# ysyx_25060166_mdu_flat

==> ysyx_25060166_mdu_flat/registers.png <==
Drawn at 1 px/um. Other sequential cells in the stronger grey, the rest of the logic in the fainter grey.
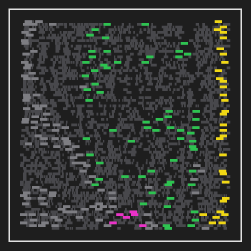

### config.mk
export PLATFORM = sky130hd
export DESIGN_NAME = ysyx_25060166_mdu_flat
export DESIGN_NICKNAME = d
export VERILOG_FILES = /design/src/rtl/ysyx_25060166_mdu_if.sv /design/src/rtl/ysyx_25060166_mdu.sv /design/src/flat_wrapper.sv
export SDC_FILE = /design/constraint.sdc
export NUM_CORES = 1
export LEC_CHECK = 0
export CORE_MARGIN = 10
export CORE_UTILIZATION = 45
export DETAILED_ROUTE_END_ITERATION = 7
export GPL_TIMING_DRIVEN = 0
export PLACE_DENSITY_LB_ADDON = 0.12
export SYNTH_ARGS = -nofsm -noshare
export SYNTH_HDL_FRONTEND = slang
export SYNTH_SLANG_ARGS = --single-unit
### constraint.sdc
create_clock -name clock -period 7.1 [get_ports clock]
set_input_delay 1.065 -clock clock [delete_from_list [all_inputs] [get_ports clock]]
set_output_delay 1.065 -clock clock [all_outputs]
set_load 0.005 [all_outputs]
### src/rtl/ysyx_25060166_mdu_if.sv
// Request/response channel between EXU and the multiply/divide unit.
//   in_valid/in_ready : request handshake carrying in_op, in_a, in_b
//   out_valid/out_ready : response handshake carrying out_result
//   busy : unit is working on or holding a result
interface ysyx_25060166_mdu_if #(
    parameter int unsigned WIDTH = 32
);
    logic             in_valid;
    logic             in_ready;
    logic [2:0]       in_op;
    logic [WIDTH-1:0] in_a;
    logic [WIDTH-1:0] in_b;
    logic             out_valid;
    logic             out_ready;
    logic [WIDTH-1:0] out_result;
    logic             busy;

    modport master (
        output in_valid, in_op, in_a, in_b, out_ready,
        input  in_ready, out_valid, out_result, busy
    );

    modport slave (
        input  in_valid, in_op, in_a, in_b, out_ready,
        output in_ready, out_valid, out_result, busy
    );
endinterface

### src/rtl/ysyx_25060166_mdu.sv
// Iterative RV32M multiply/divide unit (radix-2 shift-add multiply,
// restoring divide). One operation in flight; EXU stalls on it.
//   clock, reset : rising-edge clock, synchronous active-high reset
//   bus (slave)  : request in_valid/in_ready/in_op/in_a/in_b,
//                  response out_valid/out_ready/out_result, busy
module ysyx_25060166_mdu #(
    parameter int unsigned WIDTH = 32,
    parameter int unsigned CNT_W = 6
) (
    input  logic                 clock,
    input  logic                 reset,
    ysyx_25060166_mdu_if.slave   bus
);

    localparam int unsigned W2 = 2 * WIDTH;

    typedef enum logic [1:0] {
        S_IDLE = 2'd0,
        S_CALC = 2'd1,
        S_DONE = 2'd2
    } state_e;

    state_e             state_q, state_d;
    logic [CNT_W-1:0]   cnt_q, cnt_d;
    logic [2:0]         op_q, op_d;
    // mul: running product; div: {remainder, dividend->quotient}
    logic [W2-1:0]      acc_q, acc_d;
    // mul: sign-extended multiplicand shifted left each step; div: divisor in low half
    logic [W2-1:0]      mcand_q, mcand_d;
    logic [WIDTH-1:0]   mplier_q, mplier_d;
    logic               q_neg_q, q_neg_d;
    logic               r_neg_q, r_neg_d;
    logic               out_valid_q, out_valid_d;
    logic [WIDTH-1:0]   out_result_q, out_result_d;
    logic               in_ready_q, in_ready_d;
    logic               busy_q, busy_d;

    // Request decode
    logic               req_div, req_div_signed, req_a_signed;
    logic               a_neg, b_neg, div_zero, div_ovf;
    logic [WIDTH-1:0]   a_mag, b_mag;

    // Iteration datapath
    logic [WIDTH:0]     rem_sh, rem_diff;
    logic               last_iter;

    // Result fix-up
    logic [WIDTH-1:0]   quot, rem, quot_fix, rem_fix, final_res;

    always_comb begin
        req_div        = bus.in_op[2];
        req_div_signed = req_div & ~bus.in_op[0];
        req_a_signed   = (bus.in_op == 3'b001) | (bus.in_op == 3'b010);
        a_neg          = bus.in_a[WIDTH-1];
        b_neg          = bus.in_b[WIDTH-1];
        a_mag          = (req_div_signed & a_neg) ? WIDTH'(0) - bus.in_a : bus.in_a;
        b_mag          = (req_div_signed & b_neg) ? WIDTH'(0) - bus.in_b : bus.in_b;
        div_zero       = req_div & (bus.in_b == '0);
        div_ovf        = req_div_signed & (bus.in_a == {1'b1, {(WIDTH-1){1'b0}}})
                         & (&bus.in_b);
    end

    always_comb begin
        rem_sh    = acc_q[W2-1:WIDTH-1];
        rem_diff  = rem_sh - {1'b0, mcand_q[WIDTH-1:0]};
        last_iter = (cnt_q == CNT_W'(WIDTH - 1));
    end

    // Final result: high/low product half, or sign-corrected quotient/remainder
    always_comb begin
        quot     = acc_q[WIDTH-1:0];
        rem      = acc_q[W2-1:WIDTH];
        quot_fix = q_neg_q ? WIDTH'(0) - quot : quot;
        rem_fix  = r_neg_q ? WIDTH'(0) - rem : rem;
        if (op_q[2]) begin
            final_res = op_q[1] ? rem_fix : quot_fix;
        end else begin
            final_res = (op_q[1:0] == 2'b00) ? acc_q[WIDTH-1:0] : acc_q[W2-1:WIDTH];
        end
    end

    // Next-state and datapath update
    always_comb begin
        state_d      = state_q;
        cnt_d        = cnt_q;
        op_d         = op_q;
        acc_d        = acc_q;
        mcand_d      = mcand_q;
        mplier_d     = mplier_q;
        q_neg_d      = q_neg_q;
        r_neg_d      = r_neg_q;
        out_valid_d  = out_valid_q;
        out_result_d = out_result_q;

        unique case (state_q)
            S_IDLE: begin
                if (bus.in_valid) begin
                    op_d    = bus.in_op;
                    cnt_d   = '0;
                    q_neg_d = 1'b0;
                    r_neg_d = 1'b0;
                    if (!req_div) begin
                        mcand_d  = req_a_signed ? {{WIDTH{a_neg}}, bus.in_a}
                                                : {{WIDTH{1'b0}}, bus.in_a};
                        mplier_d = bus.in_b;
                        acc_d    = '0;
                        state_d  = S_CALC;
                    end else if (div_zero) begin
                        // quotient all ones, remainder is the raw dividend
                        acc_d   = {bus.in_a, {WIDTH{1'b1}}};
                        state_d = S_DONE;
                    end else if (div_ovf) begin
                        acc_d   = {{WIDTH{1'b0}}, 1'b1, {(WIDTH-1){1'b0}}};
                        state_d = S_DONE;
                    end else begin
                        acc_d   = {{WIDTH{1'b0}}, a_mag};
                        mcand_d = {{WIDTH{1'b0}}, b_mag};
                        q_neg_d = req_div_signed & (a_neg ^ b_neg);
                        r_neg_d = req_div_signed & a_neg;
                        state_d = S_CALC;
                    end
                end
            end

            S_CALC: begin
                cnt_d = cnt_q + CNT_W'(1);
                if (op_q[2]) begin
                    // Restoring step: keep the subtraction only if it did not borrow
                    if (!rem_diff[WIDTH]) begin
                        acc_d = {rem_diff[WIDTH-1:0], acc_q[WIDTH-2:0], 1'b1};
                    end else begin
                        acc_d = {rem_sh[WIDTH-1:0], acc_q[WIDTH-2:0], 1'b0};
                    end
                end else begin
                    // MULH treats rs2 bit WIDTH-1 as weight -2^(WIDTH-1)
                    if (mplier_q[0]) begin
                        if (last_iter && (op_q == 3'b001)) begin
                            acc_d = acc_q - mcand_q;
                        end else begin
                            acc_d = acc_q + mcand_q;
                        end
                    end
                    mcand_d  = mcand_q << 1;
                    mplier_d = mplier_q >> 1;
                end
                if (last_iter) begin
                    cnt_d   = '0;
                    state_d = S_DONE;
                end
            end

            S_DONE: begin
                if (!out_valid_q) begin
                    out_valid_d  = 1'b1;
                    out_result_d = final_res;
                end else if (bus.out_ready) begin
                    out_valid_d = 1'b0;
                    state_d     = S_IDLE;
                end
            end

            default: begin
                state_d = S_IDLE;
            end
        endcase

        in_ready_d = (state_d == S_IDLE);
        busy_d     = (state_d != S_IDLE);
    end

    always_ff @(posedge clock) begin
        if (reset) begin
            state_q      <= S_IDLE;
            cnt_q        <= '0;
            op_q         <= '0;
            acc_q        <= '0;
            mcand_q      <= '0;
            mplier_q     <= '0;
            q_neg_q      <= 1'b0;
            r_neg_q      <= 1'b0;
            out_valid_q  <= 1'b0;
            out_result_q <= '0;
            in_ready_q   <= 1'b1;
            busy_q       <= 1'b0;
        end else begin
            state_q      <= state_d;
            cnt_q        <= cnt_d;
            op_q         <= op_d;
            acc_q        <= acc_d;
            mcand_q      <= mcand_d;
            mplier_q     <= mplier_d;
            q_neg_q      <= q_neg_d;
            r_neg_q      <= r_neg_d;
            out_valid_q  <= out_valid_d;
            out_result_q <= out_result_d;
            in_ready_q   <= in_ready_d;
            busy_q       <= busy_d;
        end
    end

    assign bus.in_ready   = in_ready_q;
    assign bus.out_valid  = out_valid_q;
    assign bus.out_result = out_result_q;
    assign bus.busy       = busy_q;

endmodule

### src/flat_wrapper.sv
// flat-port wrapper written by rule: the top's interface ports become plain ports
module ysyx_25060166_mdu_flat 
#(
    parameter int unsigned WIDTH = 32,
    parameter int unsigned CNT_W = 6
)
  (clock, reset, bus_in_valid, bus_in_op, bus_in_a, bus_in_b, bus_out_ready, bus_in_ready, bus_out_valid, bus_out_result, bus_busy);
  ysyx_25060166_mdu_if #(.WIDTH(WIDTH)) bus_i ();
  input  logic clock;
  input  logic reset;
  input wire logic [$bits(bus_i.in_valid)-1:0] bus_in_valid;
  input wire logic [$bits(bus_i.in_op)-1:0] bus_in_op;
  input wire logic [$bits(bus_i.in_a)-1:0] bus_in_a;
  input wire logic [$bits(bus_i.in_b)-1:0] bus_in_b;
  input wire logic [$bits(bus_i.out_ready)-1:0] bus_out_ready;
  output wire logic [$bits(bus_i.in_ready)-1:0] bus_in_ready;
  output wire logic [$bits(bus_i.out_valid)-1:0] bus_out_valid;
  output wire logic [$bits(bus_i.out_result)-1:0] bus_out_result;
  output wire logic [$bits(bus_i.busy)-1:0] bus_busy;
  assign bus_i.in_valid = bus_in_valid;
  assign bus_i.in_op = bus_in_op;
  assign bus_i.in_a = bus_in_a;
  assign bus_i.in_b = bus_in_b;
  assign bus_i.out_ready = bus_out_ready;
  assign bus_in_ready = bus_i.in_ready;
  assign bus_out_valid = bus_i.out_valid;
  assign bus_out_result = bus_i.out_result;
  assign bus_busy = bus_i.busy;
  ysyx_25060166_mdu #(.WIDTH(WIDTH), .CNT_W(CNT_W)) u_core (.clock(clock), .reset(reset), .bus(bus_i));
endmodule
# i2c_master_write_fsm

--- src/rtl/i2c_master_write_fsm.sv ---
// I2C master transmitter: START, {addr, W}, two data bytes, STOP, checking the slave ACK after each byte.
// Optional feature macro CLOCK_STRETCH_EN: the divider holds while a released SCL is still seen low.
module i2c_master_write_fsm #(
    parameter int unsigned CLK_DIV = 4
) (
    input  logic       clk,
    input  logic       rst,
    input  logic       start,
    input  logic [6:0] slave_addr,
    input  logic [7:0] data1,
    input  logic [7:0] data2,
    input  logic       sda_in,
    input  logic       scl_in,
    output logic       sda_oe,
    output logic       scl_oe,
    output logic       busy,
    output logic       done,
    output logic       ack_error
);

    localparam int unsigned DIV_W = 8;
    localparam logic [DIV_W-1:0] DIV_LAST = DIV_W'(CLK_DIV - 1);

    typedef enum logic [3:0] {
        IDLE,
        START,
        ADDR,
        ACK_A,
        DATA1,
        ACK_1,
        DATA2,
        ACK_2,
        STOP
    } state_t;

    state_t           state;
    logic [DIV_W-1:0] div;
    logic [1:0]       phase;
    logic [2:0]       bit_cnt;
    logic [7:0]       shreg;
    logic [7:0]       data1_q;
    logic [7:0]       data2_q;
    logic             nack;
    logic             hold_c;
    logic [7:0]       next_byte_c;

`ifdef CLOCK_STRETCH_EN
    // A slave keeping SCL low after we released it freezes the quarter count.
    assign hold_c = !scl_oe && !scl_in;
`else
    logic unused_scl_in;
    assign unused_scl_in = scl_in;
    assign hold_c        = 1'b0;
`endif

    assign next_byte_c = (state == ACK_A) ? data1_q : data2_q;

    // Quarter-stepped transfer sequencer; outputs are set for the quarter being entered.
    always_ff @(posedge clk or posedge rst) begin
        if (rst) begin
            state     <= IDLE;
            div       <= '0;
            phase     <= '0;
            bit_cnt   <= '0;
            shreg     <= '0;
            data1_q   <= '0;
            data2_q   <= '0;
            nack      <= 1'b0;
            sda_oe    <= 1'b0;
            scl_oe    <= 1'b0;
            busy      <= 1'b0;
            done      <= 1'b0;
            ack_error <= 1'b0;
        end else begin
            done <= 1'b0;
            if (state == IDLE) begin
                div   <= '0;
                phase <= '0;
                if (start) begin
                    state     <= START;
                    busy      <= 1'b1;
                    ack_error <= 1'b0;
                    nack      <= 1'b0;
                    shreg     <= {slave_addr, 1'b0};
                    data1_q   <= data1;
                    data2_q   <= data2;
                end
            end else if (!hold_c) begin
                if (div != DIV_LAST) begin
                    div <= div + 1'b1;
                end else begin
                    div   <= '0;
                    phase <= phase + 1'b1;
                    case (state)
                        START: begin
                            if (phase == 2'd0) begin
                                sda_oe <= 1'b1;
                            end else begin
                                state   <= ADDR;
                                phase   <= '0;
                                bit_cnt <= 3'd7;
                                scl_oe  <= 1'b1;
                                sda_oe  <= ~shreg[7];
                            end
                        end
                        ADDR, DATA1, DATA2: begin
                            if (phase == 2'd1) begin
                                scl_oe <= 1'b0;
                            end else if (phase == 2'd3) begin
                                scl_oe <= 1'b1;
                                if (bit_cnt != 3'd0) begin
                                    bit_cnt <= bit_cnt - 1'b1;
                                    shreg   <= {shreg[6:0], 1'b0};
                                    sda_oe  <= ~shreg[6];
                                end else begin
                                    sda_oe <= 1'b0;
                                    state  <= (state == ADDR)  ? ACK_A :
                                              (state == DATA1) ? ACK_1 : ACK_2;
                                end
                            end
                        end
                        ACK_A, ACK_1, ACK_2: begin
                            if (phase == 2'd1) begin
                                scl_oe <= 1'b0;
                            end else if (phase == 2'd2) begin
                                nack <= sda_in;
                            end else if (phase == 2'd3) begin
                                scl_oe <= 1'b1;
                                // A NACK skips every remaining byte.
                                if (nack || state == ACK_2) begin
                                    state  <= STOP;
                                    sda_oe <= 1'b1;
                                    if (nack) begin
                                        ack_error <= 1'b1;
                                    end
                                end else begin
                                    state   <= (state == ACK_A) ? DATA1 : DATA2;
                                    shreg   <= next_byte_c;
                                    bit_cnt <= 3'd7;
                                    sda_oe  <= ~next_byte_c[7];
                                end
                            end
                        end
                        STOP: begin
                            if (phase == 2'd0) begin
                                scl_oe <= 1'b0;
                            end else begin
                                state  <= IDLE;
                                sda_oe <= 1'b0;
                                busy   <= 1'b0;
                                done   <= 1'b1;
                            end
                        end
                        default: state <= IDLE;
                    endcase
                end
            end
        end
    end

endmodule
--- config.mk ---
export PLATFORM = sky130hd
export DESIGN_NAME = i2c_master_write_fsm
export DESIGN_NICKNAME = d
export VERILOG_FILES = /design/src/rtl/i2c_master_write_fsm.sv
export SDC_FILE = /design/constraint.sdc
export NUM_CORES = 1
export LEC_CHECK = 0
export CAP_MARGIN = 40
export CORE_MARGIN = 10
export CORE_UTILIZATION = 55
export CTS_BUF_LIST = sky130_fd_sc_hd__clkbuf_4 sky130_fd_sc_hd__clkbuf_8 sky130_fd_sc_hd__clkbuf_16
export DETAILED_ROUTE_END_ITERATION = 7
export GPL_TIMING_DRIVEN = 0
export PLACE_DENSITY = 0.91
export SLEW_MARGIN = 0
export SYNTH_ARGS = -nofsm -noshare
export SYNTH_HDL_FRONTEND = slang
export SYNTH_SLANG_ARGS = --single-unit
--- constraint.sdc ---
create_clock -name clk -period 2.87 [get_ports clk]
set_input_delay 0.861 -clock clk [delete_from_list [all_inputs] [get_ports clk]]
set_output_delay 0.861 -clock clk [all_outputs]
set_load 0.03 [all_outputs]
# fetch_unit

--- config.mk ---
export PLATFORM = sky130hd
export DESIGN_NAME = fetch_unit
export DESIGN_NICKNAME = d
export VERILOG_FILES = /design/src/rtl/fetch_unit.sv
export SDC_FILE = /design/constraint.sdc
export NUM_CORES = 1
export LEC_CHECK = 0
export ABC_AREA = 1
export ABC_CLOCK_PERIOD_IN_PS = 1300
export CORE_MARGIN = 1.5
export CORE_UTILIZATION = 40
export DETAILED_ROUTE_END_ITERATION = 6
export MAX_ROUTING_LAYER = met4
export PLACE_DENSITY = 0.8
export SKIP_LAST_GASP = 1
export SYNTH_ARGS = -nofsm -noshare
export SYNTH_HDL_FRONTEND = slang
export SYNTH_SLANG_ARGS = --single-unit
--- constraint.sdc ---
create_clock -name clk -period 1.3 [get_ports clk]
set_input_delay 0.26 -clock clk [delete_from_list [all_inputs] [get_ports clk]]
set_output_delay 0.26 -clock clk [all_outputs]
set_load 0.1 [all_outputs]
--- src/rtl/fetch_unit.sv ---
// -----------------------------------------------------------------------------
// fetch_unit -- instruction-fetch front end of the h2bp core.
//
// Owns the program counter and drives the word address into a synchronous
// instruction memory with one-cycle read latency. Delivers (pc, instruction)
// pairs to decode and absorbs decode back-pressure with a one-entry hold
// buffer. A branch redirect squashes everything in flight.
//
// Optional build macro: FETCH_PERF_CNT_EN
//   When defined, adds the saturating counters perf_fetched, perf_stall and
//   perf_squash. When undefined, those ports do not exist.
//
// Parameters:
//   RESET_PC         word address fetched first after reset
//   PC_STEP          PC increment per sequential fetch
//
// Ports:
//   clk              core clock
//   rst              synchronous active-high reset
//   fetch_en         permits issuing new fetches
//   imem_pc          fetch address to instruction memory (the req_pc register)
//   imem_instruction memory data for the address presented one cycle earlier
//   redirect_valid   branch/jump taken this cycle
//   redirect_pc      redirect target word address
//   dec_valid        instruction available to decode
//   dec_ready        decode accepts this cycle
//   dec_pc           address of dec_instruction
//   dec_instruction  instruction word
//   perf_fetched     (FETCH_PERF_CNT_EN) accepted instructions
//   perf_stall       (FETCH_PERF_CNT_EN) cycles with dec_valid & !dec_ready
//   perf_squash      (FETCH_PERF_CNT_EN) redirects that discarded live data
//
// Handshake: a transfer to decode happens on a rising edge where dec_valid and
// dec_ready are both high. While dec_valid is high and dec_ready is low, the
// presented dec_pc/dec_instruction stay stable until accepted, unless a
// redirect squashes them.
// -----------------------------------------------------------------------------
module fetch_unit #(
  parameter logic [31:0] RESET_PC = 32'h0000_0000,
  parameter logic [31:0] PC_STEP  = 32'h0000_0001
) (
  input  logic        clk,
  input  logic        rst,
  input  logic        fetch_en,
  output logic [31:0] imem_pc,
  input  logic [31:0] imem_instruction,
  input  logic        redirect_valid,
  input  logic [31:0] redirect_pc,
  output logic        dec_valid,
  input  logic        dec_ready,
  output logic [31:0] dec_pc,
  output logic [31:0] dec_instruction
`ifdef FETCH_PERF_CNT_EN
  ,
  output logic [31:0] perf_fetched,
  output logic [31:0] perf_stall,
  output logic [31:0] perf_squash
`endif
);

  // Fetch state
  logic [31:0] r_req_pc;
  logic        r_resp_valid;
  logic [31:0] r_resp_pc;
  logic        r_hold_valid;
  logic [31:0] r_hold_pc;
  logic [31:0] r_hold_instr;

  logic        w_accept;
  logic        w_issue;
  logic        w_capture;

  // ---------------------------------------------------------------------------
  // Output mux: the hold buffer, when full, is always the older instruction.
  // Outputs are forced quiet during reset so decode never sees stale data.
  // ---------------------------------------------------------------------------
  always_comb begin
    dec_pc          = r_resp_pc;
    dec_instruction = imem_instruction;
    if (r_hold_valid) begin
      dec_pc          = r_hold_pc;
      dec_instruction = r_hold_instr;
    end
    dec_valid = (r_hold_valid | r_resp_valid) & ~redirect_valid & ~rst;
  end

  // Memory address follows req_pc, but shows RESET_PC while reset is held so
  // the memory is already reading the first word when reset releases.
  assign imem_pc = rst ? RESET_PC : r_req_pc;

  assign w_accept = dec_valid & dec_ready;

  // A new fetch may only go out if its data will have a place to land next
  // cycle: the hold buffer is empty and the current response leaves now.
  assign w_issue = fetch_en & ~redirect_valid & ~r_hold_valid
                 & (~r_resp_valid | dec_ready);

  // The memory re-reads req_pc at the edge and overwrites its output, so a
  // stalled response must be parked in the hold buffer.
  assign w_capture = r_resp_valid & ~r_hold_valid & ~dec_ready & ~redirect_valid;

  // ---------------------------------------------------------------------------
  // Fetch state update. Redirect outranks accept, capture and issue.
  // ---------------------------------------------------------------------------
  always_ff @(posedge clk) begin
    if (rst) begin
      r_req_pc     <= RESET_PC;
      r_resp_valid <= 1'b0;
      r_resp_pc    <= RESET_PC;
      r_hold_valid <= 1'b0;
      r_hold_pc    <= 32'h0;
      r_hold_instr <= 32'h0;
    end else if (redirect_valid) begin
      r_req_pc     <= redirect_pc;
      r_resp_valid <= 1'b0;
      r_hold_valid <= 1'b0;
    end else begin
      r_resp_valid <= w_issue;
      if (w_issue) begin
        r_resp_pc <= r_req_pc;
        r_req_pc  <= r_req_pc + PC_STEP;
      end
      if (w_capture) begin
        r_hold_valid <= 1'b1;
        r_hold_pc    <= r_resp_pc;
        r_hold_instr <= imem_instruction;
      end else if (r_hold_valid && w_accept) begin
        r_hold_valid <= 1'b0;
      end
    end
  end

`ifdef FETCH_PERF_CNT_EN
  // ---------------------------------------------------------------------------
  // Saturating performance counters.
  // ---------------------------------------------------------------------------
  logic [31:0] r_perf_fetched;
  logic [31:0] r_perf_stall;
  logic [31:0] r_perf_squash;
  logic        w_stall_evt;
  logic        w_squash_evt;

  assign w_stall_evt  = dec_valid & ~dec_ready;
  assign w_squash_evt = redirect_valid & (r_hold_valid | r_resp_valid);

  always_ff @(posedge clk) begin
    if (rst) begin
      r_perf_fetched <= 32'h0;
      r_perf_stall   <= 32'h0;
      r_perf_squash  <= 32'h0;
    end else begin
      if (w_accept && (r_perf_fetched != 32'hFFFF_FFFF)) begin
        r_perf_fetched <= r_perf_fetched + 32'h1;
      end
      if (w_stall_evt && (r_perf_stall != 32'hFFFF_FFFF)) begin
        r_perf_stall <= r_perf_stall + 32'h1;
      end
      if (w_squash_evt && (r_perf_squash != 32'hFFFF_FFFF)) begin
        r_perf_squash <= r_perf_squash + 32'h1;
      end
    end
  end

  assign perf_fetched = r_perf_fetched;
  assign perf_stall   = r_perf_stall;
  assign perf_squash  = r_perf_squash;
`endif

endmodule

# prog_loader

<file path="src/rtl/prog_loader.sv">
// Program-memory loader: packs an MSB-first byte stream into i_size-bit words
// and writes them to sequential program-memory addresses, holding the core off via busy.
module prog_loader #(
  parameter int p_size = 6,
  parameter int i_size = 24
) (
  input  logic              Clock,
  input  logic              nReset,
  input  logic              start,
  input  logic [7:0]        byte_in,
  input  logic              byte_valid,
  output logic              byte_ready,
  output logic [p_size-1:0] wr_addr,
  output logic [i_size-1:0] wr_data,
  output logic              wr_en,
  output logic              busy,
  output logic              done
);

  // state | meaning
  // IDLE  | waiting for start, all outputs low
  // RECV  | accepting bytes of the current word
  // WRITE | one-cycle write strobe of the assembled word
  // DONE  | full image written, waiting for a new start
  typedef enum logic [1:0] {IDLE, RECV, WRITE, DONE} state_t;

  localparam int B  = i_size / 8;
  localparam int BW = (B > 1) ? $clog2(B) : 1;
  localparam logic [BW-1:0]     BCNT_LAST = BW'(B - 1);
  localparam logic [p_size-1:0] ADDR_LAST = {p_size{1'b1}};

  state_t              state;
  logic [p_size-1:0]   addr;
  logic [BW-1:0]       bcnt;
  logic [i_size-1:0]   shreg;
  logic [i_size+7:0]   shifted;

  // Widened concatenation keeps the shift legal even when i_size is 8.
  assign shifted = {shreg, byte_in};

  always_ff @(posedge Clock or negedge nReset) begin
    if (!nReset) begin
      state      <= IDLE;
      addr       <= '0;
      bcnt       <= '0;
      shreg      <= '0;
      byte_ready <= 1'b0;
      wr_en      <= 1'b0;
      busy       <= 1'b0;
      done       <= 1'b0;
      wr_addr    <= '0;
      wr_data    <= '0;
    end else begin
      case (state)
        IDLE, DONE: begin
          if (start) begin
            state      <= RECV;
            addr       <= '0;
            bcnt       <= '0;
            shreg      <= '0;
            byte_ready <= 1'b1;
            busy       <= 1'b1;
            done       <= 1'b0;
          end
        end
        RECV: begin
          if (byte_valid) begin
            shreg <= shifted[i_size-1:0];
            if (bcnt == BCNT_LAST) begin
              state      <= WRITE;
              bcnt       <= '0;
              byte_ready <= 1'b0;
              wr_en      <= 1'b1;
              wr_addr    <= addr;
              wr_data    <= shifted[i_size-1:0];
            end else begin
              bcnt <= bcnt + 1'b1;
            end
          end
        end
        WRITE: begin
          wr_en <= 1'b0;
          if (addr == ADDR_LAST) begin
            state <= DONE;
            busy  <= 1'b0;
            done  <= 1'b1;
          end else begin
            addr       <= addr + 1'b1;
            state      <= RECV;
            byte_ready <= 1'b1;
          end
        end
        default: state <= IDLE;
      endcase
    end
  end

endmodule

</file>
<file path="config.mk">
export PLATFORM = sky130hd
export DESIGN_NAME = prog_loader
export DESIGN_NICKNAME = d
export VERILOG_FILES = /design/src/rtl/prog_loader.sv
export SDC_FILE = /design/constraint.sdc
export NUM_CORES = 1
export LEC_CHECK = 0
export CORE_ASPECT_RATIO = 0.6
export CORE_UTILIZATION = 50
export DETAILED_ROUTE_END_ITERATION = 8
export PLACE_DENSITY_LB_ADDON = 0.3
export SKIP_CTS_REPAIR_TIMING = 1
export SYNTH_ARGS = -nofsm -noshare
export SYNTH_HDL_FRONTEND = slang
export SYNTH_SLANG_ARGS = --single-unit
</file>
<file path="constraint.sdc">
create_clock -name Clock -period 1.9 [get_ports Clock]
set_input_delay 0.38 -clock Clock [delete_from_list [all_inputs] [get_ports Clock]]
set_output_delay 0.38 -clock Clock [all_outputs]
set_load 0.005 [all_outputs]
</file>
==> prog_loader/metal_stack.png <==
Drawn at 4 px/um.
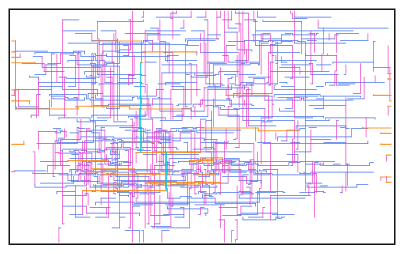
legend:
  blue:
    layer: met1
    wire_length: 2,760 um
  cyan:
    layer: met4
    wire_length: 49.0 um
  orange:
    layer: met3
    wire_length: 307 um
  magenta:
    layer: met2
    wire_length: 2,130 um

==> Slide: Implementation Results, prog_loader <==
Physical Implementation Snapshot

Status
  • Status: completed

Pwr
  • Sequential Power Share: 0.395
  • Cell area power density: 1502 nW/um^2

Critical path
  • Endpoint of the most critical register-to-register path: addr[5]
  • Cell-by-cell listing of the critical path: inv_1 > ha_2 > nor2b_4 > nor4b_2 > a31oi_1 > o21a_1
  • Reg-to-Reg Start: state[0]

Min path
  • Class of the most critical hold timing path: in -> async

Final layout
  • Fill cell count: 344
  • Largest registers in the final layout: wr_data: 24 flops, shreg: 16 flops
  • Max FFs per register: 24
  • Register Area: 1501 sq um

Route
  • Detail Route met3 WL: 307 um
  • Post-DRT Antenna Nets: 0
  • Routed length on met1: 2758 um

Placed design
  • Instance count after placement with tap cells included: 304

Floorplan
  • Placeable core region: 5080 sq um

Logic synthesis
  • Commonest cells in the synthesized netlist: sky130_fd_sc_hd__dfrtp_1, sky130_fd_sc_hd__mux2_4, sky130_fd_sc_hd__a22o_1
  • Synth Area in Compound Gates: 0.1057
  • Summed instance area of the synthesized netlist: 2651 sq um

Clocking
  • Reg clk slew, reported paths: 0.07 ns

Final timing
  • Remaining max-slew budget at the tightest pin: 0.6118

Global route
  • First-pass GRT wire length: 8618 um
[prog_loader: final cells by class]
type                       instances  share of cell area
clock buffer                      10             0.03681
clock inverter                     6             0.03212
inverter                           5            0.005413
multi-input combinational        119              0.3057
sequential                        60              0.4331
tap                               66             0.02382
timing repair buffer              56              0.1631
[prog_loader: cells by family (layout without fill, tap and decap cells)]
logic type      after synthesis  count (layout)
flops                        60              60
compound gates               40              40
simple gates                 40              41
mux                          34              34
buf+inv                      13              77
fa+ha+maj                     4               4
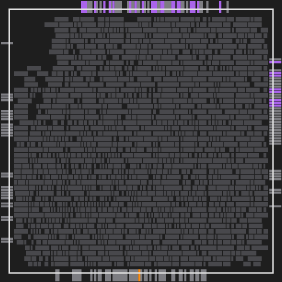
(fetch_unit/pins.png)
Drawn at 2 px/um. Pins as bars across the die edge, other pins in grey.
legend:
  purple:
    port: imem_instruction
    pins: 32
    direction: input
    edge: 24 top, 8 right
  orange:
    port: fetch_en
    pins: 1
    direction: input
    edge: bottom

==> Slide: Implementation Results, fetch_unit <==
Physical Implementation Snapshot

Placed design
  • Post-DP HPWL: 16,830 um
  • Placed inst area: 11,440 sq um
  • Instance count after placement with tap cells included: 1,455

Critical path
  • Crit path launch type: flip-flop
  • Setup crit start: r_hold_valid
  • Number of logic stages on the critical path including buffering: 9

Logic synthesis
  • Synth Area in Compound Gates: 0.1775
  • Total number of yosys warnings: 0
  • Yosys cell count: 1,011
  • Fraction of registers with async set or reset after synthesis: 0
  • Post-synth EDFFs: 0
  • Most used flip-flop cell: sky130_fd_sc_hd__dfxtp_1

Final timing
  • Post-Route Hold Slack: 0.2273 ns
  • Number of setup violations in the final report: 226
  • Final cycle utilization of the critical path: 1.509
  • Count of final max-slew check failures: 0
  • Final worst slack: -0.6623 ns

Min path
  • Hold path endpoint: r_resp_pc[0]

Final layout
  • # clk buffers: 20
  • Register Area: 2665 sq um
  • Logic inverters: 99

Floorplan
  • Num tapcells: 216
  • Initial Utilization: 0.4117

Clocking
  • H-tree levels: 4
  • TritonCTS clock tree: yes

Global route
  • Met2 Usage GRT: 0.6481

Status
  • Status: finished with violations
  • Failing checks: setup timing

Pwr
  • Total Power Consumption: 14.77 mW
-- fetch_unit: power groups by stage --
stage                     clock (mW)  sequential (mW)  combinational [mW]
after floorplan                    0             4.34                2.23
after global placement             0             4.35                3.62
after detailed placement           0             4.35                3.67
after CTS                       5.78             4.27                4.09
after global routing            6.03             4.32                4.64
final                           5.90             4.32                4.55
-- fetch_unit: flip-flops by register name, indices dropped and copies added, names as in the netlist --
name	count
r_resp_valid	1
r_req_pc	32
r_hold_valid	1
r_hold_instr	32
r_resp_pc	32
r_hold_pc	32
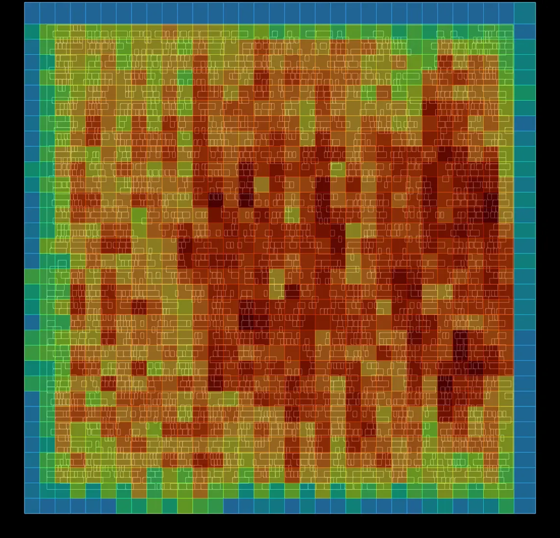
(ysyx_25060166_mdu_flat/final_congestion.png)
Final Core Density: 0.5122
layer carrying the most global-route usage: met2
met2 Usage GRT: 0.5494
GR met1 Demand/Resource: 0.4432

## Picture notes: ysyx_25060166_mdu_flat/registers.png
legend:
  magenta:
    netlist_name: u_core.cnt_q
    flops: 6
    where: bottom centre
  yellow:
    netlist_name: u_core.bus.out_result
    flops: 32
    where: a vertical strip on the right
  green:
    netlist_name: u_core.acc_q
    flops: 64
not coloured: 106

==> Slide: Implementation Results, ysyx_25060166_mdu_flat <==
Physical Implementation Snapshot

Logic synthesis
  • Chip Area, Yosys: 19,940 sq um
  • Largest area contributor in the synthesized netlist: sky130_fd_sc_hd__dfxtp_1
  • Yosys cell count: 2,836
  • Synth mux share: 0.03212
  • Most used flip-flop cell: sky130_fd_sc_hd__dfxtp_1

Critical path
  • Data arrival at the endpoint of the critical path: 7.18 ns
  • Number of cell instances on the worst register-to-register path: 21
  • R2R setup slack: 0.33 ns
  • Slowest cell on the critical path: sky130_fd_sc_hd__a221oi_1

Final layout
  • Register Area: 4164 sq um

Min path
  • Hold path endpoint: u_core.bus.out_result[17]
  • Class of the most critical hold timing path: reg -> reg

Status
  • Status: completed

Pwr
  • Switching portion of total power: 0.4602

Clocking
  • Clk sinks: 208

Route
  • Top metal layer carrying routed signals: met4
## ysyx_25060166_mdu_flat: worst max-delay path: cells and delay by family (launching register included)
family                     cells  cell delay, ns
buffers and inverters          3            1.21
adders and majority gates      2            0.43
DFF                            1            0.34
xor gates and xnor gates       2            0.56
and+or+nand+nor                6            1.37
AOI/OAI and AO/OA              8            2.67
## ysyx_25060166_mdu_flat: routing by layer
layer / track usage / up-vias
li1: - / 10567
met1: 0.4432 / 11080
met2: 0.5494 / 1427
met3: 0.06868 / 329
met4: 0.2249 / 0
met5: 0 / -
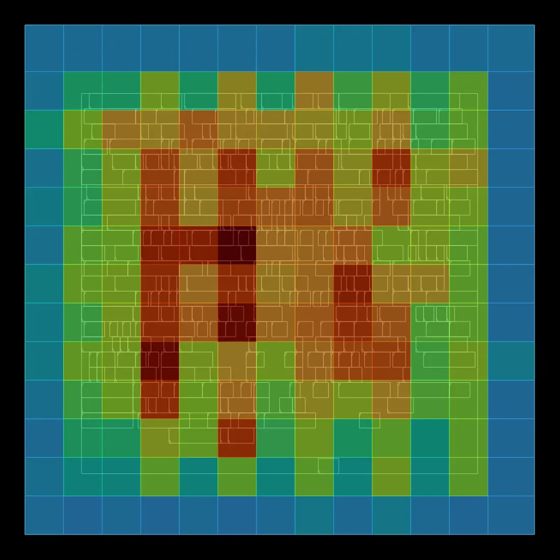
(i2c_master_write_fsm/final_congestion.png)
met3 usage: 0.03374
Final Core Density: 0.6818
met2 Usage GRT: 0.2739
layer carrying the most global-route usage: met2
GRT Overall Usage: 0.1699

==> Slide: Implementation Results, i2c_master_write_fsm <==
Physical Implementation Snapshot

Status
  • Status: completed

Final layout
  • Area Growth Syn to Fin: 18.03%
  • Logic gate fraction of the total cell area: 0.4461
  • Number of non-filler instances in the completed layout: 407
  • Area-dominant class: combinational gates

Route
  • Starting DRT DRC Count: 254

Final timing
  • Final worst slack: 0.3862 ns
  • Count of final max-slew check failures: 0

Critical path
  • Number of cell instances on the worst register-to-register path: 7
  • Number of logic stages on the critical path including buffering: 6
  • Crit path launch type: input pin

Flow run
  • Number of max-capacitance violations reported: 0

Clocking
  • TritonCTS Buffers: 5
  • Clk sinks: 47
  • TritonCTS clock tree: yes
  • Reg clk slew, reported paths: 0.09 ns
  • Maximum count of clock buffers along a single path: 2

Min path
  • Cell depth of the worst min-delay path: 1

Logic synthesis
  • Post-synthesis xor/xnor area fraction: 0.01888
  • Synth mux share: 0.1187
  • Synth Net Count: 336

Placed design
  • GPL Wtd Cong: 0.9353
## i2c_master_write_fsm: layer usage
metal | up-vias | GRT usage | routed length [um]
li1 | 1138 | - | -
met3 | 15 | 0.03374 | 393
met1 | 1173 | 0.2219 | 3079
met5 | - | 0 | 0
met4 | 0 | 0.05744 | 127
met2 | 94 | 0.2739 | 3337
## i2c_master_write_fsm: sequential cells by signal, summed over array words and instances (netlist names), named ones only
signal     count
phase          2
ack_error      1
done           1
data2_q        8
busy           1
nack           1
data1_q        8
state          4
bit_cnt        3
shreg          8
sda_oe         1
div            8

# apb_master

==> apb_master/pins.png <==
Drawn at 2 px/um. Pins as bars across the die edge, other pins in grey.
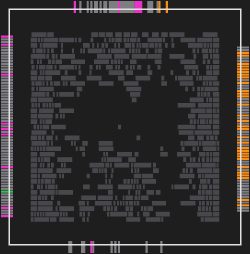

--- src/rtl/apb_master.sv ---
`timescale 1ns/1ps
// apb_master: APB requester for a two-slave APB segment.
//   Takes single read/write commands on a valid/ready port, decodes the
//   address MSB into PSEL1/PSEL2, runs the SETUP/ACCESS sequence and returns
//   a one-cycle response strobe carrying read data or a timeout error.
// Ports:
//   PCLK, PRESETn            clock, synchronous active-low reset
//   cmd_valid/cmd_ready      command handshake
//   cmd_write/addr/wdata     command payload
//   rsp_valid/rdata/err      one-cycle completion strobe with held payload
//   PSEL1/PSEL2/PENABLE/PWRITE/PADDR/PWDATA  APB request signals
//   PRDATA/PREADY            merged return path from the slave multiplexer
module apb_master #(
  parameter int DATAWIDTH = 32,
  parameter int ADDRWIDTH = 16,
  parameter int TIMEOUT   = 16
) (
  input  logic                 PCLK,
  input  logic                 PRESETn,
  input  logic                 cmd_valid,
  output logic                 cmd_ready,
  input  logic                 cmd_write,
  input  logic [ADDRWIDTH-1:0] cmd_addr,
  input  logic [DATAWIDTH-1:0] cmd_wdata,
  output logic                 rsp_valid,
  output logic [DATAWIDTH-1:0] rsp_rdata,
  output logic                 rsp_err,
  output logic                 PSEL1,
  output logic                 PSEL2,
  output logic                 PENABLE,
  output logic                 PWRITE,
  output logic [ADDRWIDTH-1:0] PADDR,
  output logic [DATAWIDTH-1:0] PWDATA,
  input  logic [DATAWIDTH-1:0] PRDATA,
  input  logic                 PREADY
);

  localparam int CNTW = (TIMEOUT > 0) ? $clog2(TIMEOUT + 1) : 1;
  localparam bit TO_EN = (TIMEOUT > 0);
  // Counter value seen on the edge that would be the TIMEOUT-th wait edge.
  localparam logic [CNTW-1:0] CNT_LAST = TO_EN ? CNTW'(TIMEOUT - 1) : '0;

  typedef enum logic [1:0] {
    ST_IDLE   = 2'd0,
    ST_SETUP  = 2'd1,
    ST_ACCESS = 2'd2
  } state_e;

  state_e               state_q, state_d;
  logic [CNTW-1:0]      cnt_q, cnt_d;
  logic                 cmd_ready_q, cmd_ready_d;
  logic                 rsp_valid_q, rsp_valid_d;
  logic [DATAWIDTH-1:0] rsp_rdata_q, rsp_rdata_d;
  logic                 rsp_err_q, rsp_err_d;
  logic                 psel1_q, psel1_d;
  logic                 psel2_q, psel2_d;
  logic                 penable_q, penable_d;
  logic                 pwrite_q, pwrite_d;
  logic [ADDRWIDTH-1:0] paddr_q, paddr_d;
  logic [DATAWIDTH-1:0] pwdata_q, pwdata_d;
  logic                 timeout_hit_s;

  assign timeout_hit_s = TO_EN && (cnt_q == CNT_LAST);

  // Next-state and next-output computation for the IDLE/SETUP/ACCESS sequence.
  always_comb begin
    state_d     = state_q;
    cnt_d       = cnt_q;
    cmd_ready_d = cmd_ready_q;
    rsp_valid_d = 1'b0;
    rsp_rdata_d = rsp_rdata_q;
    rsp_err_d   = rsp_err_q;
    psel1_d     = psel1_q;
    psel2_d     = psel2_q;
    penable_d   = penable_q;
    pwrite_d    = pwrite_q;
    paddr_d     = paddr_q;
    pwdata_d    = pwdata_q;
    case (state_q)
      ST_IDLE: begin
        if (cmd_valid) begin
          state_d     = ST_SETUP;
          cnt_d       = '0;
          cmd_ready_d = 1'b0;
          pwrite_d    = cmd_write;
          paddr_d     = cmd_addr;
          pwdata_d    = cmd_wdata;
          psel1_d     = ~cmd_addr[ADDRWIDTH-1];
          psel2_d     = cmd_addr[ADDRWIDTH-1];
          penable_d   = 1'b0;
        end else begin
          cmd_ready_d = 1'b1;
          psel1_d     = 1'b0;
          psel2_d     = 1'b0;
          penable_d   = 1'b0;
        end
      end
      ST_SETUP: begin
        state_d   = ST_ACCESS;
        penable_d = 1'b1;
      end
      ST_ACCESS: begin
        // PREADY is tested first so a ready on the timeout edge completes normally.
        if (PREADY) begin
          state_d     = ST_IDLE;
          cmd_ready_d = 1'b1;
          rsp_valid_d = 1'b1;
          rsp_err_d   = 1'b0;
          rsp_rdata_d = pwrite_q ? '0 : PRDATA;
          psel1_d     = 1'b0;
          psel2_d     = 1'b0;
          penable_d   = 1'b0;
        end else if (timeout_hit_s) begin
          state_d     = ST_IDLE;
          cmd_ready_d = 1'b1;
          rsp_valid_d = 1'b1;
          rsp_err_d   = 1'b1;
          rsp_rdata_d = '0;
          psel1_d     = 1'b0;
          psel2_d     = 1'b0;
          penable_d   = 1'b0;
        end else begin
          cnt_d = TO_EN ? (cnt_q + CNTW'(1)) : cnt_q;
        end
      end
      default: begin
        state_d     = ST_IDLE;
        cmd_ready_d = 1'b1;
        psel1_d     = 1'b0;
        psel2_d     = 1'b0;
        penable_d   = 1'b0;
      end
    endcase
  end

  // State and registered outputs, with synchronous active-low reset.
  always_ff @(posedge PCLK) begin
    if (!PRESETn) begin
      state_q     <= ST_IDLE;
      cnt_q       <= '0;
      cmd_ready_q <= 1'b1;
      rsp_valid_q <= 1'b0;
      rsp_rdata_q <= '0;
      rsp_err_q   <= 1'b0;
      psel1_q     <= 1'b0;
      psel2_q     <= 1'b0;
      penable_q   <= 1'b0;
      pwrite_q    <= 1'b0;
      paddr_q     <= '0;
      pwdata_q    <= '0;
    end else begin
      state_q     <= state_d;
      cnt_q       <= cnt_d;
      cmd_ready_q <= cmd_ready_d;
      rsp_valid_q <= rsp_valid_d;
      rsp_rdata_q <= rsp_rdata_d;
      rsp_err_q   <= rsp_err_d;
      psel1_q     <= psel1_d;
      psel2_q     <= psel2_d;
      penable_q   <= penable_d;
      pwrite_q    <= pwrite_d;
      paddr_q     <= paddr_d;
      pwdata_q    <= pwdata_d;
    end
  end

  assign cmd_ready = cmd_ready_q;
  assign rsp_valid = rsp_valid_q;
  assign rsp_rdata = rsp_rdata_q;
  assign rsp_err   = rsp_err_q;
  assign PSEL1     = psel1_q;
  assign PSEL2     = psel2_q;
  assign PENABLE   = penable_q;
  assign PWRITE    = pwrite_q;
  assign PADDR     = paddr_q;
  assign PWDATA    = pwdata_q;

endmodule

--- config.mk ---
export PLATFORM = sky130hd
export DESIGN_NAME = apb_master
export DESIGN_NICKNAME = d
export VERILOG_FILES = /design/src/rtl/apb_master.sv
export SDC_FILE = /design/constraint.sdc
export NUM_CORES = 1
export LEC_CHECK = 0
export ABC_AREA = 1
export CAP_MARGIN = 0
export CORE_AREA = 10 10 105 107
export CTS_BUF_LIST = sky130_fd_sc_hd__clkbuf_2
export DETAILED_ROUTE_END_ITERATION = 7
export DIE_AREA = 0 0 115 117
export DONT_BUFFER_PORTS = 1
export REMOVE_ABC_BUFFERS = 1
export SYNTH_ARGS = -nofsm -noshare
export SYNTH_HDL_FRONTEND = slang
export SYNTH_SLANG_ARGS = --single-unit
--- constraint.sdc ---
create_clock -name PCLK -period 1.9 [get_ports PCLK]
set_clock_uncertainty 0.2 [all_clocks]
set_input_delay 0.38 -clock PCLK [delete_from_list [all_inputs] [get_ports PCLK]]
set_output_delay 0.38 -clock PCLK [all_outputs]
set_load 0.05 [all_outputs]
# deser_load_ctrl

--- src/rtl/deser_load_ctrl.sv ---
// Sequencer streaming FEATURES input + FEATURES hidden elements per frame from SRAM into the
// LSTM deserializer, then presenting each frame with valid/ready. Option: DESER_LOAD_CTRL_PERF_EN.
module deser_load_ctrl #(
  parameter int unsigned ELEMENT_BITS = 8,
  parameter int unsigned FEATURES     = 4,
  parameter int unsigned ADDR_BITS    = 10,
  parameter int unsigned FRAME_BITS   = 8
) (
  input  logic                    i_clk,
  input  logic                    i_reset,
  input  logic                    i_cmd_valid,
  output logic                    o_cmd_ready,
  input  logic [ADDR_BITS-1:0]    i_cmd_base_addr,
  input  logic [FRAME_BITS-1:0]   i_cmd_num_frames,
  output logic                    o_rd_en,
  output logic [ADDR_BITS-1:0]    o_rd_addr,
  input  logic [ELEMENT_BITS-1:0] i_rd_data,
  output logic                    o_deser_start,
  output logic [ELEMENT_BITS-1:0] o_deser_data,
  output logic                    o_frame_valid,
  input  logic                    i_frame_ready,
  output logic [FRAME_BITS-1:0]   o_frame_idx,
  output logic                    o_busy,
  output logic                    o_done
`ifdef DESER_LOAD_CTRL_PERF_EN
  ,
  output logic [31:0]             o_perf_busy_cycles,
  output logic [31:0]             o_perf_stall_cycles
`endif
);

  localparam int unsigned FrameElems = 2 * FEATURES;
  localparam int unsigned KBits      = (FrameElems > 1) ? $clog2(FrameElems) : 1;

  typedef enum logic [1:0] {StIdle, StFetch, StLast, StPresent} state_e;

  state_e                  r_state, w_state_d;
  logic [ADDR_BITS-1:0]    r_addr;
  logic [FRAME_BITS-1:0]   r_num;
  logic [FRAME_BITS-1:0]   r_idx;
  logic [KBits-1:0]        r_k;
  logic                    r_rd_en_q;
  logic                    r_done;

  logic                    w_accept;
  logic                    w_handshake;
  logic                    w_k_last;
  logic                    w_last_frame;
  logic [FRAME_BITS-1:0]   w_idx_inc;

  assign w_accept     = (r_state == StIdle) && i_cmd_valid;
  assign w_handshake  = (r_state == StPresent) && i_frame_ready;
  assign w_k_last     = (r_k == KBits'(FrameElems - 1));
  assign w_idx_inc    = r_idx + FRAME_BITS'(1);
  assign w_last_frame = (w_idx_inc == r_num);

  always_comb begin
    w_state_d     = r_state;
    o_cmd_ready   = 1'b0;
    o_rd_en       = 1'b0;
    o_rd_addr     = '0;
    o_deser_start = 1'b0;
    o_frame_valid = 1'b0;
    o_busy        = 1'b1;
    unique case (r_state)
      StIdle: begin
        o_cmd_ready = 1'b1;
        o_busy      = 1'b0;
        if (w_accept && (i_cmd_num_frames != '0)) w_state_d = StFetch;
      end
      StFetch: begin
        o_rd_en       = 1'b1;
        o_rd_addr     = r_addr;
        o_deser_start = (r_k == '0);
        if (w_k_last) w_state_d = StLast;
      end
      StLast: w_state_d = StPresent;
      StPresent: begin
        o_frame_valid = 1'b1;
        if (w_handshake) w_state_d = w_last_frame ? StIdle : StFetch;
      end
      default: w_state_d = StIdle;
    endcase
  end

  // Read data lands one cycle after the strobe; gate it so stale SRAM output never leaks out.
  assign o_deser_data = r_rd_en_q ? i_rd_data : '0;
  assign o_frame_idx  = r_idx;
  assign o_done       = r_done;

  always_ff @(posedge i_clk) begin
    if (i_reset) begin
      r_state   <= StIdle;
      r_addr    <= '0;
      r_num     <= '0;
      r_idx     <= '0;
      r_k       <= '0;
      r_rd_en_q <= 1'b0;
      r_done    <= 1'b0;
    end else begin
      r_state   <= w_state_d;
      r_rd_en_q <= o_rd_en;
      r_done    <= (w_accept && (i_cmd_num_frames == '0)) || (w_handshake && w_last_frame);
      // Address runs contiguously across frames, so base + idx*2F + k needs no multiplier.
      if (w_accept) begin
        r_addr <= i_cmd_base_addr;
        r_num  <= i_cmd_num_frames;
        r_idx  <= '0;
      end else begin
        if (r_state == StFetch) r_addr <= r_addr + ADDR_BITS'(1);
        if (w_handshake)        r_idx  <= w_idx_inc;
      end
      if (r_state == StFetch) r_k <= w_k_last ? '0 : r_k + KBits'(1);
      else                    r_k <= '0;
    end
  end

`ifdef DESER_LOAD_CTRL_PERF_EN
  logic [31:0] r_perf_busy;
  logic [31:0] r_perf_stall;

  always_ff @(posedge i_clk) begin
    if (i_reset || w_accept) begin
      r_perf_busy  <= '0;
      r_perf_stall <= '0;
    end else begin
      if (o_busy) r_perf_busy <= r_perf_busy + 32'd1;
      if ((r_state == StPresent) && !i_frame_ready) r_perf_stall <= r_perf_stall + 32'd1;
    end
  end

  assign o_perf_busy_cycles  = r_perf_busy;
  assign o_perf_stall_cycles = r_perf_stall;
`endif

endmodule

--- config.mk ---
export PLATFORM = sky130hd
export DESIGN_NAME = deser_load_ctrl
export DESIGN_NICKNAME = d
export VERILOG_FILES = /design/src/rtl/deser_load_ctrl.sv
export SDC_FILE = /design/constraint.sdc
export NUM_CORES = 1
export LEC_CHECK = 0
export CAP_MARGIN = 20
export CORE_UTILIZATION = 45
export DETAILED_ROUTE_END_ITERATION = 12
export GPL_ROUTABILITY_DRIVEN = 0
export HOLD_SLACK_MARGIN = 0.08
export MAX_ROUTING_LAYER = met4
export PLACE_DENSITY = 0.8
export SYNTH_ARGS = -nofsm -noshare
export SYNTH_HDL_FRONTEND = slang
export SYNTH_SLANG_ARGS = --single-unit
--- constraint.sdc ---
create_clock -name i_clk -period 2.52 [get_ports i_clk]
set_clock_uncertainty 0.1 [all_clocks]
set_input_delay 0.378 -clock i_clk [delete_from_list [all_inputs] [get_ports i_clk]]
set_output_delay 0.378 -clock i_clk [all_outputs]
set_load 0.01 [all_outputs]
# mult_share_ctrl

`src/rtl/mult_share_ctrl.sv`:
```
// mult_share_ctrl: shares one combinational 4x4 array multiplier between two
// requesters. A round-robin pointer picks the winner when both ask at once.
// Each operation runs IDLE (grant + operand latch) -> CALC (array settles,
// product registered) -> DONE (completion pulse to the owner).
//
// Ports:
//   clk, rst        rising-edge clock, async active-high reset
//   req0/a0/b0      requester 0 level request and operands
//   req1/a1/b1      requester 1 level request and operands
//   gnt[1:0]        one-hot grant, combinational pulse in the latch cycle
//   done[1:0]       one-hot completion pulse, p valid in the same cycle
//   p[7:0]          registered product of the last completed operation
//   owner           requester that owns p
//   busy            high in CALC and DONE
//   op_count        completed operations, saturating
module mult_share_ctrl #(
  parameter int FIRST_PRIO = 0,
  parameter int CNT_W      = 8
) (
  input  logic             clk,
  input  logic             rst,
  input  logic             req0,
  input  logic [3:0]       a0,
  input  logic [3:0]       b0,
  input  logic             req1,
  input  logic [3:0]       a1,
  input  logic [3:0]       b1,
  output logic [1:0]       gnt,
  output logic [1:0]       done,
  output logic [7:0]       p,
  output logic             owner,
  output logic             busy,
  output logic [CNT_W-1:0] op_count
);

  typedef enum logic [1:0] {
    IDLE = 2'd0,
    CALC = 2'd1,
    DONE = 2'd2
  } state_t;

  state_t           state, state_nx;
  logic [3:0]       opa, opb;
  logic             own_q, prio;
  logic [7:0]       prod, p_q;
  logic [CNT_W-1:0] cnt;
  logic             win, grant;

  // Array multiplier: sum of shifted partial-product rows. Only the latched
  // operands feed it, so requester inputs are isolated after the grant.
  always_comb begin
    prod = 8'd0;
    for (int i = 0; i < 4; i++)
      prod = prod + ({4'd0, opa & {4{opb[i]}}} << i);
  end

  always_comb begin
    state_nx = state;
    gnt      = 2'b00;
    grant    = 1'b0;
    win      = prio;
    case (state)
      IDLE: begin
        // Pointer only matters on contention; a lone request always wins.
        win   = (req0 && req1) ? prio : req1;
        grant = req0 | req1;
        if (grant) begin
          gnt      = win ? 2'b10 : 2'b01;
          state_nx = CALC;
        end
      end
      CALC:    state_nx = DONE;
      DONE:    state_nx = IDLE;
      default: state_nx = IDLE;
    endcase
  end

  always_ff @(posedge clk or posedge rst) begin
    if (rst) begin
      state <= IDLE;
      opa   <= 4'd0;
      opb   <= 4'd0;
      own_q <= 1'b0;
      prio  <= 1'(FIRST_PRIO);
      p_q   <= 8'd0;
      cnt   <= '0;
    end else begin
      state <= state_nx;
      if (state == IDLE && grant) begin
        opa   <= win ? a1 : a0;
        opb   <= win ? b1 : b0;
        own_q <= win;
      end
      if (state == CALC) p_q <= prod;
      if (state == DONE) begin
        prio <= ~own_q;
        if (cnt != '1) cnt <= cnt + 1'b1;
      end
    end
  end

  assign done     = (state == DONE) ? (own_q ? 2'b10 : 2'b01) : 2'b00;
  assign busy     = (state == CALC) || (state == DONE);
  assign p        = p_q;
  assign owner    = own_q;
  assign op_count = cnt;

endmodule
```
`config.mk`:
```
export PLATFORM = sky130hd
export DESIGN_NAME = mult_share_ctrl
export DESIGN_NICKNAME = d
export VERILOG_FILES = /design/src/rtl/mult_share_ctrl.sv
export SDC_FILE = /design/constraint.sdc
export NUM_CORES = 1
export LEC_CHECK = 0
export CAP_MARGIN = 10
export CORE_MARGIN = 5
export CORE_UTILIZATION = 40
export CTS_CLUSTER_SIZE = 40
export DETAILED_ROUTE_END_ITERATION = 10
export HOLD_SLACK_MARGIN = 0.06
export PLACE_DENSITY = 0.65
export SLEW_MARGIN = 20
export SYNTH_ARGS = -nofsm -noshare
export SYNTH_HDL_FRONTEND = slang
export SYNTH_SLANG_ARGS = --single-unit
```
`constraint.sdc`:
```
create_clock -name clk -period 4.02 [get_ports clk]
set_input_delay 0.603 -clock clk [delete_from_list [all_inputs] [get_ports clk]]
set_output_delay 0.603 -clock clk [all_outputs]
set_load 0.1 [all_outputs]
```
# plat_scan_arbiter

--- config.mk ---
export PLATFORM = sky130hd
export DESIGN_NAME = plat_scan_arbiter
export DESIGN_NICKNAME = d
export VERILOG_FILES = /design/src/rtl/plat_scan_arbiter.sv
export SDC_FILE = /design/constraint.sdc
export NUM_CORES = 1
export LEC_CHECK = 0
export ABC_AREA = 0
export ABC_CLOCK_PERIOD_IN_PS = 24300
export CAP_MARGIN = 20
export CORE_ASPECT_RATIO = 1.4
export CORE_MARGIN = 2
export CORE_UTILIZATION = 47
export DETAILED_ROUTE_END_ITERATION = 6
export PLACE_DENSITY = 0.85
export SLEW_MARGIN = 20
export SYNTH_ARGS = -nofsm -noshare
export SYNTH_HDL_FRONTEND = slang
export SYNTH_SLANG_ARGS = --single-unit
--- constraint.sdc ---
create_clock -name sys_clk -period 24.3 [get_ports sys_clk]
set_input_delay 2.43 -clock sys_clk [delete_from_list [all_inputs] [get_ports sys_clk]]
set_output_delay 2.43 -clock sys_clk [all_outputs]
set_load 0.005 [all_outputs]
--- src/rtl/plat_scan_arbiter.sv ---
// plat_scan_arbiter
// Shares the block generator's platform-descriptor buses between the physics
// collision unit and the VGA platform renderer. The granted requester gets a
// snapshot of the current block's platforms, streamed one descriptor per beat
// under valid/ready flow control.
//
// Build option: define PLAT_SCAN_RR_EN for round-robin arbitration between
// the two requesters. Left undefined, physics has fixed priority over VGA and
// no last-owner register is built.

module plat_scan_arbiter #(
    parameter int PLATFORM_NUM_PER_BLOCK = 10,
    parameter int VALID_PLAT_NUM         = 7,
    parameter int PHY_WIDTH              = 14,
    parameter int BLOCK_LEN_WIDTH        = 4,
    parameter int IDX_WIDTH              = 4
) (
    input  logic                                          sys_clk,
    input  logic                                          sys_rst,
    input  logic [PLATFORM_NUM_PER_BLOCK*PHY_WIDTH-1:0]   plat_relative_x,
    input  logic [PLATFORM_NUM_PER_BLOCK*PHY_WIDTH-1:0]   plat_relative_y,
    input  logic [PLATFORM_NUM_PER_BLOCK*BLOCK_LEN_WIDTH-1:0] plat_len,
    input  logic                                          block_switch,
    input  logic                                          phy_req,
    input  logic                                          vga_req,
    input  logic                                          scan_ready,
    output logic                                          phy_gnt,
    output logic                                          vga_gnt,
    output logic                                          scan_valid,
    output logic                                          scan_last,
    output logic [IDX_WIDTH-1:0]                          scan_idx,
    output logic [PHY_WIDTH-1:0]                          scan_x,
    output logic [PHY_WIDTH-1:0]                          scan_y,
    output logic [BLOCK_LEN_WIDTH-1:0]                    scan_len,
    output logic                                          scan_done,
    output logic                                          scan_stale
);

    // FSM encoding
    localparam logic [1:0] ST_IDLE = 2'd0;
    localparam logic [1:0] ST_LOAD = 2'd1;
    localparam logic [1:0] ST_SCAN = 2'd2;
    localparam logic [1:0] ST_DONE = 2'd3;

    // Owner encoding
    localparam logic OWNER_PHY = 1'b0;
    localparam logic OWNER_VGA = 1'b1;

    localparam logic [IDX_WIDTH-1:0] LAST_IDX = IDX_WIDTH'(VALID_PLAT_NUM - 1);
    localparam logic [IDX_WIDTH-1:0] ONE_IDX  = IDX_WIDTH'(1);

    // Unpacked views of the live descriptor buses
    logic [PHY_WIDTH-1:0]       busX   [PLATFORM_NUM_PER_BLOCK];
    logic [PHY_WIDTH-1:0]       busY   [PLATFORM_NUM_PER_BLOCK];
    logic [BLOCK_LEN_WIDTH-1:0] busLen [PLATFORM_NUM_PER_BLOCK];

    // Snapshot taken when a scan starts; never touched mid-scan
    logic [PHY_WIDTH-1:0]       snapX_q   [PLATFORM_NUM_PER_BLOCK];
    logic [PHY_WIDTH-1:0]       snapY_q   [PLATFORM_NUM_PER_BLOCK];
    logic [BLOCK_LEN_WIDTH-1:0] snapLen_q [PLATFORM_NUM_PER_BLOCK];

    // Control state
    logic [1:0]           state_q,  state_d;
    logic                 owner_q,  owner_d;
    logic [IDX_WIDTH-1:0] idx_q,    idx_d;
    logic                 stale_q,  stale_d;
    logic                 loadSnap;

    // Registered outputs
    logic                       phyGnt_q,    phyGnt_d;
    logic                       vgaGnt_q,    vgaGnt_d;
    logic                       valid_q,     valid_d;
    logic                       last_q,      last_d;
    logic [IDX_WIDTH-1:0]       scanIdx_q,   scanIdx_d;
    logic [PHY_WIDTH-1:0]       scanX_q,     scanX_d;
    logic [PHY_WIDTH-1:0]       scanY_q,     scanY_d;
    logic [BLOCK_LEN_WIDTH-1:0] scanLen_q,   scanLen_d;
    logic                       done_q,      done_d;
    logic                       staleOut_q,  staleOut_d;

    // Helpers
    logic                 winner;
    logic                 ownerReq;
    logic [IDX_WIDTH-1:0] nextIdx;

    // Slice the flattened buses into per-slot descriptors
    always_comb begin
        for (int i = 0; i < PLATFORM_NUM_PER_BLOCK; i++) begin
            busX[i]   = plat_relative_x[i*PHY_WIDTH +: PHY_WIDTH];
            busY[i]   = plat_relative_y[i*PHY_WIDTH +: PHY_WIDTH];
            busLen[i] = plat_len[i*BLOCK_LEN_WIDTH +: BLOCK_LEN_WIDTH];
        end
    end

`ifdef PLAT_SCAN_RR_EN
    logic lastOwner_q;

    // Remember who was served last so that contention alternates
    always_ff @(posedge sys_clk) begin
        if (sys_rst) begin
            lastOwner_q <= OWNER_VGA;
        end else if (state_q == ST_IDLE && (phy_req || vga_req)) begin
            lastOwner_q <= winner;
        end
    end

    // Round-robin pick: under contention the one not served last wins
    always_comb begin
        winner = OWNER_PHY;
        if (phy_req && vga_req) begin
            winner = ~lastOwner_q;
        end else if (!phy_req) begin
            winner = OWNER_VGA;
        end
    end
`else
    // Fixed-priority pick: physics always beats VGA
    always_comb begin
        winner = phy_req ? OWNER_PHY : OWNER_VGA;
    end
`endif

    // The current owner's request line; dropping it aborts the scan
    always_comb begin
        ownerReq = (owner_q == OWNER_PHY) ? phy_req : vga_req;
        nextIdx  = idx_q + ONE_IDX;
    end

    // Next-state and next-output logic; every output is computed one cycle
    // ahead so it comes straight out of a flop
    always_comb begin
        state_d    = state_q;
        owner_d    = owner_q;
        idx_d      = idx_q;
        stale_d    = stale_q;
        loadSnap   = 1'b0;
        phyGnt_d   = phyGnt_q;
        vgaGnt_d   = vgaGnt_q;
        valid_d    = 1'b0;
        last_d     = 1'b0;
        scanIdx_d  = '0;
        scanX_d    = '0;
        scanY_d    = '0;
        scanLen_d  = '0;
        done_d     = 1'b0;
        staleOut_d = 1'b0;

        case (state_q)
            ST_IDLE: begin
                if (phy_req || vga_req) begin
                    state_d  = ST_LOAD;
                    owner_d  = winner;
                    phyGnt_d = (winner == OWNER_PHY);
                    vgaGnt_d = (winner == OWNER_VGA);
                end
            end

            ST_LOAD: begin
                if (!ownerReq) begin
                    state_d  = ST_IDLE;
                    phyGnt_d = 1'b0;
                    vgaGnt_d = 1'b0;
                end else begin
                    loadSnap  = 1'b1;
                    idx_d     = '0;
                    stale_d   = block_switch;
                    state_d   = ST_SCAN;
                    valid_d   = 1'b1;
                    last_d    = (LAST_IDX == '0);
                    scanIdx_d = '0;
                    scanX_d   = busX[0];
                    scanY_d   = busY[0];
                    scanLen_d = busLen[0];
                end
            end

            ST_SCAN: begin
                if (!ownerReq) begin
                    state_d  = ST_IDLE;
                    phyGnt_d = 1'b0;
                    vgaGnt_d = 1'b0;
                end else begin
                    stale_d = stale_q | block_switch;
                    if (scan_ready && valid_q) begin
                        if (idx_q == LAST_IDX) begin
                            state_d    = ST_DONE;
                            phyGnt_d   = 1'b0;
                            vgaGnt_d   = 1'b0;
                            done_d     = 1'b1;
                            staleOut_d = stale_q | block_switch;
                        end else begin
                            idx_d     = nextIdx;
                            valid_d   = 1'b1;
                            last_d    = (nextIdx == LAST_IDX);
                            scanIdx_d = nextIdx;
                            scanX_d   = snapX_q[nextIdx];
                            scanY_d   = snapY_q[nextIdx];
                            scanLen_d = snapLen_q[nextIdx];
                        end
                    end else begin
                        valid_d   = 1'b1;
                        last_d    = (idx_q == LAST_IDX);
                        scanIdx_d = idx_q;
                        scanX_d   = snapX_q[idx_q];
                        scanY_d   = snapY_q[idx_q];
                        scanLen_d = snapLen_q[idx_q];
                    end
                end
            end

            ST_DONE: begin
                state_d = ST_IDLE;
            end

            default: begin
                state_d  = ST_IDLE;
                phyGnt_d = 1'b0;
                vgaGnt_d = 1'b0;
            end
        endcase
    end

    // Control and output registers
    always_ff @(posedge sys_clk) begin
        if (sys_rst) begin
            state_q    <= ST_IDLE;
            owner_q    <= OWNER_PHY;
            idx_q      <= '0;
            stale_q    <= 1'b0;
            phyGnt_q   <= 1'b0;
            vgaGnt_q   <= 1'b0;
            valid_q    <= 1'b0;
            last_q     <= 1'b0;
            scanIdx_q  <= '0;
            scanX_q    <= '0;
            scanY_q    <= '0;
            scanLen_q  <= '0;
            done_q     <= 1'b0;
            staleOut_q <= 1'b0;
        end else begin
            state_q    <= state_d;
            owner_q    <= owner_d;
            idx_q      <= idx_d;
            stale_q    <= stale_d;
            phyGnt_q   <= phyGnt_d;
            vgaGnt_q   <= vgaGnt_d;
            valid_q    <= valid_d;
            last_q     <= last_d;
            scanIdx_q  <= scanIdx_d;
            scanX_q    <= scanX_d;
            scanY_q    <= scanY_d;
            scanLen_q  <= scanLen_d;
            done_q     <= done_d;
            staleOut_q <= staleOut_d;
        end
    end

    // Snapshot capture at the start of a scan
    always_ff @(posedge sys_clk) begin
        if (sys_rst) begin
            for (int i = 0; i < PLATFORM_NUM_PER_BLOCK; i++) begin
                snapX_q[i]   <= '0;
                snapY_q[i]   <= '0;
                snapLen_q[i] <= '0;
            end
        end else if (loadSnap) begin
            for (int i = 0; i < PLATFORM_NUM_PER_BLOCK; i++) begin
                snapX_q[i]   <= busX[i];
                snapY_q[i]   <= busY[i];
                snapLen_q[i] <= busLen[i];
            end
        end
    end

    assign phy_gnt    = phyGnt_q;
    assign vga_gnt    = vgaGnt_q;
    assign scan_valid = valid_q;
    assign scan_last  = last_q;
    assign scan_idx   = scanIdx_q;
    assign scan_x     = scanX_q;
    assign scan_y     = scanY_q;
    assign scan_len   = scanLen_q;
    assign scan_done  = done_q;
    assign scan_stale = staleOut_q;

endmodule

==> apb_master/registers.png <==
Drawn at 2 px/um. Other sequential cells in the stronger grey, the rest of the logic in the fainter grey.
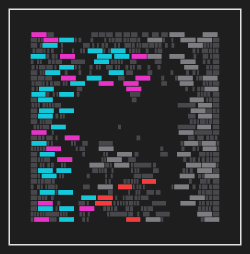
legend:
  red:
    netlist_name: cnt_q
    flops: 5
    where: bottom centre
  cyan:
    netlist_name: PWDATA
    flops: 32
  magenta:
    netlist_name: PADDR
    flops: 16
not coloured: 41

About apb_master/pins.png:
legend:
  magenta:
    port: PADDR
    pins: 16
    direction: output
    edge: 9 left, 6 top, 1 bottom
  orange:
    port: rsp_rdata
    pins: 32
    direction: output
    edge: 30 right, 2 top
  green:
    port: PRESETn
    pins: 1
    direction: input
    edge: left

==> Slide: Implementation Results, apb_master <==
Physical Implementation Snapshot

Final timing
  • Number of hold-slack violations in the final timing report: 0
  • Final worst slack: 0.02045 ns

Logic synthesis
  • Summed instance area of the synthesized netlist: 3471 sq um
  • Total number of yosys warnings: 0

Clocking
  • Latest clock arrival within the worst-skew pair: 0.53 ns
  • Setup Buffers After CTS: 0

Critical path
  • Number of logic stages on the critical path including buffering: 9
  • Largest delay share family, worst path: flip-flops
  • Endpoint of the most critical register-to-register path: rsp_rdata[4]

Final layout
  • Fill cell count: 762
  • Area Growth Syn to Fin: 38.75%
  • Final Core Density: 0.5338

Global route
  • GRT Overall Usage: 0.1533

Status
  • Status: completed
apb_master: registers in the layout (all words and copies together), names as in the netlist:
signal and flops:
PADDR 16, PENABLE 1, PSEL1 1, PSEL2 1, PWDATA 32, PWRITE 1
cmd_ready 1, cnt_q 5, rsp_err 1, rsp_rdata 32, rsp_valid 1, state_q 2
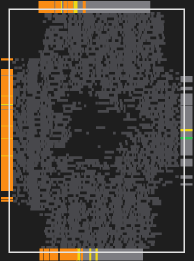
(plat_scan_arbiter/pins.png)
Drawn at 1 px/um. Pins as bars across the die edge, other pins in grey.
legend:
  orange:
    port: plat_relative_y
    pins: 140
    direction: input
    edge: 84 left, 33 bottom, 23 top
  green:
    port: scan_last
    pins: 1
    direction: output
    edge: right
  yellow:
    port: scan_y
    pins: 14
    direction: output
    edge: 5 bottom, 5 left, 3 top, 1 right

==> Slide: Implementation Results, plat_scan_arbiter <==
Physical Implementation Snapshot

Status
  • Status: completed

Global route
  • Number of antenna violations at the first check in global routing: 10
  • Met2 Usage GRT: 0.4368

Clocking
  • H-tree levels: 2
  • Number of buffers inserted for hold repair after clock tree synthesis: 0

Final timing
  • Setup tns final: 0 ns
  • Post-Route Hold Slack: 0.4613 ns
  • Final worst slack: 18.20 ns
  • Number of setup violations in the final report: 0
  • Remaining max-slew budget at the tightest pin: 0.2247

Final layout
  • Register Area: 10,700 sq um
  • Commonest non-fill, non-tap cells in the layout: sky130_fd_sc_hd__clkdlybuf4s50_1, sky130_fd_sc_hd__and2_1, sky130_fd_sc_hd__edfxtp_1
  • Number of non-filler instances in the completed layout: 2,338
  • Area-dominant class: flip-flops and latches

Logic synthesis
  • Number of instances in the synthesized netlist: 1,459

Placed design
  • Instance count after placement with tap cells included: 2,260

Route
  • Post-DRT Antenna Nets: 0
plat_scan_arbiter: final timing paths:
kind / end / slack [ns]
max: snapX_q[5][7] / 18.20
min: vga_gnt / 0.46
max reg2reg: snapX_q[5][7] / 20.28
min reg2reg: vga_gnt / 0.46
plat_scan_arbiter: cells by family after synthesis:
| group | synth area share |
|---|---|
| xor+xnor | 0.0009259 |
| compound gates | 0.08007 |
| fa+ha+maj | 0.005290 |
| mux | 0.1796 |
| flops | 0.5649 |
| simple gates | 0.1402 |
| buf+inv | 0.02889 |
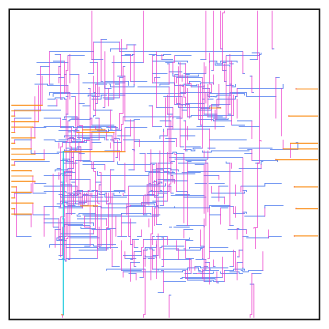
(mult_share_ctrl/metal_stack.png)
Drawn at 4 px/um.
legend:
  cyan:
    layer: met4
    wire_length: 40.8 um
  magenta:
    layer: met2
    wire_length: 1,920 um
  blue:
    layer: met1
    wire_length: 1,820 um
  orange:
    layer: met3
    wire_length: 179 um

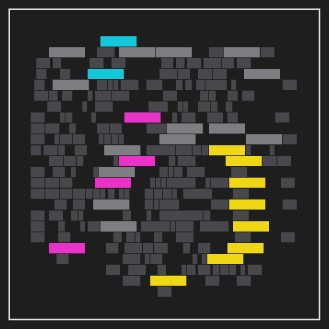
(mult_share_ctrl/registers.png)
Drawn at 4 px/um. Other sequential cells in the stronger grey, the rest of the logic in the fainter grey.
legend:
  magenta:
    netlist_name: opb
    flops: 4
  yellow:
    netlist_name: p
    flops: 8
  cyan:
    netlist_name: state
    flops: 2
not coloured: 14

==> Slide: Implementation Results, mult_share_ctrl <==
Physical Implementation Snapshot

Status
  • Status: completed

Global route
  • Number of global-route vias before repair: 1,523
  • Met3 usage: 0.01756
  • GR Overflow Total: 0

Final timing
  • Crit path time final: 3.022 ns
  • Achievable clock frequency: 330.9 MHz
  • Remaining max-slew budget at the tightest pin: 0.3425

Clocking
  • Reg clk slew, reported paths: 0.10 ns
  • Number of gates given a new drive strength after cts: 0

Floorplan
  • Chip area: 5961 sq um
  • Chip Height: 77.21 um
  • Placeable core region: 4354 sq um
  • Die x size: 77.21 um

Logic synthesis
  • Largest area contributor in the synthesized netlist: sky130_fd_sc_hd__dfrtp_1
  • Adder-cell share of the synthesized area: 0.1593
  • Commonest cells in the synthesized netlist: sky130_fd_sc_hd__dfrtp_1, sky130_fd_sc_hd__nand2_1, sky130_fd_sc_hd__o2111ai_1
  • Fraction of registers with async set or reset after synthesis: 1.000
  • Most used flip-flop cell: sky130_fd_sc_hd__dfrtp_1

Placed design
  • DP Worst Slack: 1.196 ns
  • Instance count after placement with tap cells included: 264

Min path
  • Hold Path Origin: p[1]

Flow run
  • Number of warnings in the stage logs: 29
mult_share_ctrl: final cells by class:
class	count	area, sq um	share of cell area
sequential	28	700.7	0.3030
clock buffer	3	41.29	0.01786
inverter	16	60.06	0.02597
clock inverter	1	30.03	0.01299
tap	52	65.06	0.02814
timing repair buffer	41	402.9	0.1742
multi-input combinational	127	1012	0.4378
mult_share_ctrl: cells by family (layout without fill, tap and decap cells):
logic type               after synthesis  after routing
XOR/XNOR                               4              4
adder cells (fa/ha/maj)               20             20
AND/OR/NAND/NOR                       59             59
AND-OR/OR-AND                         36             36
multiplexers                           8              8
buffers and inverters                 23             61
flip-flops                            28             28
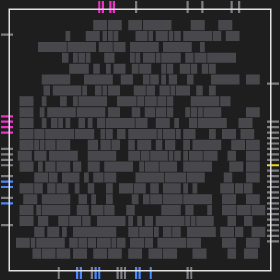
(deser_load_ctrl/pins.png)
Drawn at 4 px/um. Pins as bars across the die edge, other pins in grey.
legend:
  magenta:
    port: i_cmd_num_frames
    pins: 8
    direction: input
    edge: 4 left, 4 top
  blue:
    port: o_rd_addr
    pins: 10
    direction: output
    edge: 7 bottom, 3 left
  yellow:
    port: o_busy
    pins: 1
    direction: output
    edge: right

==> Slide: Implementation Results, deser_load_ctrl <==
Physical Implementation Snapshot

Logic synthesis
  • Adder-cell share of the synthesized area: 0.05606
  • Most frequent cell after synthesis: sky130_fd_sc_hd__dfxtp_1

Status
  • Status: completed

Route
  • Post-DRT Antenna Nets: 0
  • Starting DRT DRC Count: 77
  • Total length of routed wires: 4337 um

Floorplan
  • Die x size: 64.99 um

Final timing
  • Achievable clock frequency: 423.9 MHz
  • Final cycle utilization of the critical path: 0.9362
  • Crit path time final: 2.359 ns
  • Final worst slack: 0.1608 ns

Final layout
  • Combinational Gates: 168
  • Final-layout clock-cell area share: 0.04568
  • Net count, final: 317

Clocking
  • H-tree levels: 2
  • Reg clk slew, reported paths: 0.07 ns

Global route
  • GR met1 Demand/Resource: 0.2702
## deser_load_ctrl: critical path, cell delays in order, from the launching register on
cell and delay (ns):
sky130_fd_sc_hd__dfxtp_1 0.43, sky130_fd_sc_hd__ha_2 0.44, sky130_fd_sc_hd__nand2_1 0.08, sky130_fd_sc_hd__nor2_1 0.10
sky130_fd_sc_hd__clkdlybuf4s50_1 0.54

# mem_access_unit

==> mem_access_unit/port_nets.png <==
Drawn at 3 px/um.
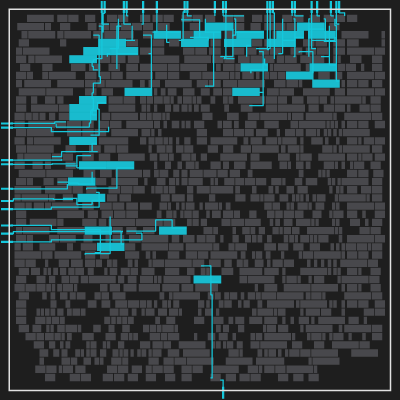

File: src/rtl/mem_pkg.sv
// Shared definitions for the load/store unit: funct3 encodings, FSM states
// and access-size decoding.
package mem_pkg;

   localparam logic [2:0] F3_B  = 3'b000;
   localparam logic [2:0] F3_H  = 3'b001;
   localparam logic [2:0] F3_W  = 3'b010;
   localparam logic [2:0] F3_BU = 3'b100;
   localparam logic [2:0] F3_HU = 3'b101;

   typedef enum logic [1:0] {IDLE, RD, WR, RESP} state_t;

   // Byte count touched by an access; 0 marks an illegal funct3.
   function automatic logic [2:0] access_size(input logic [2:0] funct3);
      case (funct3)
         F3_B, F3_BU: access_size = 3'd1;
         F3_H, F3_HU: access_size = 3'd2;
         F3_W:        access_size = 3'd4;
         default:     access_size = 3'd0;
      endcase
   endfunction

endpackage

File: src/rtl/mem_lane_align.sv
// Byte-lane steering between the 32-bit memory word and the CPU: load
// extraction with sign/zero extension, and the merge used by SB/SH.
module mem_lane_align
   import mem_pkg::*;
(
   input  logic [31:0] word,
   input  logic [1:0]  offset,
   input  logic [2:0]  funct3,
   input  logic [31:0] wdata,
   output logic [31:0] load_data,
   output logic [31:0] merged_word
);

   logic [31:0] shifted;
   logic [7:0]  byte_val;
   logic [15:0] half_val;

   always_comb begin
      shifted  = word >> {offset, 3'b000};
      byte_val = shifted[7:0];
      half_val = offset[1] ? word[31:16] : word[15:0];
      case (funct3)
         F3_B:    load_data = {{24{byte_val[7]}}, byte_val};
         F3_BU:   load_data = {24'd0, byte_val};
         F3_H:    load_data = {{16{half_val[15]}}, half_val};
         F3_HU:   load_data = {16'd0, half_val};
         default: load_data = word;
      endcase
   end

   // Only the addressed lane(s) change; the rest of the old word is kept.
   always_comb begin
      merged_word = word;
      case (funct3)
         F3_B:    merged_word[{offset, 3'b000} +: 8]      = wdata[7:0];
         F3_H:    merged_word[{offset[1], 4'b0000} +: 16] = wdata[15:0];
         default: merged_word = wdata;
      endcase
   end

endmodule

File: src/rtl/mem_access_unit.sv
// CPU load/store unit: one request at a time, word-aligned memory cycles,
// read-modify-write for sub-word stores, one-cycle response strobe.
module mem_access_unit
   import mem_pkg::*;
#(
   parameter int MEM_BYTES = 12,
   parameter int ADDR_W    = 32
) (
   input  logic              clk,
   input  logic              rst,
   input  logic              req_valid,
   output logic              req_ready,
   input  logic              req_write,
   input  logic [2:0]        req_funct3,
   input  logic [ADDR_W-1:0] req_addr,
   input  logic [31:0]       req_wdata,
   output logic              resp_valid,
   output logic [31:0]       resp_rdata,
   output logic              resp_fault,
   output logic [ADDR_W-1:0] mem_addr,
   output logic              mem_write_en,
   output logic [31:0]       mem_write_data,
   input  logic [31:0]       mem_read_data
);

   state_t      state;
   logic        write_q;
   logic [2:0]  funct3_q;
   logic [1:0]  offset_q;
   logic [31:0] wdata_q;
   logic [31:0] load_data;
   logic [31:0] merged_word;
   logic        req_fault;
   logic [2:0]  req_size;
   logic [ADDR_W:0] req_end;

   // The extra address bit keeps accesses near the top of the address
   // space from wrapping back into range.
   always_comb begin
      req_size  = access_size(req_funct3);
      req_end   = {1'b0, req_addr} + (ADDR_W+1)'(req_size);
      req_fault = (req_size == 3'd0) || (req_end > (ADDR_W+1)'(MEM_BYTES));
      case (req_funct3)
         F3_H, F3_HU: if (req_addr[0]) req_fault = 1'b1;
         F3_W:        if (req_addr[1:0] != 2'b00) req_fault = 1'b1;
         default:     ;
      endcase
      if (req_write && (req_funct3 == F3_BU || req_funct3 == F3_HU))
         req_fault = 1'b1;
   end

   mem_lane_align u_lane_align (
      .word        (mem_read_data),
      .offset      (offset_q),
      .funct3      (funct3_q),
      .wdata       (wdata_q),
      .load_data   (load_data),
      .merged_word (merged_word)
   );

   always_ff @(posedge clk or posedge rst) begin
      if (rst) begin
         state          <= IDLE;
         req_ready      <= 1'b1;
         write_q        <= 1'b0;
         funct3_q       <= 3'b000;
         offset_q       <= 2'b00;
         wdata_q        <= 32'd0;
         resp_valid     <= 1'b0;
         resp_rdata     <= 32'd0;
         resp_fault     <= 1'b0;
         mem_addr       <= '0;
         mem_write_en   <= 1'b0;
         mem_write_data <= 32'd0;
      end else begin
         case (state)
            IDLE: begin
               if (req_valid) begin
                  req_ready <= 1'b0;
                  write_q   <= req_write;
                  funct3_q  <= req_funct3;
                  offset_q  <= req_addr[1:0];
                  wdata_q   <= req_wdata;
                  if (req_fault) begin
                     state      <= RESP;
                     resp_valid <= 1'b1;
                     resp_fault <= 1'b1;
                     resp_rdata <= 32'd0;
                  end else begin
                     mem_addr <= {req_addr[ADDR_W-1:2], 2'b00};
                     if (req_write && req_funct3 == F3_W) begin
                        state          <= WR;
                        mem_write_en   <= 1'b1;
                        mem_write_data <= req_wdata;
                     end else begin
                        state <= RD;
                     end
                  end
               end
            end
            RD: begin
               if (write_q) begin
                  state          <= WR;
                  mem_write_en   <= 1'b1;
                  mem_write_data <= merged_word;
               end else begin
                  state      <= RESP;
                  resp_valid <= 1'b1;
                  resp_fault <= 1'b0;
                  resp_rdata <= load_data;
               end
            end
            WR: begin
               state        <= RESP;
               mem_write_en <= 1'b0;
               resp_valid   <= 1'b1;
               resp_fault   <= 1'b0;
               resp_rdata   <= 32'd0;
            end
            RESP: begin
               state      <= IDLE;
               resp_valid <= 1'b0;
               req_ready  <= 1'b1;
            end
            default: state <= IDLE;
         endcase
      end
   end

endmodule

File: config.mk
export PLATFORM = sky130hd
export DESIGN_NAME = mem_access_unit
export DESIGN_NICKNAME = d
export VERILOG_FILES = /design/src/rtl/mem_pkg.sv /design/src/rtl/mem_lane_align.sv /design/src/rtl/mem_access_unit.sv
export SDC_FILE = /design/constraint.sdc
export NUM_CORES = 1
export LEC_CHECK = 0
export CAP_MARGIN = 40
export CORE_UTILIZATION = 56
export CTS_BUF_LIST = sky130_fd_sc_hd__clkbuf_8
export DETAILED_ROUTE_END_ITERATION = 6
export PLACE_DENSITY_LB_ADDON = 0.15
export SLEW_MARGIN = 20
export SYNTH_ARGS = -nofsm -noshare
export SYNTH_HDL_FRONTEND = slang
export SYNTH_HIERARCHICAL = 1
export SYNTH_SLANG_ARGS = --single-unit
File: constraint.sdc
create_clock -name clk -period 9 [get_ports clk]
set_input_delay 1.35 -clock clk [delete_from_list [all_inputs] [get_ports clk]]
set_output_delay 1.35 -clock clk [all_outputs]
set_load 0.02 [all_outputs]
# gate_tester_flat

File: config.mk
export PLATFORM = sky130hd
export DESIGN_NAME = gate_tester_flat
export DESIGN_NICKNAME = d
export VERILOG_FILES = /design/src/rtl/gate_tester_if.sv /design/src/rtl/gate_tester.sv /design/src/flat_wrapper.sv
export SDC_FILE = /design/constraint.sdc
export NUM_CORES = 1
export LEC_CHECK = 0
export CAP_MARGIN = 5
export CORE_MARGIN = 2
export CORE_UTILIZATION = 50
export CTS_BUF_LIST = sky130_fd_sc_hd__clkbuf_8 sky130_fd_sc_hd__clkbuf_16
export DETAILED_ROUTE_END_ITERATION = 6
export GPL_TIMING_DRIVEN = 0
export PLACE_DENSITY = 0.88
export SKIP_LAST_GASP = 1
export SYNTH_ARGS = -nofsm -noshare
export SYNTH_HDL_FRONTEND = slang
export SYNTH_SLANG_ARGS = --single-unit
File: constraint.sdc
create_clock -name clk -period 2 [get_ports clk]
set_clock_uncertainty 0.1 [all_clocks]
set_input_delay 0.4 -clock clk [delete_from_list [all_inputs] [get_ports clk]]
set_output_delay 0.4 -clock clk [all_outputs]
set_load 0.01 [all_outputs]
File: src/rtl/gate_tester_if.sv
// Signal bundle between gate_tester and its environment: run control,
// the drive/return path to the gate under test, and the run results.
interface gate_tester_if;
  logic       start;
  logic       dut_a;
  logic       dut_b;
  logic       dut_z;
  logic       busy;
  logic       done;
  logic       pass;
  logic [2:0] fail_cnt;
  logic [1:0] fail_vec;

  // Tester side: issues vectors, reports results.
  modport master (
    input  start, dut_z,
    output dut_a, dut_b, busy, done, pass, fail_cnt, fail_vec
  );

  // Environment side: requests runs, returns the gate output.
  modport slave (
    output start, dut_z,
    input  dut_a, dut_b, busy, done, pass, fail_cnt, fail_vec
  );
endinterface

File: src/rtl/gate_tester.sv
// Exhaustive 2-input gate tester: walks v = 0..3, settles, compares dut_z to EXPECTED[v].
// Define GATE_TESTER_FAILVEC_EN to build the first-failing-vector capture on fail_vec.
//
// state  | meaning
// IDLE   | waiting for start; results of last run held
// SETTLE | vector v applied, counting down settle time
// SAMPLE | vector v applied, dut_z compared this cycle
// DONE   | one-cycle completion pulse, pass valid
module gate_tester #(
  parameter int unsigned SETTLE_CYCLES = 2,
  parameter logic [3:0]  EXPECTED      = 4'b1110
) (
  input  logic          clk,
  input  logic          rst,
  gate_tester_if.master gt
);

  localparam logic [3:0] SETTLE_LOAD = 4'(SETTLE_CYCLES - 1);

  typedef enum logic [1:0] {
    IDLE   = 2'd0,
    SETTLE = 2'd1,
    SAMPLE = 2'd2,
    DONE   = 2'd3
  } state_t;

  state_t     state_q, state_d;
  logic [1:0] v_q, v_d;
  logic [3:0] cnt_q, cnt_d;
  logic [2:0] fail_cnt_q, fail_cnt_d;
  logic       pass_q, pass_d;
  logic       mismatch;
  logic       first_mismatch;

  assign mismatch       = (state_q == SAMPLE) && (gt.dut_z != EXPECTED[v_q]);
  assign first_mismatch = mismatch && (fail_cnt_q == 3'd0);

  always_ff @(posedge clk or posedge rst) begin
    if (rst) begin
      state_q    <= IDLE;
      v_q        <= 2'd0;
      cnt_q      <= 4'd0;
      fail_cnt_q <= 3'd0;
      pass_q     <= 1'b0;
    end else begin
      state_q    <= state_d;
      v_q        <= v_d;
      cnt_q      <= cnt_d;
      fail_cnt_q <= fail_cnt_d;
      pass_q     <= pass_d;
    end
  end

  always_comb begin
    state_d    = state_q;
    v_d        = v_q;
    cnt_d      = cnt_q;
    fail_cnt_d = fail_cnt_q;
    pass_d     = pass_q;
    case (state_q)
      IDLE: begin
        if (gt.start) begin
          state_d    = SETTLE;
          v_d        = 2'd0;
          cnt_d      = SETTLE_LOAD;
          fail_cnt_d = 3'd0;
          pass_d     = 1'b0;
        end
      end
      SETTLE: begin
        if (cnt_q == 4'd0) begin
          state_d = SAMPLE;
        end else begin
          cnt_d = cnt_q - 4'd1;
        end
      end
      SAMPLE: begin
        if (mismatch && (fail_cnt_q < 3'd4)) begin
          fail_cnt_d = fail_cnt_q + 3'd1;
        end
        if (v_q == 2'd3) begin
          state_d = DONE;
          // Include this last comparison, so pass is already valid in DONE.
          pass_d  = (fail_cnt_q == 3'd0) && !mismatch;
        end else begin
          state_d = SETTLE;
          v_d     = v_q + 2'd1;
          cnt_d   = SETTLE_LOAD;
        end
      end
      DONE: begin
        state_d = IDLE;
      end
      default: begin
        state_d = IDLE;
      end
    endcase
  end

  always_comb begin
    gt.busy  = 1'b0;
    gt.done  = 1'b0;
    gt.dut_a = 1'b0;
    gt.dut_b = 1'b0;
    case (state_q)
      SETTLE, SAMPLE: begin
        gt.busy  = 1'b1;
        gt.dut_a = v_q[1];
        gt.dut_b = v_q[0];
      end
      DONE: begin
        gt.done = 1'b1;
      end
      default: begin
        gt.busy = 1'b0;
      end
    endcase
  end

  assign gt.pass     = pass_q;
  assign gt.fail_cnt = fail_cnt_q;

`ifdef GATE_TESTER_FAILVEC_EN
  logic [1:0] fail_vec_q, fail_vec_d;

  always_ff @(posedge clk or posedge rst) begin
    if (rst) begin
      fail_vec_q <= 2'd0;
    end else begin
      fail_vec_q <= fail_vec_d;
    end
  end

  always_comb begin
    fail_vec_d = fail_vec_q;
    if ((state_q == IDLE) && gt.start) begin
      fail_vec_d = 2'd0;
    end else if (first_mismatch) begin
      fail_vec_d = v_q;
    end
  end

  assign gt.fail_vec = fail_vec_q;
`else
  logic unused_first_mismatch;
  assign unused_first_mismatch = first_mismatch;
  assign gt.fail_vec           = 2'b00;
`endif

endmodule

File: src/flat_wrapper.sv
// flat-port wrapper written by rule: the top's interface ports become plain ports
module gate_tester_flat 
#(
  parameter int unsigned SETTLE_CYCLES = 2,
  parameter logic [3:0]  EXPECTED      = 4'b1110
)
  (clk, rst, gt_start, gt_dut_z, gt_dut_a, gt_dut_b, gt_busy, gt_done, gt_pass, gt_fail_cnt, gt_fail_vec);
  gate_tester_if gt_i ();
  input  logic clk;
  input  logic rst;
  input wire logic [$bits(gt_i.start)-1:0] gt_start;
  input wire logic [$bits(gt_i.dut_z)-1:0] gt_dut_z;
  output wire logic [$bits(gt_i.dut_a)-1:0] gt_dut_a;
  output wire logic [$bits(gt_i.dut_b)-1:0] gt_dut_b;
  output wire logic [$bits(gt_i.busy)-1:0] gt_busy;
  output wire logic [$bits(gt_i.done)-1:0] gt_done;
  output wire logic [$bits(gt_i.pass)-1:0] gt_pass;
  output wire logic [$bits(gt_i.fail_cnt)-1:0] gt_fail_cnt;
  output wire logic [$bits(gt_i.fail_vec)-1:0] gt_fail_vec;
  assign gt_i.start = gt_start;
  assign gt_i.dut_z = gt_dut_z;
  assign gt_dut_a = gt_i.dut_a;
  assign gt_dut_b = gt_i.dut_b;
  assign gt_busy = gt_i.busy;
  assign gt_done = gt_i.done;
  assign gt_pass = gt_i.pass;
  assign gt_fail_cnt = gt_i.fail_cnt;
  assign gt_fail_vec = gt_i.fail_vec;
  gate_tester #(.SETTLE_CYCLES(SETTLE_CYCLES), .EXPECTED(EXPECTED)) u_core (.clk(clk), .rst(rst), .gt(gt_i));
endmodule
# bus_arbiter_rr

**src/rtl/bus_arb_pkg.sv**
```systemverilog
// Shared types and sizing helpers for the round-robin bus arbiter.
//   arb_state_e : arbiter FSM state encoding
//   idx_w()     : width of a master index (at least one bit)
//   lock_cnt_w(): width of the lock-hold counter for a given LOCK_MAX
package bus_arb_pkg;

  typedef enum logic [1:0] {
    ST_IDLE   = 2'd0,
    ST_GRANT  = 2'd1,
    ST_LOCKED = 2'd2
  } arb_state_e;

  // Index width for n masters; never collapses to zero bits.
  function automatic int unsigned idx_w(input int unsigned n);
    return (n > 1) ? $clog2(n) : 1;
  endfunction

  // The counter only has to reach lock_max-1; unlimited locks (0) still get one bit.
  function automatic int unsigned lock_cnt_w(input int unsigned lock_max);
    return (lock_max > 2) ? $clog2(lock_max) : 1;
  endfunction

endpackage

```
**src/rtl/rr_pick.sv**
```systemverilog
// Rotate-and-find-first: returns the first set bit of req scanning upward
// from ptr and wrapping from N-1 to 0.
//   req : per-master candidate vector
//   ptr : scan start position (must be < N)
//   idx : index of the selected master (0 when none)
//   vld : high when any bit of req is set
module rr_pick
  import bus_arb_pkg::*;
#(
  parameter int unsigned N  = 4,
  parameter int unsigned IW = idx_w(N)
) (
  input  logic [N-1:0]  req,
  input  logic [IW-1:0] ptr,
  output logic [IW-1:0] idx,
  output logic          vld
);

  localparam int unsigned SW = IW + 1;

  logic [SW-1:0] pos;

  // Walk offsets from farthest to nearest so the nearest requester wins last.
  always_comb begin
    idx = '0;
    vld = 1'b0;
    pos = '0;
    for (int i = int'(N) - 1; i >= 0; i--) begin
      pos = SW'({1'b0, ptr}) + SW'(i);
      if (pos >= SW'(N)) begin
        pos = pos - SW'(N);
      end
      if (req[pos[IW-1:0]]) begin
        idx = pos[IW-1:0];
        vld = 1'b1;
      end
    end
  end

endmodule

```
**src/rtl/bus_arbiter_rr.sv**
```systemverilog
// Round-robin bus arbiter with bounded bus locking.
//   clk, rst            : clock, asynchronous active-high reset
//   bus_req, bus_lock   : per-master request and lock (lock only counts with req)
//   bus_grant           : registered one-hot (or zero) grant
//   grant_idx, grant_vld: registered owner index and grant-active flag
//   addr_m, wd_m, we_m  : per-master address, write data, write enable
//   addr_f, wd_f, we_f  : owner's address/data/enable, zero when idle
module bus_arbiter_rr
  import bus_arb_pkg::*;
#(
  parameter int unsigned M_W      = 4,
  parameter int unsigned AW       = 32,
  parameter int unsigned DW       = 32,
  parameter int unsigned LOCK_MAX = 16
) (
  input  logic                        clk,
  input  logic                        rst,
  input  logic [M_W-1:0]              bus_req,
  input  logic [M_W-1:0]              bus_lock,
  output logic [M_W-1:0]              bus_grant,
  output logic [$clog2(M_W)-1:0]      grant_idx,
  output logic                        grant_vld,
  input  logic [M_W-1:0][AW-1:0]      addr_m,
  input  logic [M_W-1:0][DW-1:0]      wd_m,
  input  logic [M_W-1:0]              we_m,
  output logic [AW-1:0]               addr_f,
  output logic [DW-1:0]               wd_f,
  output logic                        we_f
);

  localparam int unsigned IW = idx_w(M_W);
  localparam int unsigned CW = lock_cnt_w(LOCK_MAX);
  localparam int unsigned PW = IW + 1;

  arb_state_e     state_q, state_d;
  logic [IW-1:0]  ptr_q, ptr_d;
  logic [CW-1:0]  lock_cnt_q, lock_cnt_d;
  logic [M_W-1:0] grant_q, grant_d;
  logic [IW-1:0]  idx_q, idx_d;
  logic           vld_q, vld_d;

  logic           force_rel;
  logic           owner_hold;
  logic [M_W-1:0] pick_req;
  logic [IW-1:0]  pick_idx;
  logic           pick_vld;
  logic [PW-1:0]  ptr_nxt;
  logic           do_arb;

  // A lock that has used up its budget must give way for one arbitration.
  assign force_rel  = (state_q == ST_LOCKED) && (LOCK_MAX != 0) &&
                      (lock_cnt_q == CW'(LOCK_MAX - 1));
  assign owner_hold = bus_req[idx_q] && bus_lock[idx_q] && !force_rel;
  assign pick_req   = bus_req & ~(force_rel ? grant_q : '0);

  rr_pick #(
    .N  (M_W),
    .IW (IW)
  ) u_pick (
    .req (pick_req),
    .ptr (ptr_q),
    .idx (pick_idx),
    .vld (pick_vld)
  );

  // Pointer moves just past the winner, wrapping at M_W.
  always_comb begin
    ptr_nxt = PW'(pick_idx) + PW'(1);
    if (ptr_nxt >= PW'(M_W)) begin
      ptr_nxt = '0;
    end
  end

  // Next-state and next-grant logic.
  always_comb begin
    state_d    = state_q;
    ptr_d      = ptr_q;
    lock_cnt_d = lock_cnt_q;
    grant_d    = grant_q;
    idx_d      = idx_q;
    vld_d      = vld_q;
    do_arb     = 1'b0;

    unique case (state_q)
      ST_IDLE:  do_arb = 1'b1;
      ST_GRANT: do_arb = 1'b1;
      ST_LOCKED: begin
        if (owner_hold) begin
          lock_cnt_d = lock_cnt_q + CW'(1);
        end else begin
          do_arb = 1'b1;
        end
      end
      default: begin
        state_d = ST_IDLE;
        grant_d = '0;
        idx_d   = '0;
        vld_d   = 1'b0;
      end
    endcase

    if (do_arb) begin
      if (pick_vld) begin
        grant_d = M_W'(1) << pick_idx;
        idx_d   = pick_idx;
        vld_d   = 1'b1;
        ptr_d   = ptr_nxt[IW-1:0];
        if (bus_lock[pick_idx]) begin
          state_d    = ST_LOCKED;
          lock_cnt_d = '0;
        end else begin
          state_d = ST_GRANT;
        end
      end else begin
        // Nobody eligible (including a forced-out lone owner): idle one cycle.
        state_d = ST_IDLE;
        grant_d = '0;
        idx_d   = '0;
        vld_d   = 1'b0;
      end
    end
  end

  // State and grant registers.
  always_ff @(posedge clk or posedge rst) begin
    if (rst) begin
      state_q    <= ST_IDLE;
      ptr_q      <= '0;
      lock_cnt_q <= '0;
      grant_q    <= '0;
      idx_q      <= '0;
      vld_q      <= 1'b0;
    end else begin
      state_q    <= state_d;
      ptr_q      <= ptr_d;
      lock_cnt_q <= lock_cnt_d;
      grant_q    <= grant_d;
      idx_q      <= idx_d;
      vld_q      <= vld_d;
    end
  end

  assign bus_grant = grant_q;
  assign grant_idx = idx_q;
  assign grant_vld = vld_q;

  // Forwarding mux follows the registered owner; forced to zero when idle.
  assign addr_f = vld_q ? addr_m[idx_q] : '0;
  assign wd_f   = vld_q ? wd_m[idx_q]   : '0;
  assign we_f   = vld_q ? we_m[idx_q]   : 1'b0;

endmodule

```
**config.mk**
```make
export PLATFORM = sky130hd
export DESIGN_NAME = bus_arbiter_rr
export DESIGN_NICKNAME = d
export VERILOG_FILES = /design/src/rtl/bus_arb_pkg.sv /design/src/rtl/rr_pick.sv /design/src/rtl/bus_arbiter_rr.sv
export SDC_FILE = /design/constraint.sdc
export NUM_CORES = 1
export LEC_CHECK = 0
export CAP_MARGIN = 10
export CELL_PAD_IN_SITES_DETAIL_PLACEMENT = 1
export CELL_PAD_IN_SITES_GLOBAL_PLACEMENT = 1
export CORE_ASPECT_RATIO = 2
export CORE_MARGIN = 5
export CORE_UTILIZATION = 17
export DETAILED_ROUTE_END_ITERATION = 12
export GPL_TIMING_DRIVEN = 0
export PLACE_DENSITY_LB_ADDON = 0.1
export SLEW_MARGIN = 40
export SYNTH_ARGS = -nofsm -noshare
export SYNTH_HDL_FRONTEND = slang
export SYNTH_SLANG_ARGS = --single-unit
```
**constraint.sdc**
```tcl
create_clock -name clk -period 2.1 [get_ports clk]
set_input_delay 0.42 -clock clk [delete_from_list [all_inputs] [get_ports clk]]
set_output_delay 0.42 -clock clk [all_outputs]
set_load 0.01 [all_outputs]
```
# regfile_wb_sched_flat

[src/rtl/regfile_wb_sched_pkg.sv]
// -----------------------------------------------------------------------------
// regfile_pkg
// Shared constants and types for the register-file write-back scheduler.
//   XLEN       : integer data width
//   REG_ADDR_W : architectural register index width
//   NUM_REGS   : number of architectural registers (x0..x31)
//   REG_ZERO   : index of the hardwired-zero register
// -----------------------------------------------------------------------------
package regfile_pkg;

  localparam int XLEN       = 32;
  localparam int REG_ADDR_W = 5;
  localparam int NUM_REGS   = 32;

  typedef logic [REG_ADDR_W-1:0] reg_idx_t;
  typedef logic [XLEN-1:0]       xword_t;

  localparam reg_idx_t REG_ZERO = 5'd0;

  // True for any register that actually stores state (everything but x0).
  function automatic logic is_arch_reg(input reg_idx_t idx);
    return (idx != REG_ZERO);
  endfunction

endpackage

[src/rtl/regfile_wb_sched_if.sv]
// -----------------------------------------------------------------------------
// regfile_wb_sched_if
// Bundles the write-back request bus, the decode issue bus and the register
// file write port of the write-back scheduler.
//   master : execute/memory requesters + decode (drive requests and issue)
//   slave  : the scheduler (drives grants, stall, rf write port, busy_vec)
// Parameter NUM_REQ : number of write-back requesters.
// -----------------------------------------------------------------------------
interface regfile_wb_sched_if #(
  parameter int NUM_REQ = 3
);
  import regfile_pkg::*;

  // Write-back requesters (slice i belongs to requester i)
  logic [NUM_REQ-1:0]            req_valid;
  logic [NUM_REQ*REG_ADDR_W-1:0] req_rd;
  logic [NUM_REQ*XLEN-1:0]       req_data;
  logic [NUM_REQ-1:0]            req_ready;

  // Decode issue side
  logic     issue_valid;
  reg_idx_t issue_rd;
  logic     issue_rd_en;
  reg_idx_t issue_rs1;
  logic     issue_rs1_en;
  reg_idx_t issue_rs2;
  logic     issue_rs2_en;
  logic     issue_stall;

  // Register file write port and scoreboard view
  reg_idx_t            rf_rd;
  logic                rf_rd_en;
  xword_t              rf_data_in;
  logic [NUM_REGS-1:0] busy_vec;

  modport master (
    output req_valid, req_rd, req_data,
    output issue_valid, issue_rd, issue_rd_en,
    output issue_rs1, issue_rs1_en, issue_rs2, issue_rs2_en,
    input  req_ready, issue_stall,
    input  rf_rd, rf_rd_en, rf_data_in, busy_vec
  );

  modport slave (
    input  req_valid, req_rd, req_data,
    input  issue_valid, issue_rd, issue_rd_en,
    input  issue_rs1, issue_rs1_en, issue_rs2, issue_rs2_en,
    output req_ready, issue_stall,
    output rf_rd, rf_rd_en, rf_data_in, busy_vec
  );

endinterface

[src/rtl/regfile_wb_sched_arb.sv]
// -----------------------------------------------------------------------------
// wb_rr_arbiter
// Single-grant arbiter for the write-back requesters. Grant is combinational.
// Default build: round-robin starting at a pointer that advances to
// (winner + 1) mod NUM_REQ on every grant.
// Macro WB_FIXED_PRIO_EN: fixed priority, lowest index wins, no pointer.
// Ports:
//   clk, rst_n   : clock, asynchronous active-low reset
//   i_req        : request vector
//   o_gnt        : one-hot grant
//   o_gnt_idx    : index of the granted requester (0 when none)
//   o_gnt_valid  : a grant is issued this cycle
// -----------------------------------------------------------------------------
module wb_rr_arbiter #(
  parameter  int NUM_REQ = 3,
  localparam int IDX_W   = $clog2(NUM_REQ)
) (
  input  logic               clk,
  input  logic               rst_n,
  input  logic [NUM_REQ-1:0] i_req,
  output logic [NUM_REQ-1:0] o_gnt,
  output logic [IDX_W-1:0]   o_gnt_idx,
  output logic               o_gnt_valid
);

`ifdef WB_FIXED_PRIO_EN

  // Fixed priority: the first requester found from index 0 upward wins.
  always_comb begin
    o_gnt       = '0;
    o_gnt_idx   = '0;
    o_gnt_valid = 1'b0;
    for (int j = 0; j < NUM_REQ; j++) begin
      if (!o_gnt_valid && i_req[j]) begin
        o_gnt[j]    = 1'b1;
        o_gnt_idx   = IDX_W'(j);
        o_gnt_valid = 1'b1;
      end else begin
      end
    end
  end

`else

  logic [IDX_W-1:0] r_ptr;

  // Round-robin search in two passes: first indices >= pointer, then wrap
  // around to the low indices.
  always_comb begin
    o_gnt       = '0;
    o_gnt_idx   = '0;
    o_gnt_valid = 1'b0;
    for (int j = 0; j < NUM_REQ; j++) begin
      if (!o_gnt_valid && i_req[j] && (j >= int'(r_ptr))) begin
        o_gnt[j]    = 1'b1;
        o_gnt_idx   = IDX_W'(j);
        o_gnt_valid = 1'b1;
      end else begin
      end
    end
    for (int j = 0; j < NUM_REQ; j++) begin
      if (!o_gnt_valid && i_req[j]) begin
        o_gnt[j]    = 1'b1;
        o_gnt_idx   = IDX_W'(j);
        o_gnt_valid = 1'b1;
      end else begin
      end
    end
  end

  // Pointer moves past the winner, and only when something was granted.
  always_ff @(posedge clk or negedge rst_n) begin
    if (!rst_n) begin
      r_ptr <= '0;
    end else if (o_gnt_valid) begin
      r_ptr <= (o_gnt_idx == IDX_W'(NUM_REQ-1)) ? '0 : o_gnt_idx + IDX_W'(1);
    end else begin
      r_ptr <= r_ptr;
    end
  end

`endif

endmodule

[src/rtl/regfile_wb_sched.sv]
// -----------------------------------------------------------------------------
// regfile_wb_sched
// Write-back scheduler and scoreboard for the 32x32 integer register file.
// Arbitrates NUM_REQ write-back requesters onto the single register-file write
// port (one-cycle registered latency) and keeps a busy bit per architectural
// register so decode stalls on RAW/WAW hazards until the write commits.
// Optional macro WB_FIXED_PRIO_EN selects fixed-priority arbitration.
// Ports:
//   clk    : clock, rising edge
//   rst_n  : asynchronous active-low reset, clears all state
//   wb     : regfile_wb_sched_if.slave (requests, issue, rf port, busy_vec)
// -----------------------------------------------------------------------------
module regfile_wb_sched
  import regfile_pkg::*;
#(
  parameter  int NUM_REQ = 3,
  localparam int IDX_W   = $clog2(NUM_REQ)
) (
  input  logic               clk,
  input  logic               rst_n,
  regfile_wb_sched_if.slave  wb
);

  logic [NUM_REQ-1:0]  w_gnt;
  logic [IDX_W-1:0]    w_gnt_idx;
  logic                w_gnt_valid;
  reg_idx_t            w_win_rd;
  xword_t              w_win_data;
  logic                w_stall;
  logic                w_set;
  logic [NUM_REGS-1:0] w_busy_nxt;

  reg_idx_t            r_rf_rd;
  logic                r_rf_rd_en;
  xword_t              r_rf_data;
  logic [NUM_REGS-1:0] r_busy;

  wb_rr_arbiter #(.NUM_REQ(NUM_REQ)) u_arb (
    .clk         (clk),
    .rst_n       (rst_n),
    .i_req       (wb.req_valid),
    .o_gnt       (w_gnt),
    .o_gnt_idx   (w_gnt_idx),
    .o_gnt_valid (w_gnt_valid)
  );

  // Select the winner's destination and data from the packed request buses.
  always_comb begin
    w_win_rd   = REG_ZERO;
    w_win_data = '0;
    for (int j = 0; j < NUM_REQ; j++) begin
      if (w_gnt[j]) begin
        w_win_rd   = wb.req_rd[j*REG_ADDR_W +: REG_ADDR_W];
        w_win_data = wb.req_data[j*XLEN +: XLEN];
      end else begin
      end
    end
  end

  // Commit register: load on grant; writes to x0 are accepted but not enabled.
  always_ff @(posedge clk or negedge rst_n) begin
    if (!rst_n) begin
      r_rf_rd    <= REG_ZERO;
      r_rf_rd_en <= 1'b0;
      r_rf_data  <= '0;
    end else if (w_gnt_valid) begin
      r_rf_rd    <= w_win_rd;
      r_rf_rd_en <= is_arch_reg(w_win_rd);
      r_rf_data  <= w_win_data;
    end else begin
      r_rf_rd    <= r_rf_rd;
      r_rf_rd_en <= 1'b0;
      r_rf_data  <= r_rf_data;
    end
  end

  // Hazard check against the current scoreboard; no bypass from the commit stage.
  always_comb begin
    w_stall = wb.issue_valid & ((wb.issue_rs1_en & r_busy[wb.issue_rs1]) |
                                (wb.issue_rs2_en & r_busy[wb.issue_rs2]) |
                                (wb.issue_rd_en  & r_busy[wb.issue_rd]));
    w_set   = wb.issue_valid & ~w_stall & wb.issue_rd_en & is_arch_reg(wb.issue_rd);
  end

  // Scoreboard next state: clear on commit, then set on issue so set wins a
  // same-index collision (the new instruction owns the register).
  always_comb begin
    w_busy_nxt = r_busy;
    if (r_rf_rd_en) begin
      w_busy_nxt[r_rf_rd] = 1'b0;
    end else begin
    end
    if (w_set) begin
      w_busy_nxt[wb.issue_rd] = 1'b1;
    end else begin
    end
    w_busy_nxt[0] = 1'b0;
  end

  // Scoreboard state.
  always_ff @(posedge clk or negedge rst_n) begin
    if (!rst_n) begin
      r_busy <= '0;
    end else begin
      r_busy <= w_busy_nxt;
    end
  end

  assign wb.req_ready   = w_gnt;
  assign wb.issue_stall = w_stall;
  assign wb.rf_rd       = r_rf_rd;
  assign wb.rf_rd_en    = r_rf_rd_en;
  assign wb.rf_data_in  = r_rf_data;
  assign wb.busy_vec    = r_busy;

endmodule

[src/flat_wrapper.sv]
// flat-port wrapper written by rule: the top's interface ports become plain ports
module regfile_wb_sched_flat import regfile_pkg::*;
#(
  parameter  int NUM_REQ = 3,
  localparam int IDX_W   = $clog2(NUM_REQ)
)
  (clk, rst_n, wb_req_valid, wb_req_rd, wb_req_data, wb_issue_valid, wb_issue_rd, wb_issue_rd_en, wb_issue_rs1, wb_issue_rs1_en, wb_issue_rs2, wb_issue_rs2_en, wb_req_ready, wb_issue_stall, wb_rf_rd, wb_rf_rd_en, wb_rf_data_in, wb_busy_vec);
  regfile_wb_sched_if #(.NUM_REQ(NUM_REQ)) wb_i ();
  input  logic clk;
  input  logic rst_n;
  input wire logic [$bits(wb_i.req_valid)-1:0] wb_req_valid;
  input wire logic [$bits(wb_i.req_rd)-1:0] wb_req_rd;
  input wire logic [$bits(wb_i.req_data)-1:0] wb_req_data;
  input wire logic [$bits(wb_i.issue_valid)-1:0] wb_issue_valid;
  input wire logic [$bits(wb_i.issue_rd)-1:0] wb_issue_rd;
  input wire logic [$bits(wb_i.issue_rd_en)-1:0] wb_issue_rd_en;
  input wire logic [$bits(wb_i.issue_rs1)-1:0] wb_issue_rs1;
  input wire logic [$bits(wb_i.issue_rs1_en)-1:0] wb_issue_rs1_en;
  input wire logic [$bits(wb_i.issue_rs2)-1:0] wb_issue_rs2;
  input wire logic [$bits(wb_i.issue_rs2_en)-1:0] wb_issue_rs2_en;
  output wire logic [$bits(wb_i.req_ready)-1:0] wb_req_ready;
  output wire logic [$bits(wb_i.issue_stall)-1:0] wb_issue_stall;
  output wire logic [$bits(wb_i.rf_rd)-1:0] wb_rf_rd;
  output wire logic [$bits(wb_i.rf_rd_en)-1:0] wb_rf_rd_en;
  output wire logic [$bits(wb_i.rf_data_in)-1:0] wb_rf_data_in;
  output wire logic [$bits(wb_i.busy_vec)-1:0] wb_busy_vec;
  assign wb_i.req_valid = wb_req_valid;
  assign wb_i.req_rd = wb_req_rd;
  assign wb_i.req_data = wb_req_data;
  assign wb_i.issue_valid = wb_issue_valid;
  assign wb_i.issue_rd = wb_issue_rd;
  assign wb_i.issue_rd_en = wb_issue_rd_en;
  assign wb_i.issue_rs1 = wb_issue_rs1;
  assign wb_i.issue_rs1_en = wb_issue_rs1_en;
  assign wb_i.issue_rs2 = wb_issue_rs2;
  assign wb_i.issue_rs2_en = wb_issue_rs2_en;
  assign wb_req_ready = wb_i.req_ready;
  assign wb_issue_stall = wb_i.issue_stall;
  assign wb_rf_rd = wb_i.rf_rd;
  assign wb_rf_rd_en = wb_i.rf_rd_en;
  assign wb_rf_data_in = wb_i.rf_data_in;
  assign wb_busy_vec = wb_i.busy_vec;
  regfile_wb_sched #(.NUM_REQ(NUM_REQ)) u_core (.clk(clk), .rst_n(rst_n), .wb(wb_i));
endmodule
[config.mk]
export PLATFORM = sky130hd
export DESIGN_NAME = regfile_wb_sched_flat
export DESIGN_NICKNAME = d
export VERILOG_FILES = /design/src/rtl/regfile_wb_sched_pkg.sv /design/src/rtl/regfile_wb_sched_if.sv /design/src/rtl/regfile_wb_sched_arb.sv /design/src/rtl/regfile_wb_sched.sv /design/src/flat_wrapper.sv
export SDC_FILE = /design/constraint.sdc
export NUM_CORES = 1
export LEC_CHECK = 0
export ABC_AREA = 1
export ABC_CLOCK_PERIOD_IN_PS = 5000
export CORE_UTILIZATION = 40
export DETAILED_ROUTE_END_ITERATION = 12
export PLACE_DENSITY = 0.74
export SETUP_SLACK_MARGIN = 0.4
export SYNTH_ARGS = -nofsm -noshare
export SYNTH_HDL_FRONTEND = slang
export SYNTH_SLANG_ARGS = --single-unit
[constraint.sdc]
create_clock -name clk -period 5 [get_ports clk]
set_clock_uncertainty 0.15 [all_clocks]
set_input_delay 0.75 -clock clk [delete_from_list [all_inputs] [get_ports clk]]
set_output_delay 0.75 -clock clk [all_outputs]
set_load 0.02 [all_outputs]
==> bus_arbiter_rr/pins.png <==
Drawn at 2 px/um. Pins as bars across the die edge, other pins in grey.
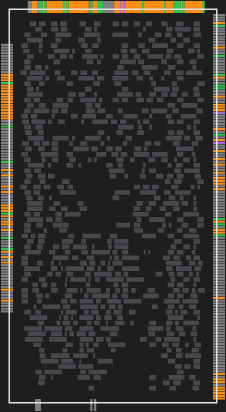
legend:
  purple:
    port: we_m
    pins: 4
    direction: input
    edge: 2 right, 2 top
  green:
    port: wd_f
    pins: 32
    direction: output
    edge: 17 top, 9 right, 6 left
  orange:
    port: wd_m
    pins: 128
    direction: input
    edge: 67 top, 32 left, 29 right

==> Slide: Implementation Results, bus_arbiter_rr <==
Physical Implementation Snapshot

Status
  • Status: finished with violations
  • Failing checks: setup timing

Critical path
  • Cell-by-cell listing of the critical path: buf_4 > buf_8 > buf_4 > buf_6 > mux4_2 > and2_4 > buf_6
  • Timing endpoint of the critical path: addr_f[8]

Placed design
  • Post-DP HPWL: 17,150 um

Final timing
  • Setup tns final: -7.332 ns
  • Final worst slack: -0.2080 ns
  • Number of setup violations in the final report: 74

Logic synthesis
  • Number of instances in the synthesized netlist: 249
  • Fraction of registers with async set or reset after synthesis: 1.000
  • Yosys cell count: 249

Route
  • Detail Route met3 WL: 2533 um
  • Routed wl met2: 11,220 um
  • Post-DRT Antenna Nets: 0

Final layout
  • Fraction of area in non-clock buffers: 0.5304
  • Logic inverters: 4
  • Commonest non-fill, non-tap cells in the layout: sky130_fd_sc_hd__clkdlybuf4s50_1, sky130_fd_sc_hd__mux4_2, sky130_fd_sc_hd__buf_6

Pwr
  • Leakage: 2.959 nW
  • Group with the largest share of power: combinational logic
  • Sequential Power Share: 0.070

Global route
  • Number of global-route vias before repair: 4,415
  • First-pass GRT wire length: 27,930 um
==> bus_arbiter_rr: cell families after synthesis <==
logic type	share of synthesized area
and+or+nand+nor	0.2116
muxes	0.5126
buffers and inverters	0.03959
AOI/OAI and AO/OA	0.08131
DFF	0.1277
adders and majority gates	0.02129
xor gates and xnor gates	0.005961
==> bus_arbiter_rr: state kept, by name (all words and copies together), names as in the netlist <==
register / flops
state_q: 2
bus_grant: 4
lock_cnt_q: 4
grant_idx: 2
ptr_q: 2
grant_vld: 1
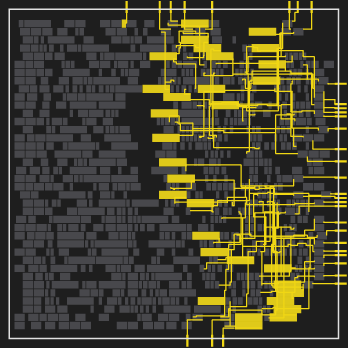
(regfile_wb_sched_flat/port_nets.png)
Drawn at 3 px/um.
legend:
  yellow:
    port: wb_busy_vec
    direction: output
    edge: 21 right, 8 top, 3 bottom
    end_cells: 32
    buffers: 31
    wire: 2,090 um

==> Slide: Implementation Results, regfile_wb_sched_flat <==
Physical Implementation Snapshot

Global route
  • Met2 Usage GRT: 0.5252
  • GRT Overall Usage: 0.2974

Placed design
  • GPL Wtd Cong: 0.9629
  • Placed inst area: 6748 sq um

Pwr
  • Total combinational power: 1.43 mW
  • Clock share of power: 0.224
  • Group with the largest share of power: combinational logic

Clocking
  • H-tree levels: 3
  • Maximum count of clock buffers along a single path: 2
  • Clk sinks: 71
  • Number of gates given a new drive strength after cts: 0

Logic synthesis
  • Fraction of registers with async set or reset after synthesis: 1.000
  • Most frequent cell after synthesis: sky130_fd_sc_hd__nand2_1
  • Synth mux share: 0

Final timing
  • Crit path time final: 4.346 ns

Floorplan
  • Chip Height: 109.2 um

Min path
  • Hold Path Origin: u_core.wb.rf_data_in[23]

Status
  • Status: completed

Critical path
  • Timing endpoint of the critical path: wb_issue_stall
  • Worst Setup Path Type: in -> out

Final layout
  • Final Core Density: 0.6419
[regfile_wb_sched_flat: metal layers]
| metal | up-vias | wire, um |
|---|---|---|
| met2 | 258 | 8632 |
| met4 | 0 | 644 |
| met1 | 2513 | 6661 |
| li1 | 2654 | - |
| met3 | 40 | 1406 |
| met5 | - | 0 |
[regfile_wb_sched_flat: area by class of cell]
class / instances / area [sq um]
Inverter: 65 / 244.0
Clock buffer: 11 / 252.7
Sequential cell: 71 / 1777
Multi-Input combinational cell: 518 / 2417
Timing Repair Buffer: 216 / 2135
Tap cell: 140 / 175.2
Clock inverter: 5 / 80.08
Fill cell: 988 / 3950
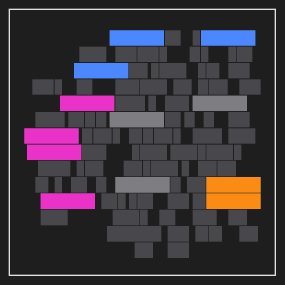
(gate_tester_flat/registers.png)
Drawn at 6 px/um. Other sequential cells in the stronger grey, the rest of the logic in the fainter grey.
legend:
  orange:
    netlist_name: u_core.v_q
    flops: 2
  blue:
    netlist_name: u_core.gt.fail_cnt
    flops: 3
  magenta:
    netlist_name: u_core.cnt_q
    flops: 4
    where: middle left

==> Slide: Implementation Results, gate_tester_flat <==
Physical Implementation Snapshot

Final timing
  • Final worst slack: 0.08730 ns
  • Post-Route Hold Slack: 0.3656 ns
  • Crit path time final: 1.913 ns

Critical path
  • Cell-by-cell listing of the critical path: inv_1 > ha_4 > and2_1 > dlygate4sd2_1
  • Endpoint of the most critical register-to-register path: u_core.cnt_q[0]
  • R2R setup slack: 0.15 ns
  • Number of buffers and inverters on the critical path: 2
  • Largest delay share family, worst path: buffers and inverters

Route
  • Routed length on met1: 668 um
  • Detailed-route via count: 624
  • Average routed wire per standard cell: 12.94 um

Final layout
  • Final-layout clock-cell area share: 0.04104

Flow run
  • Number of max-capacitance violations reported: 0

Pwr
  • Leakage: 0.4964 nW
  • Cell area power density: 1565 nW/um^2
  • Total Power Consumption: 1.574 mW

Status
  • Status: completed

Clocking
  • Master cell of the clock root buffer: sky130_fd_sc_hd__clkbuf_8

Global route
  • Layer carrying the most global-route usage: met2
  • Number of global-route vias before repair: 563

Logic synthesis
  • Synth mux share: 0.05910
  • Count of state elements after synthesis: 12
  • Most frequent cell after synthesis: sky130_fd_sc_hd__dfrtp_1

Placed design
  • DP Worst Slack: 0.02879 ns
-- gate_tester_flat: power breakdown --
part,internal (mW),total (mW),switching [mW],leakage [nW]
Clock,0.133,0.222,0.0891,0.0216
Combinational,0.484,0.947,0.463,0.320
Sequential,0.332,0.406,0.0736,0.155
Total,0.948,1.57,0.626,0.496
-- gate_tester_flat: state kept, by name (all words and copies together), names as in the netlist --
| name | flops |
|---|---|
| u_core.gt.pass | 1 |
| u_core.state_q | 2 |
| u_core.cnt_q | 4 |
| u_core.v_q | 2 |
| u_core.gt.fail_cnt | 3 |
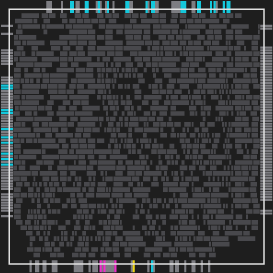
(mem_access_unit/pins.png)
Drawn at 2 px/um. Pins as bars across the die edge, other pins in grey.
legend:
  yellow:
    port: mem_write_en
    pins: 1
    direction: output
    edge: bottom
  magenta:
    port: req_funct3
    pins: 3
    direction: input
    edge: bottom
  cyan:
    port: mem_write_data
    pins: 32
    direction: output
    edge: 21 top, 10 left, 1 bottom
all pins by edge: 61 right, 58 left, 44 top, 40 bottom

## Picture notes: mem_access_unit/port_nets.png
legend:
  cyan:
    port: mem_write_data
    direction: output
    edge: 21 top, 10 left, 1 bottom
    end_cells: 32
    buffers: 32
    wire: 1,070 um

==> Slide: Implementation Results, mem_access_unit <==
Physical Implementation Snapshot

Critical path
  • Reg-to-Reg Start: state[0]
  • R2R setup slack: 6.25 ns

Final layout
  • Number of non-filler instances in the completed layout: 1,277
  • Number of diodes added for antenna fixing: 0

Logic synthesis
  • Adder-cell share of the synthesized area: 0.01958
  • Summed instance area of the synthesized netlist: 8690 sq um
  • Syn_area_per_cell: 9.634 sq um

Min path
  • Cell depth of the worst min-delay path: 1

Final timing
  • Setup tns final: 0 ns
  • Achievable clock frequency: 177.5 MHz

Global route
  • Number of global-route vias before repair: 7,291
  • Layer carrying the most global-route usage: met2
  • GRT Overall Usage: 0.3101

Status
  • Status: completed

Placed design
  • Port-buffer cells: 200

Pwr
  • Largest voltage drop on the vdd net: 0.0001761 V

Floorplan
  • Initial Utilization: 0.5737

Route
  • Average routed wire per standard cell: 19.06 um
[mem_access_unit: cell type report]
cell class	count	area (sq um)	area share
Clock buffer	18	247.7	0.02218
Clock inverter	14	131.4	0.01176
Inverter	58	222.7	0.01994
Multi-Input combinational cell	650	4753	0.4256
Sequential cell	138	3455	0.3093
Tap cell	188	235.2	0.02106
Timing Repair Buffer	211	2125	0.1902
[mem_access_unit: report_power, final]
group	internal, mW	switching [mW]	total (mW)
sequential	0.859	0.197	1.06
clock	0.210	0.282	0.492
combinational	0.963	1.09	2.05
total	2.03	1.57	3.60

## Gallery

Wiring by layer.
(a)
Drawn at 3 px/um.
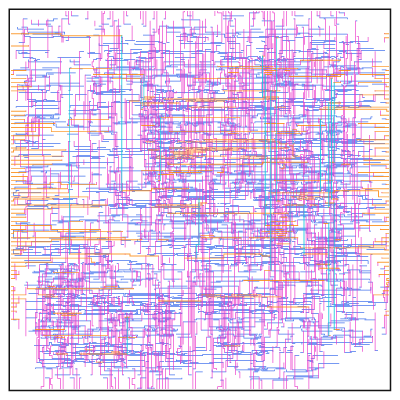
(b)
Drawn at 2 px/um.
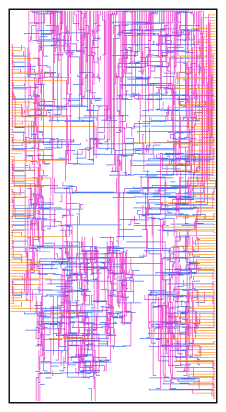
(c)
Drawn at 8 px/um.
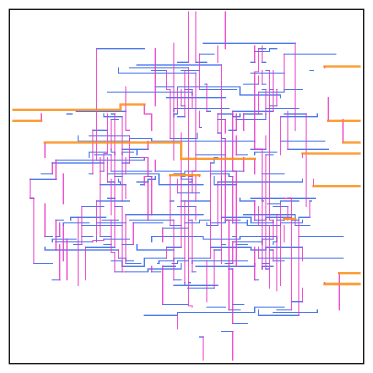
(d)
Drawn at 3 px/um.
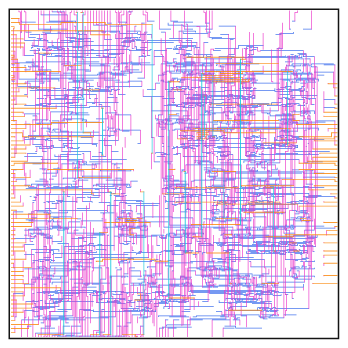
The one with the smallest die is (c).
For bus_arbiter_rr, see (b).
For gate_tester_flat, see (c).
For mem_access_unit, see (a).
For regfile_wb_sched_flat, see (d).



==> notes/layouts.md <==
Pictures saved along the way, in no particular order.

Routing congestion map.
picture 1
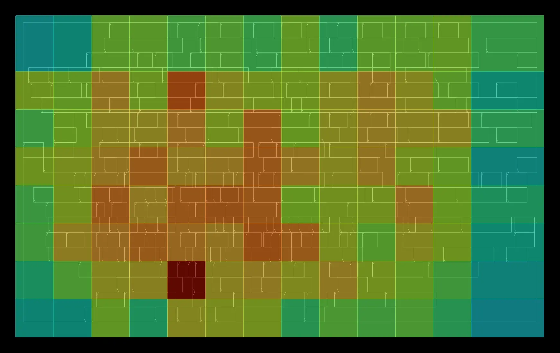
picture 2
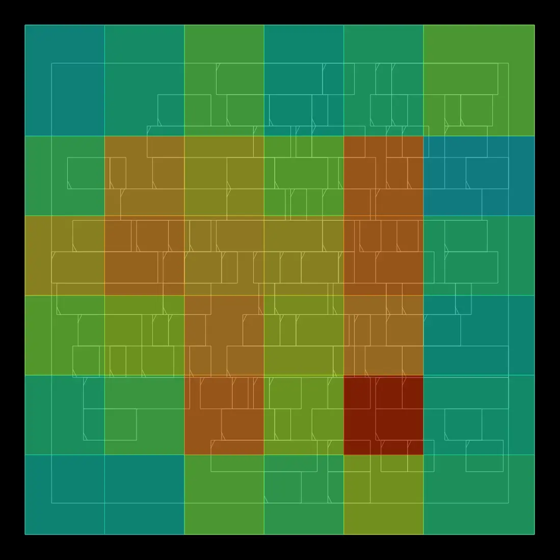
picture 3
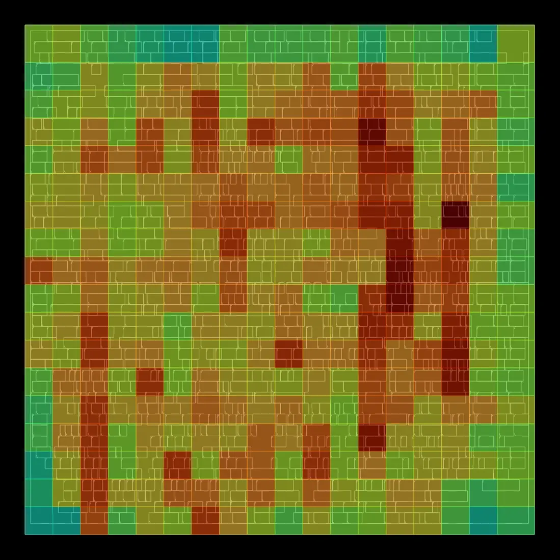
picture 4
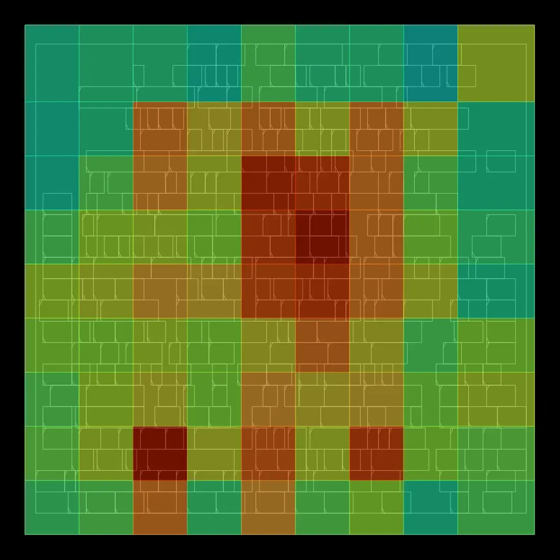
picture 5
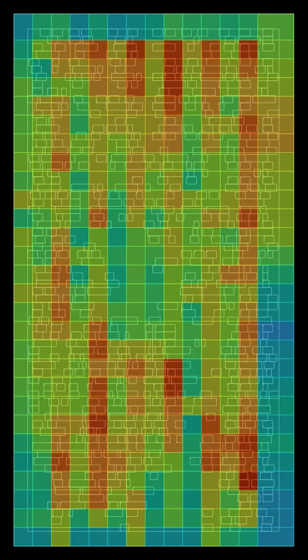
picture 6
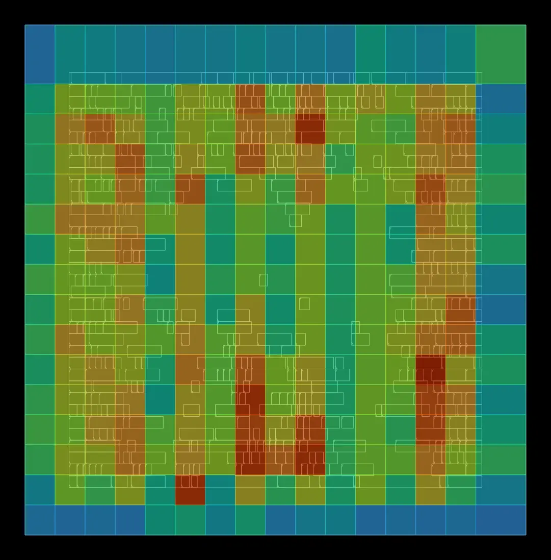
- lowest utilization: picture 5
- highest track usage: picture 3
picture 4: deser_load_ctrl
picture 5: bus_arbiter_rr
picture 1: prog_loader
picture 6: apb_master
picture 3: mem_access_unit
picture 2: gate_tester_flat


==> notes/layouts.md <==
Pictures saved along the way, in no particular order.

I/O pins on the die edge.
shot_01.png
Drawn at 1 px/um. Pins as bars across the die edge, other pins in grey.
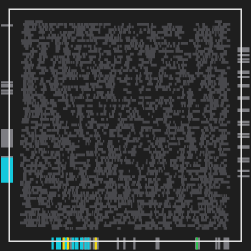
shot_02.png
Drawn at 4 px/um. Pins as bars across the die edge, other pins in grey.
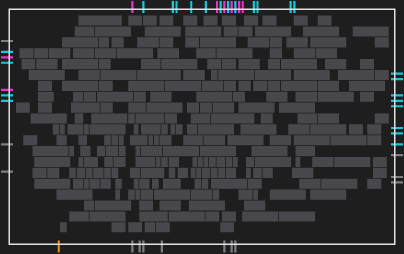
shot_03.png
Drawn at 3 px/um. Pins as bars across the die edge, other pins in grey.
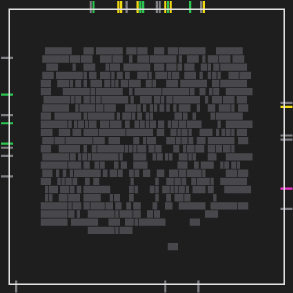
shot_04.png
Drawn at 6 px/um. Pins as bars across the die edge, other pins in grey.
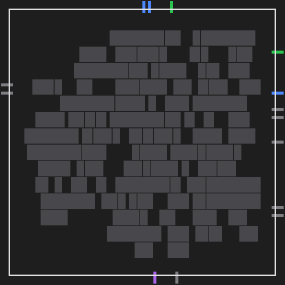
shot_05.png
Drawn at 2 px/um. Pins as bars across the die edge, other pins in grey.
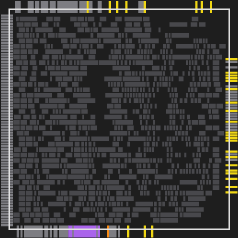
shot_06.png
Drawn at 4 px/um. Pins as bars across the die edge, other pins in grey.
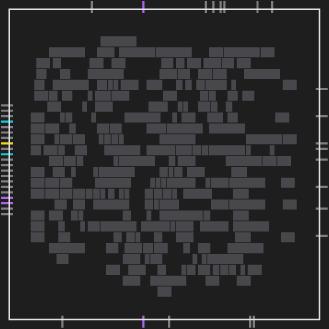
- shot_06.png = mult_share_ctrl
- shot_05.png = regfile_wb_sched_flat
- shot_04.png = gate_tester_flat
- shot_02.png = prog_loader
- shot_01.png = ysyx_25060166_mdu_flat
- shot_03.png = i2c_master_write_fsm
- largest die: shot_01.png

Key to shot_04.png:
legend:
  green:
    port: gt_fail_vec
    pins: 2
    direction: output
    edge: 1 top, 1 right
  blue:
    port: gt_fail_cnt
    pins: 3
    direction: output
    edge: 2 top, 1 right
  purple:
    port: gt_busy
    pins: 1
    direction: output
    edge: bottom
all pins by edge: 7 right, 3 top, 2 left, 2 bottom

Power and IR drop assume default switching activity.
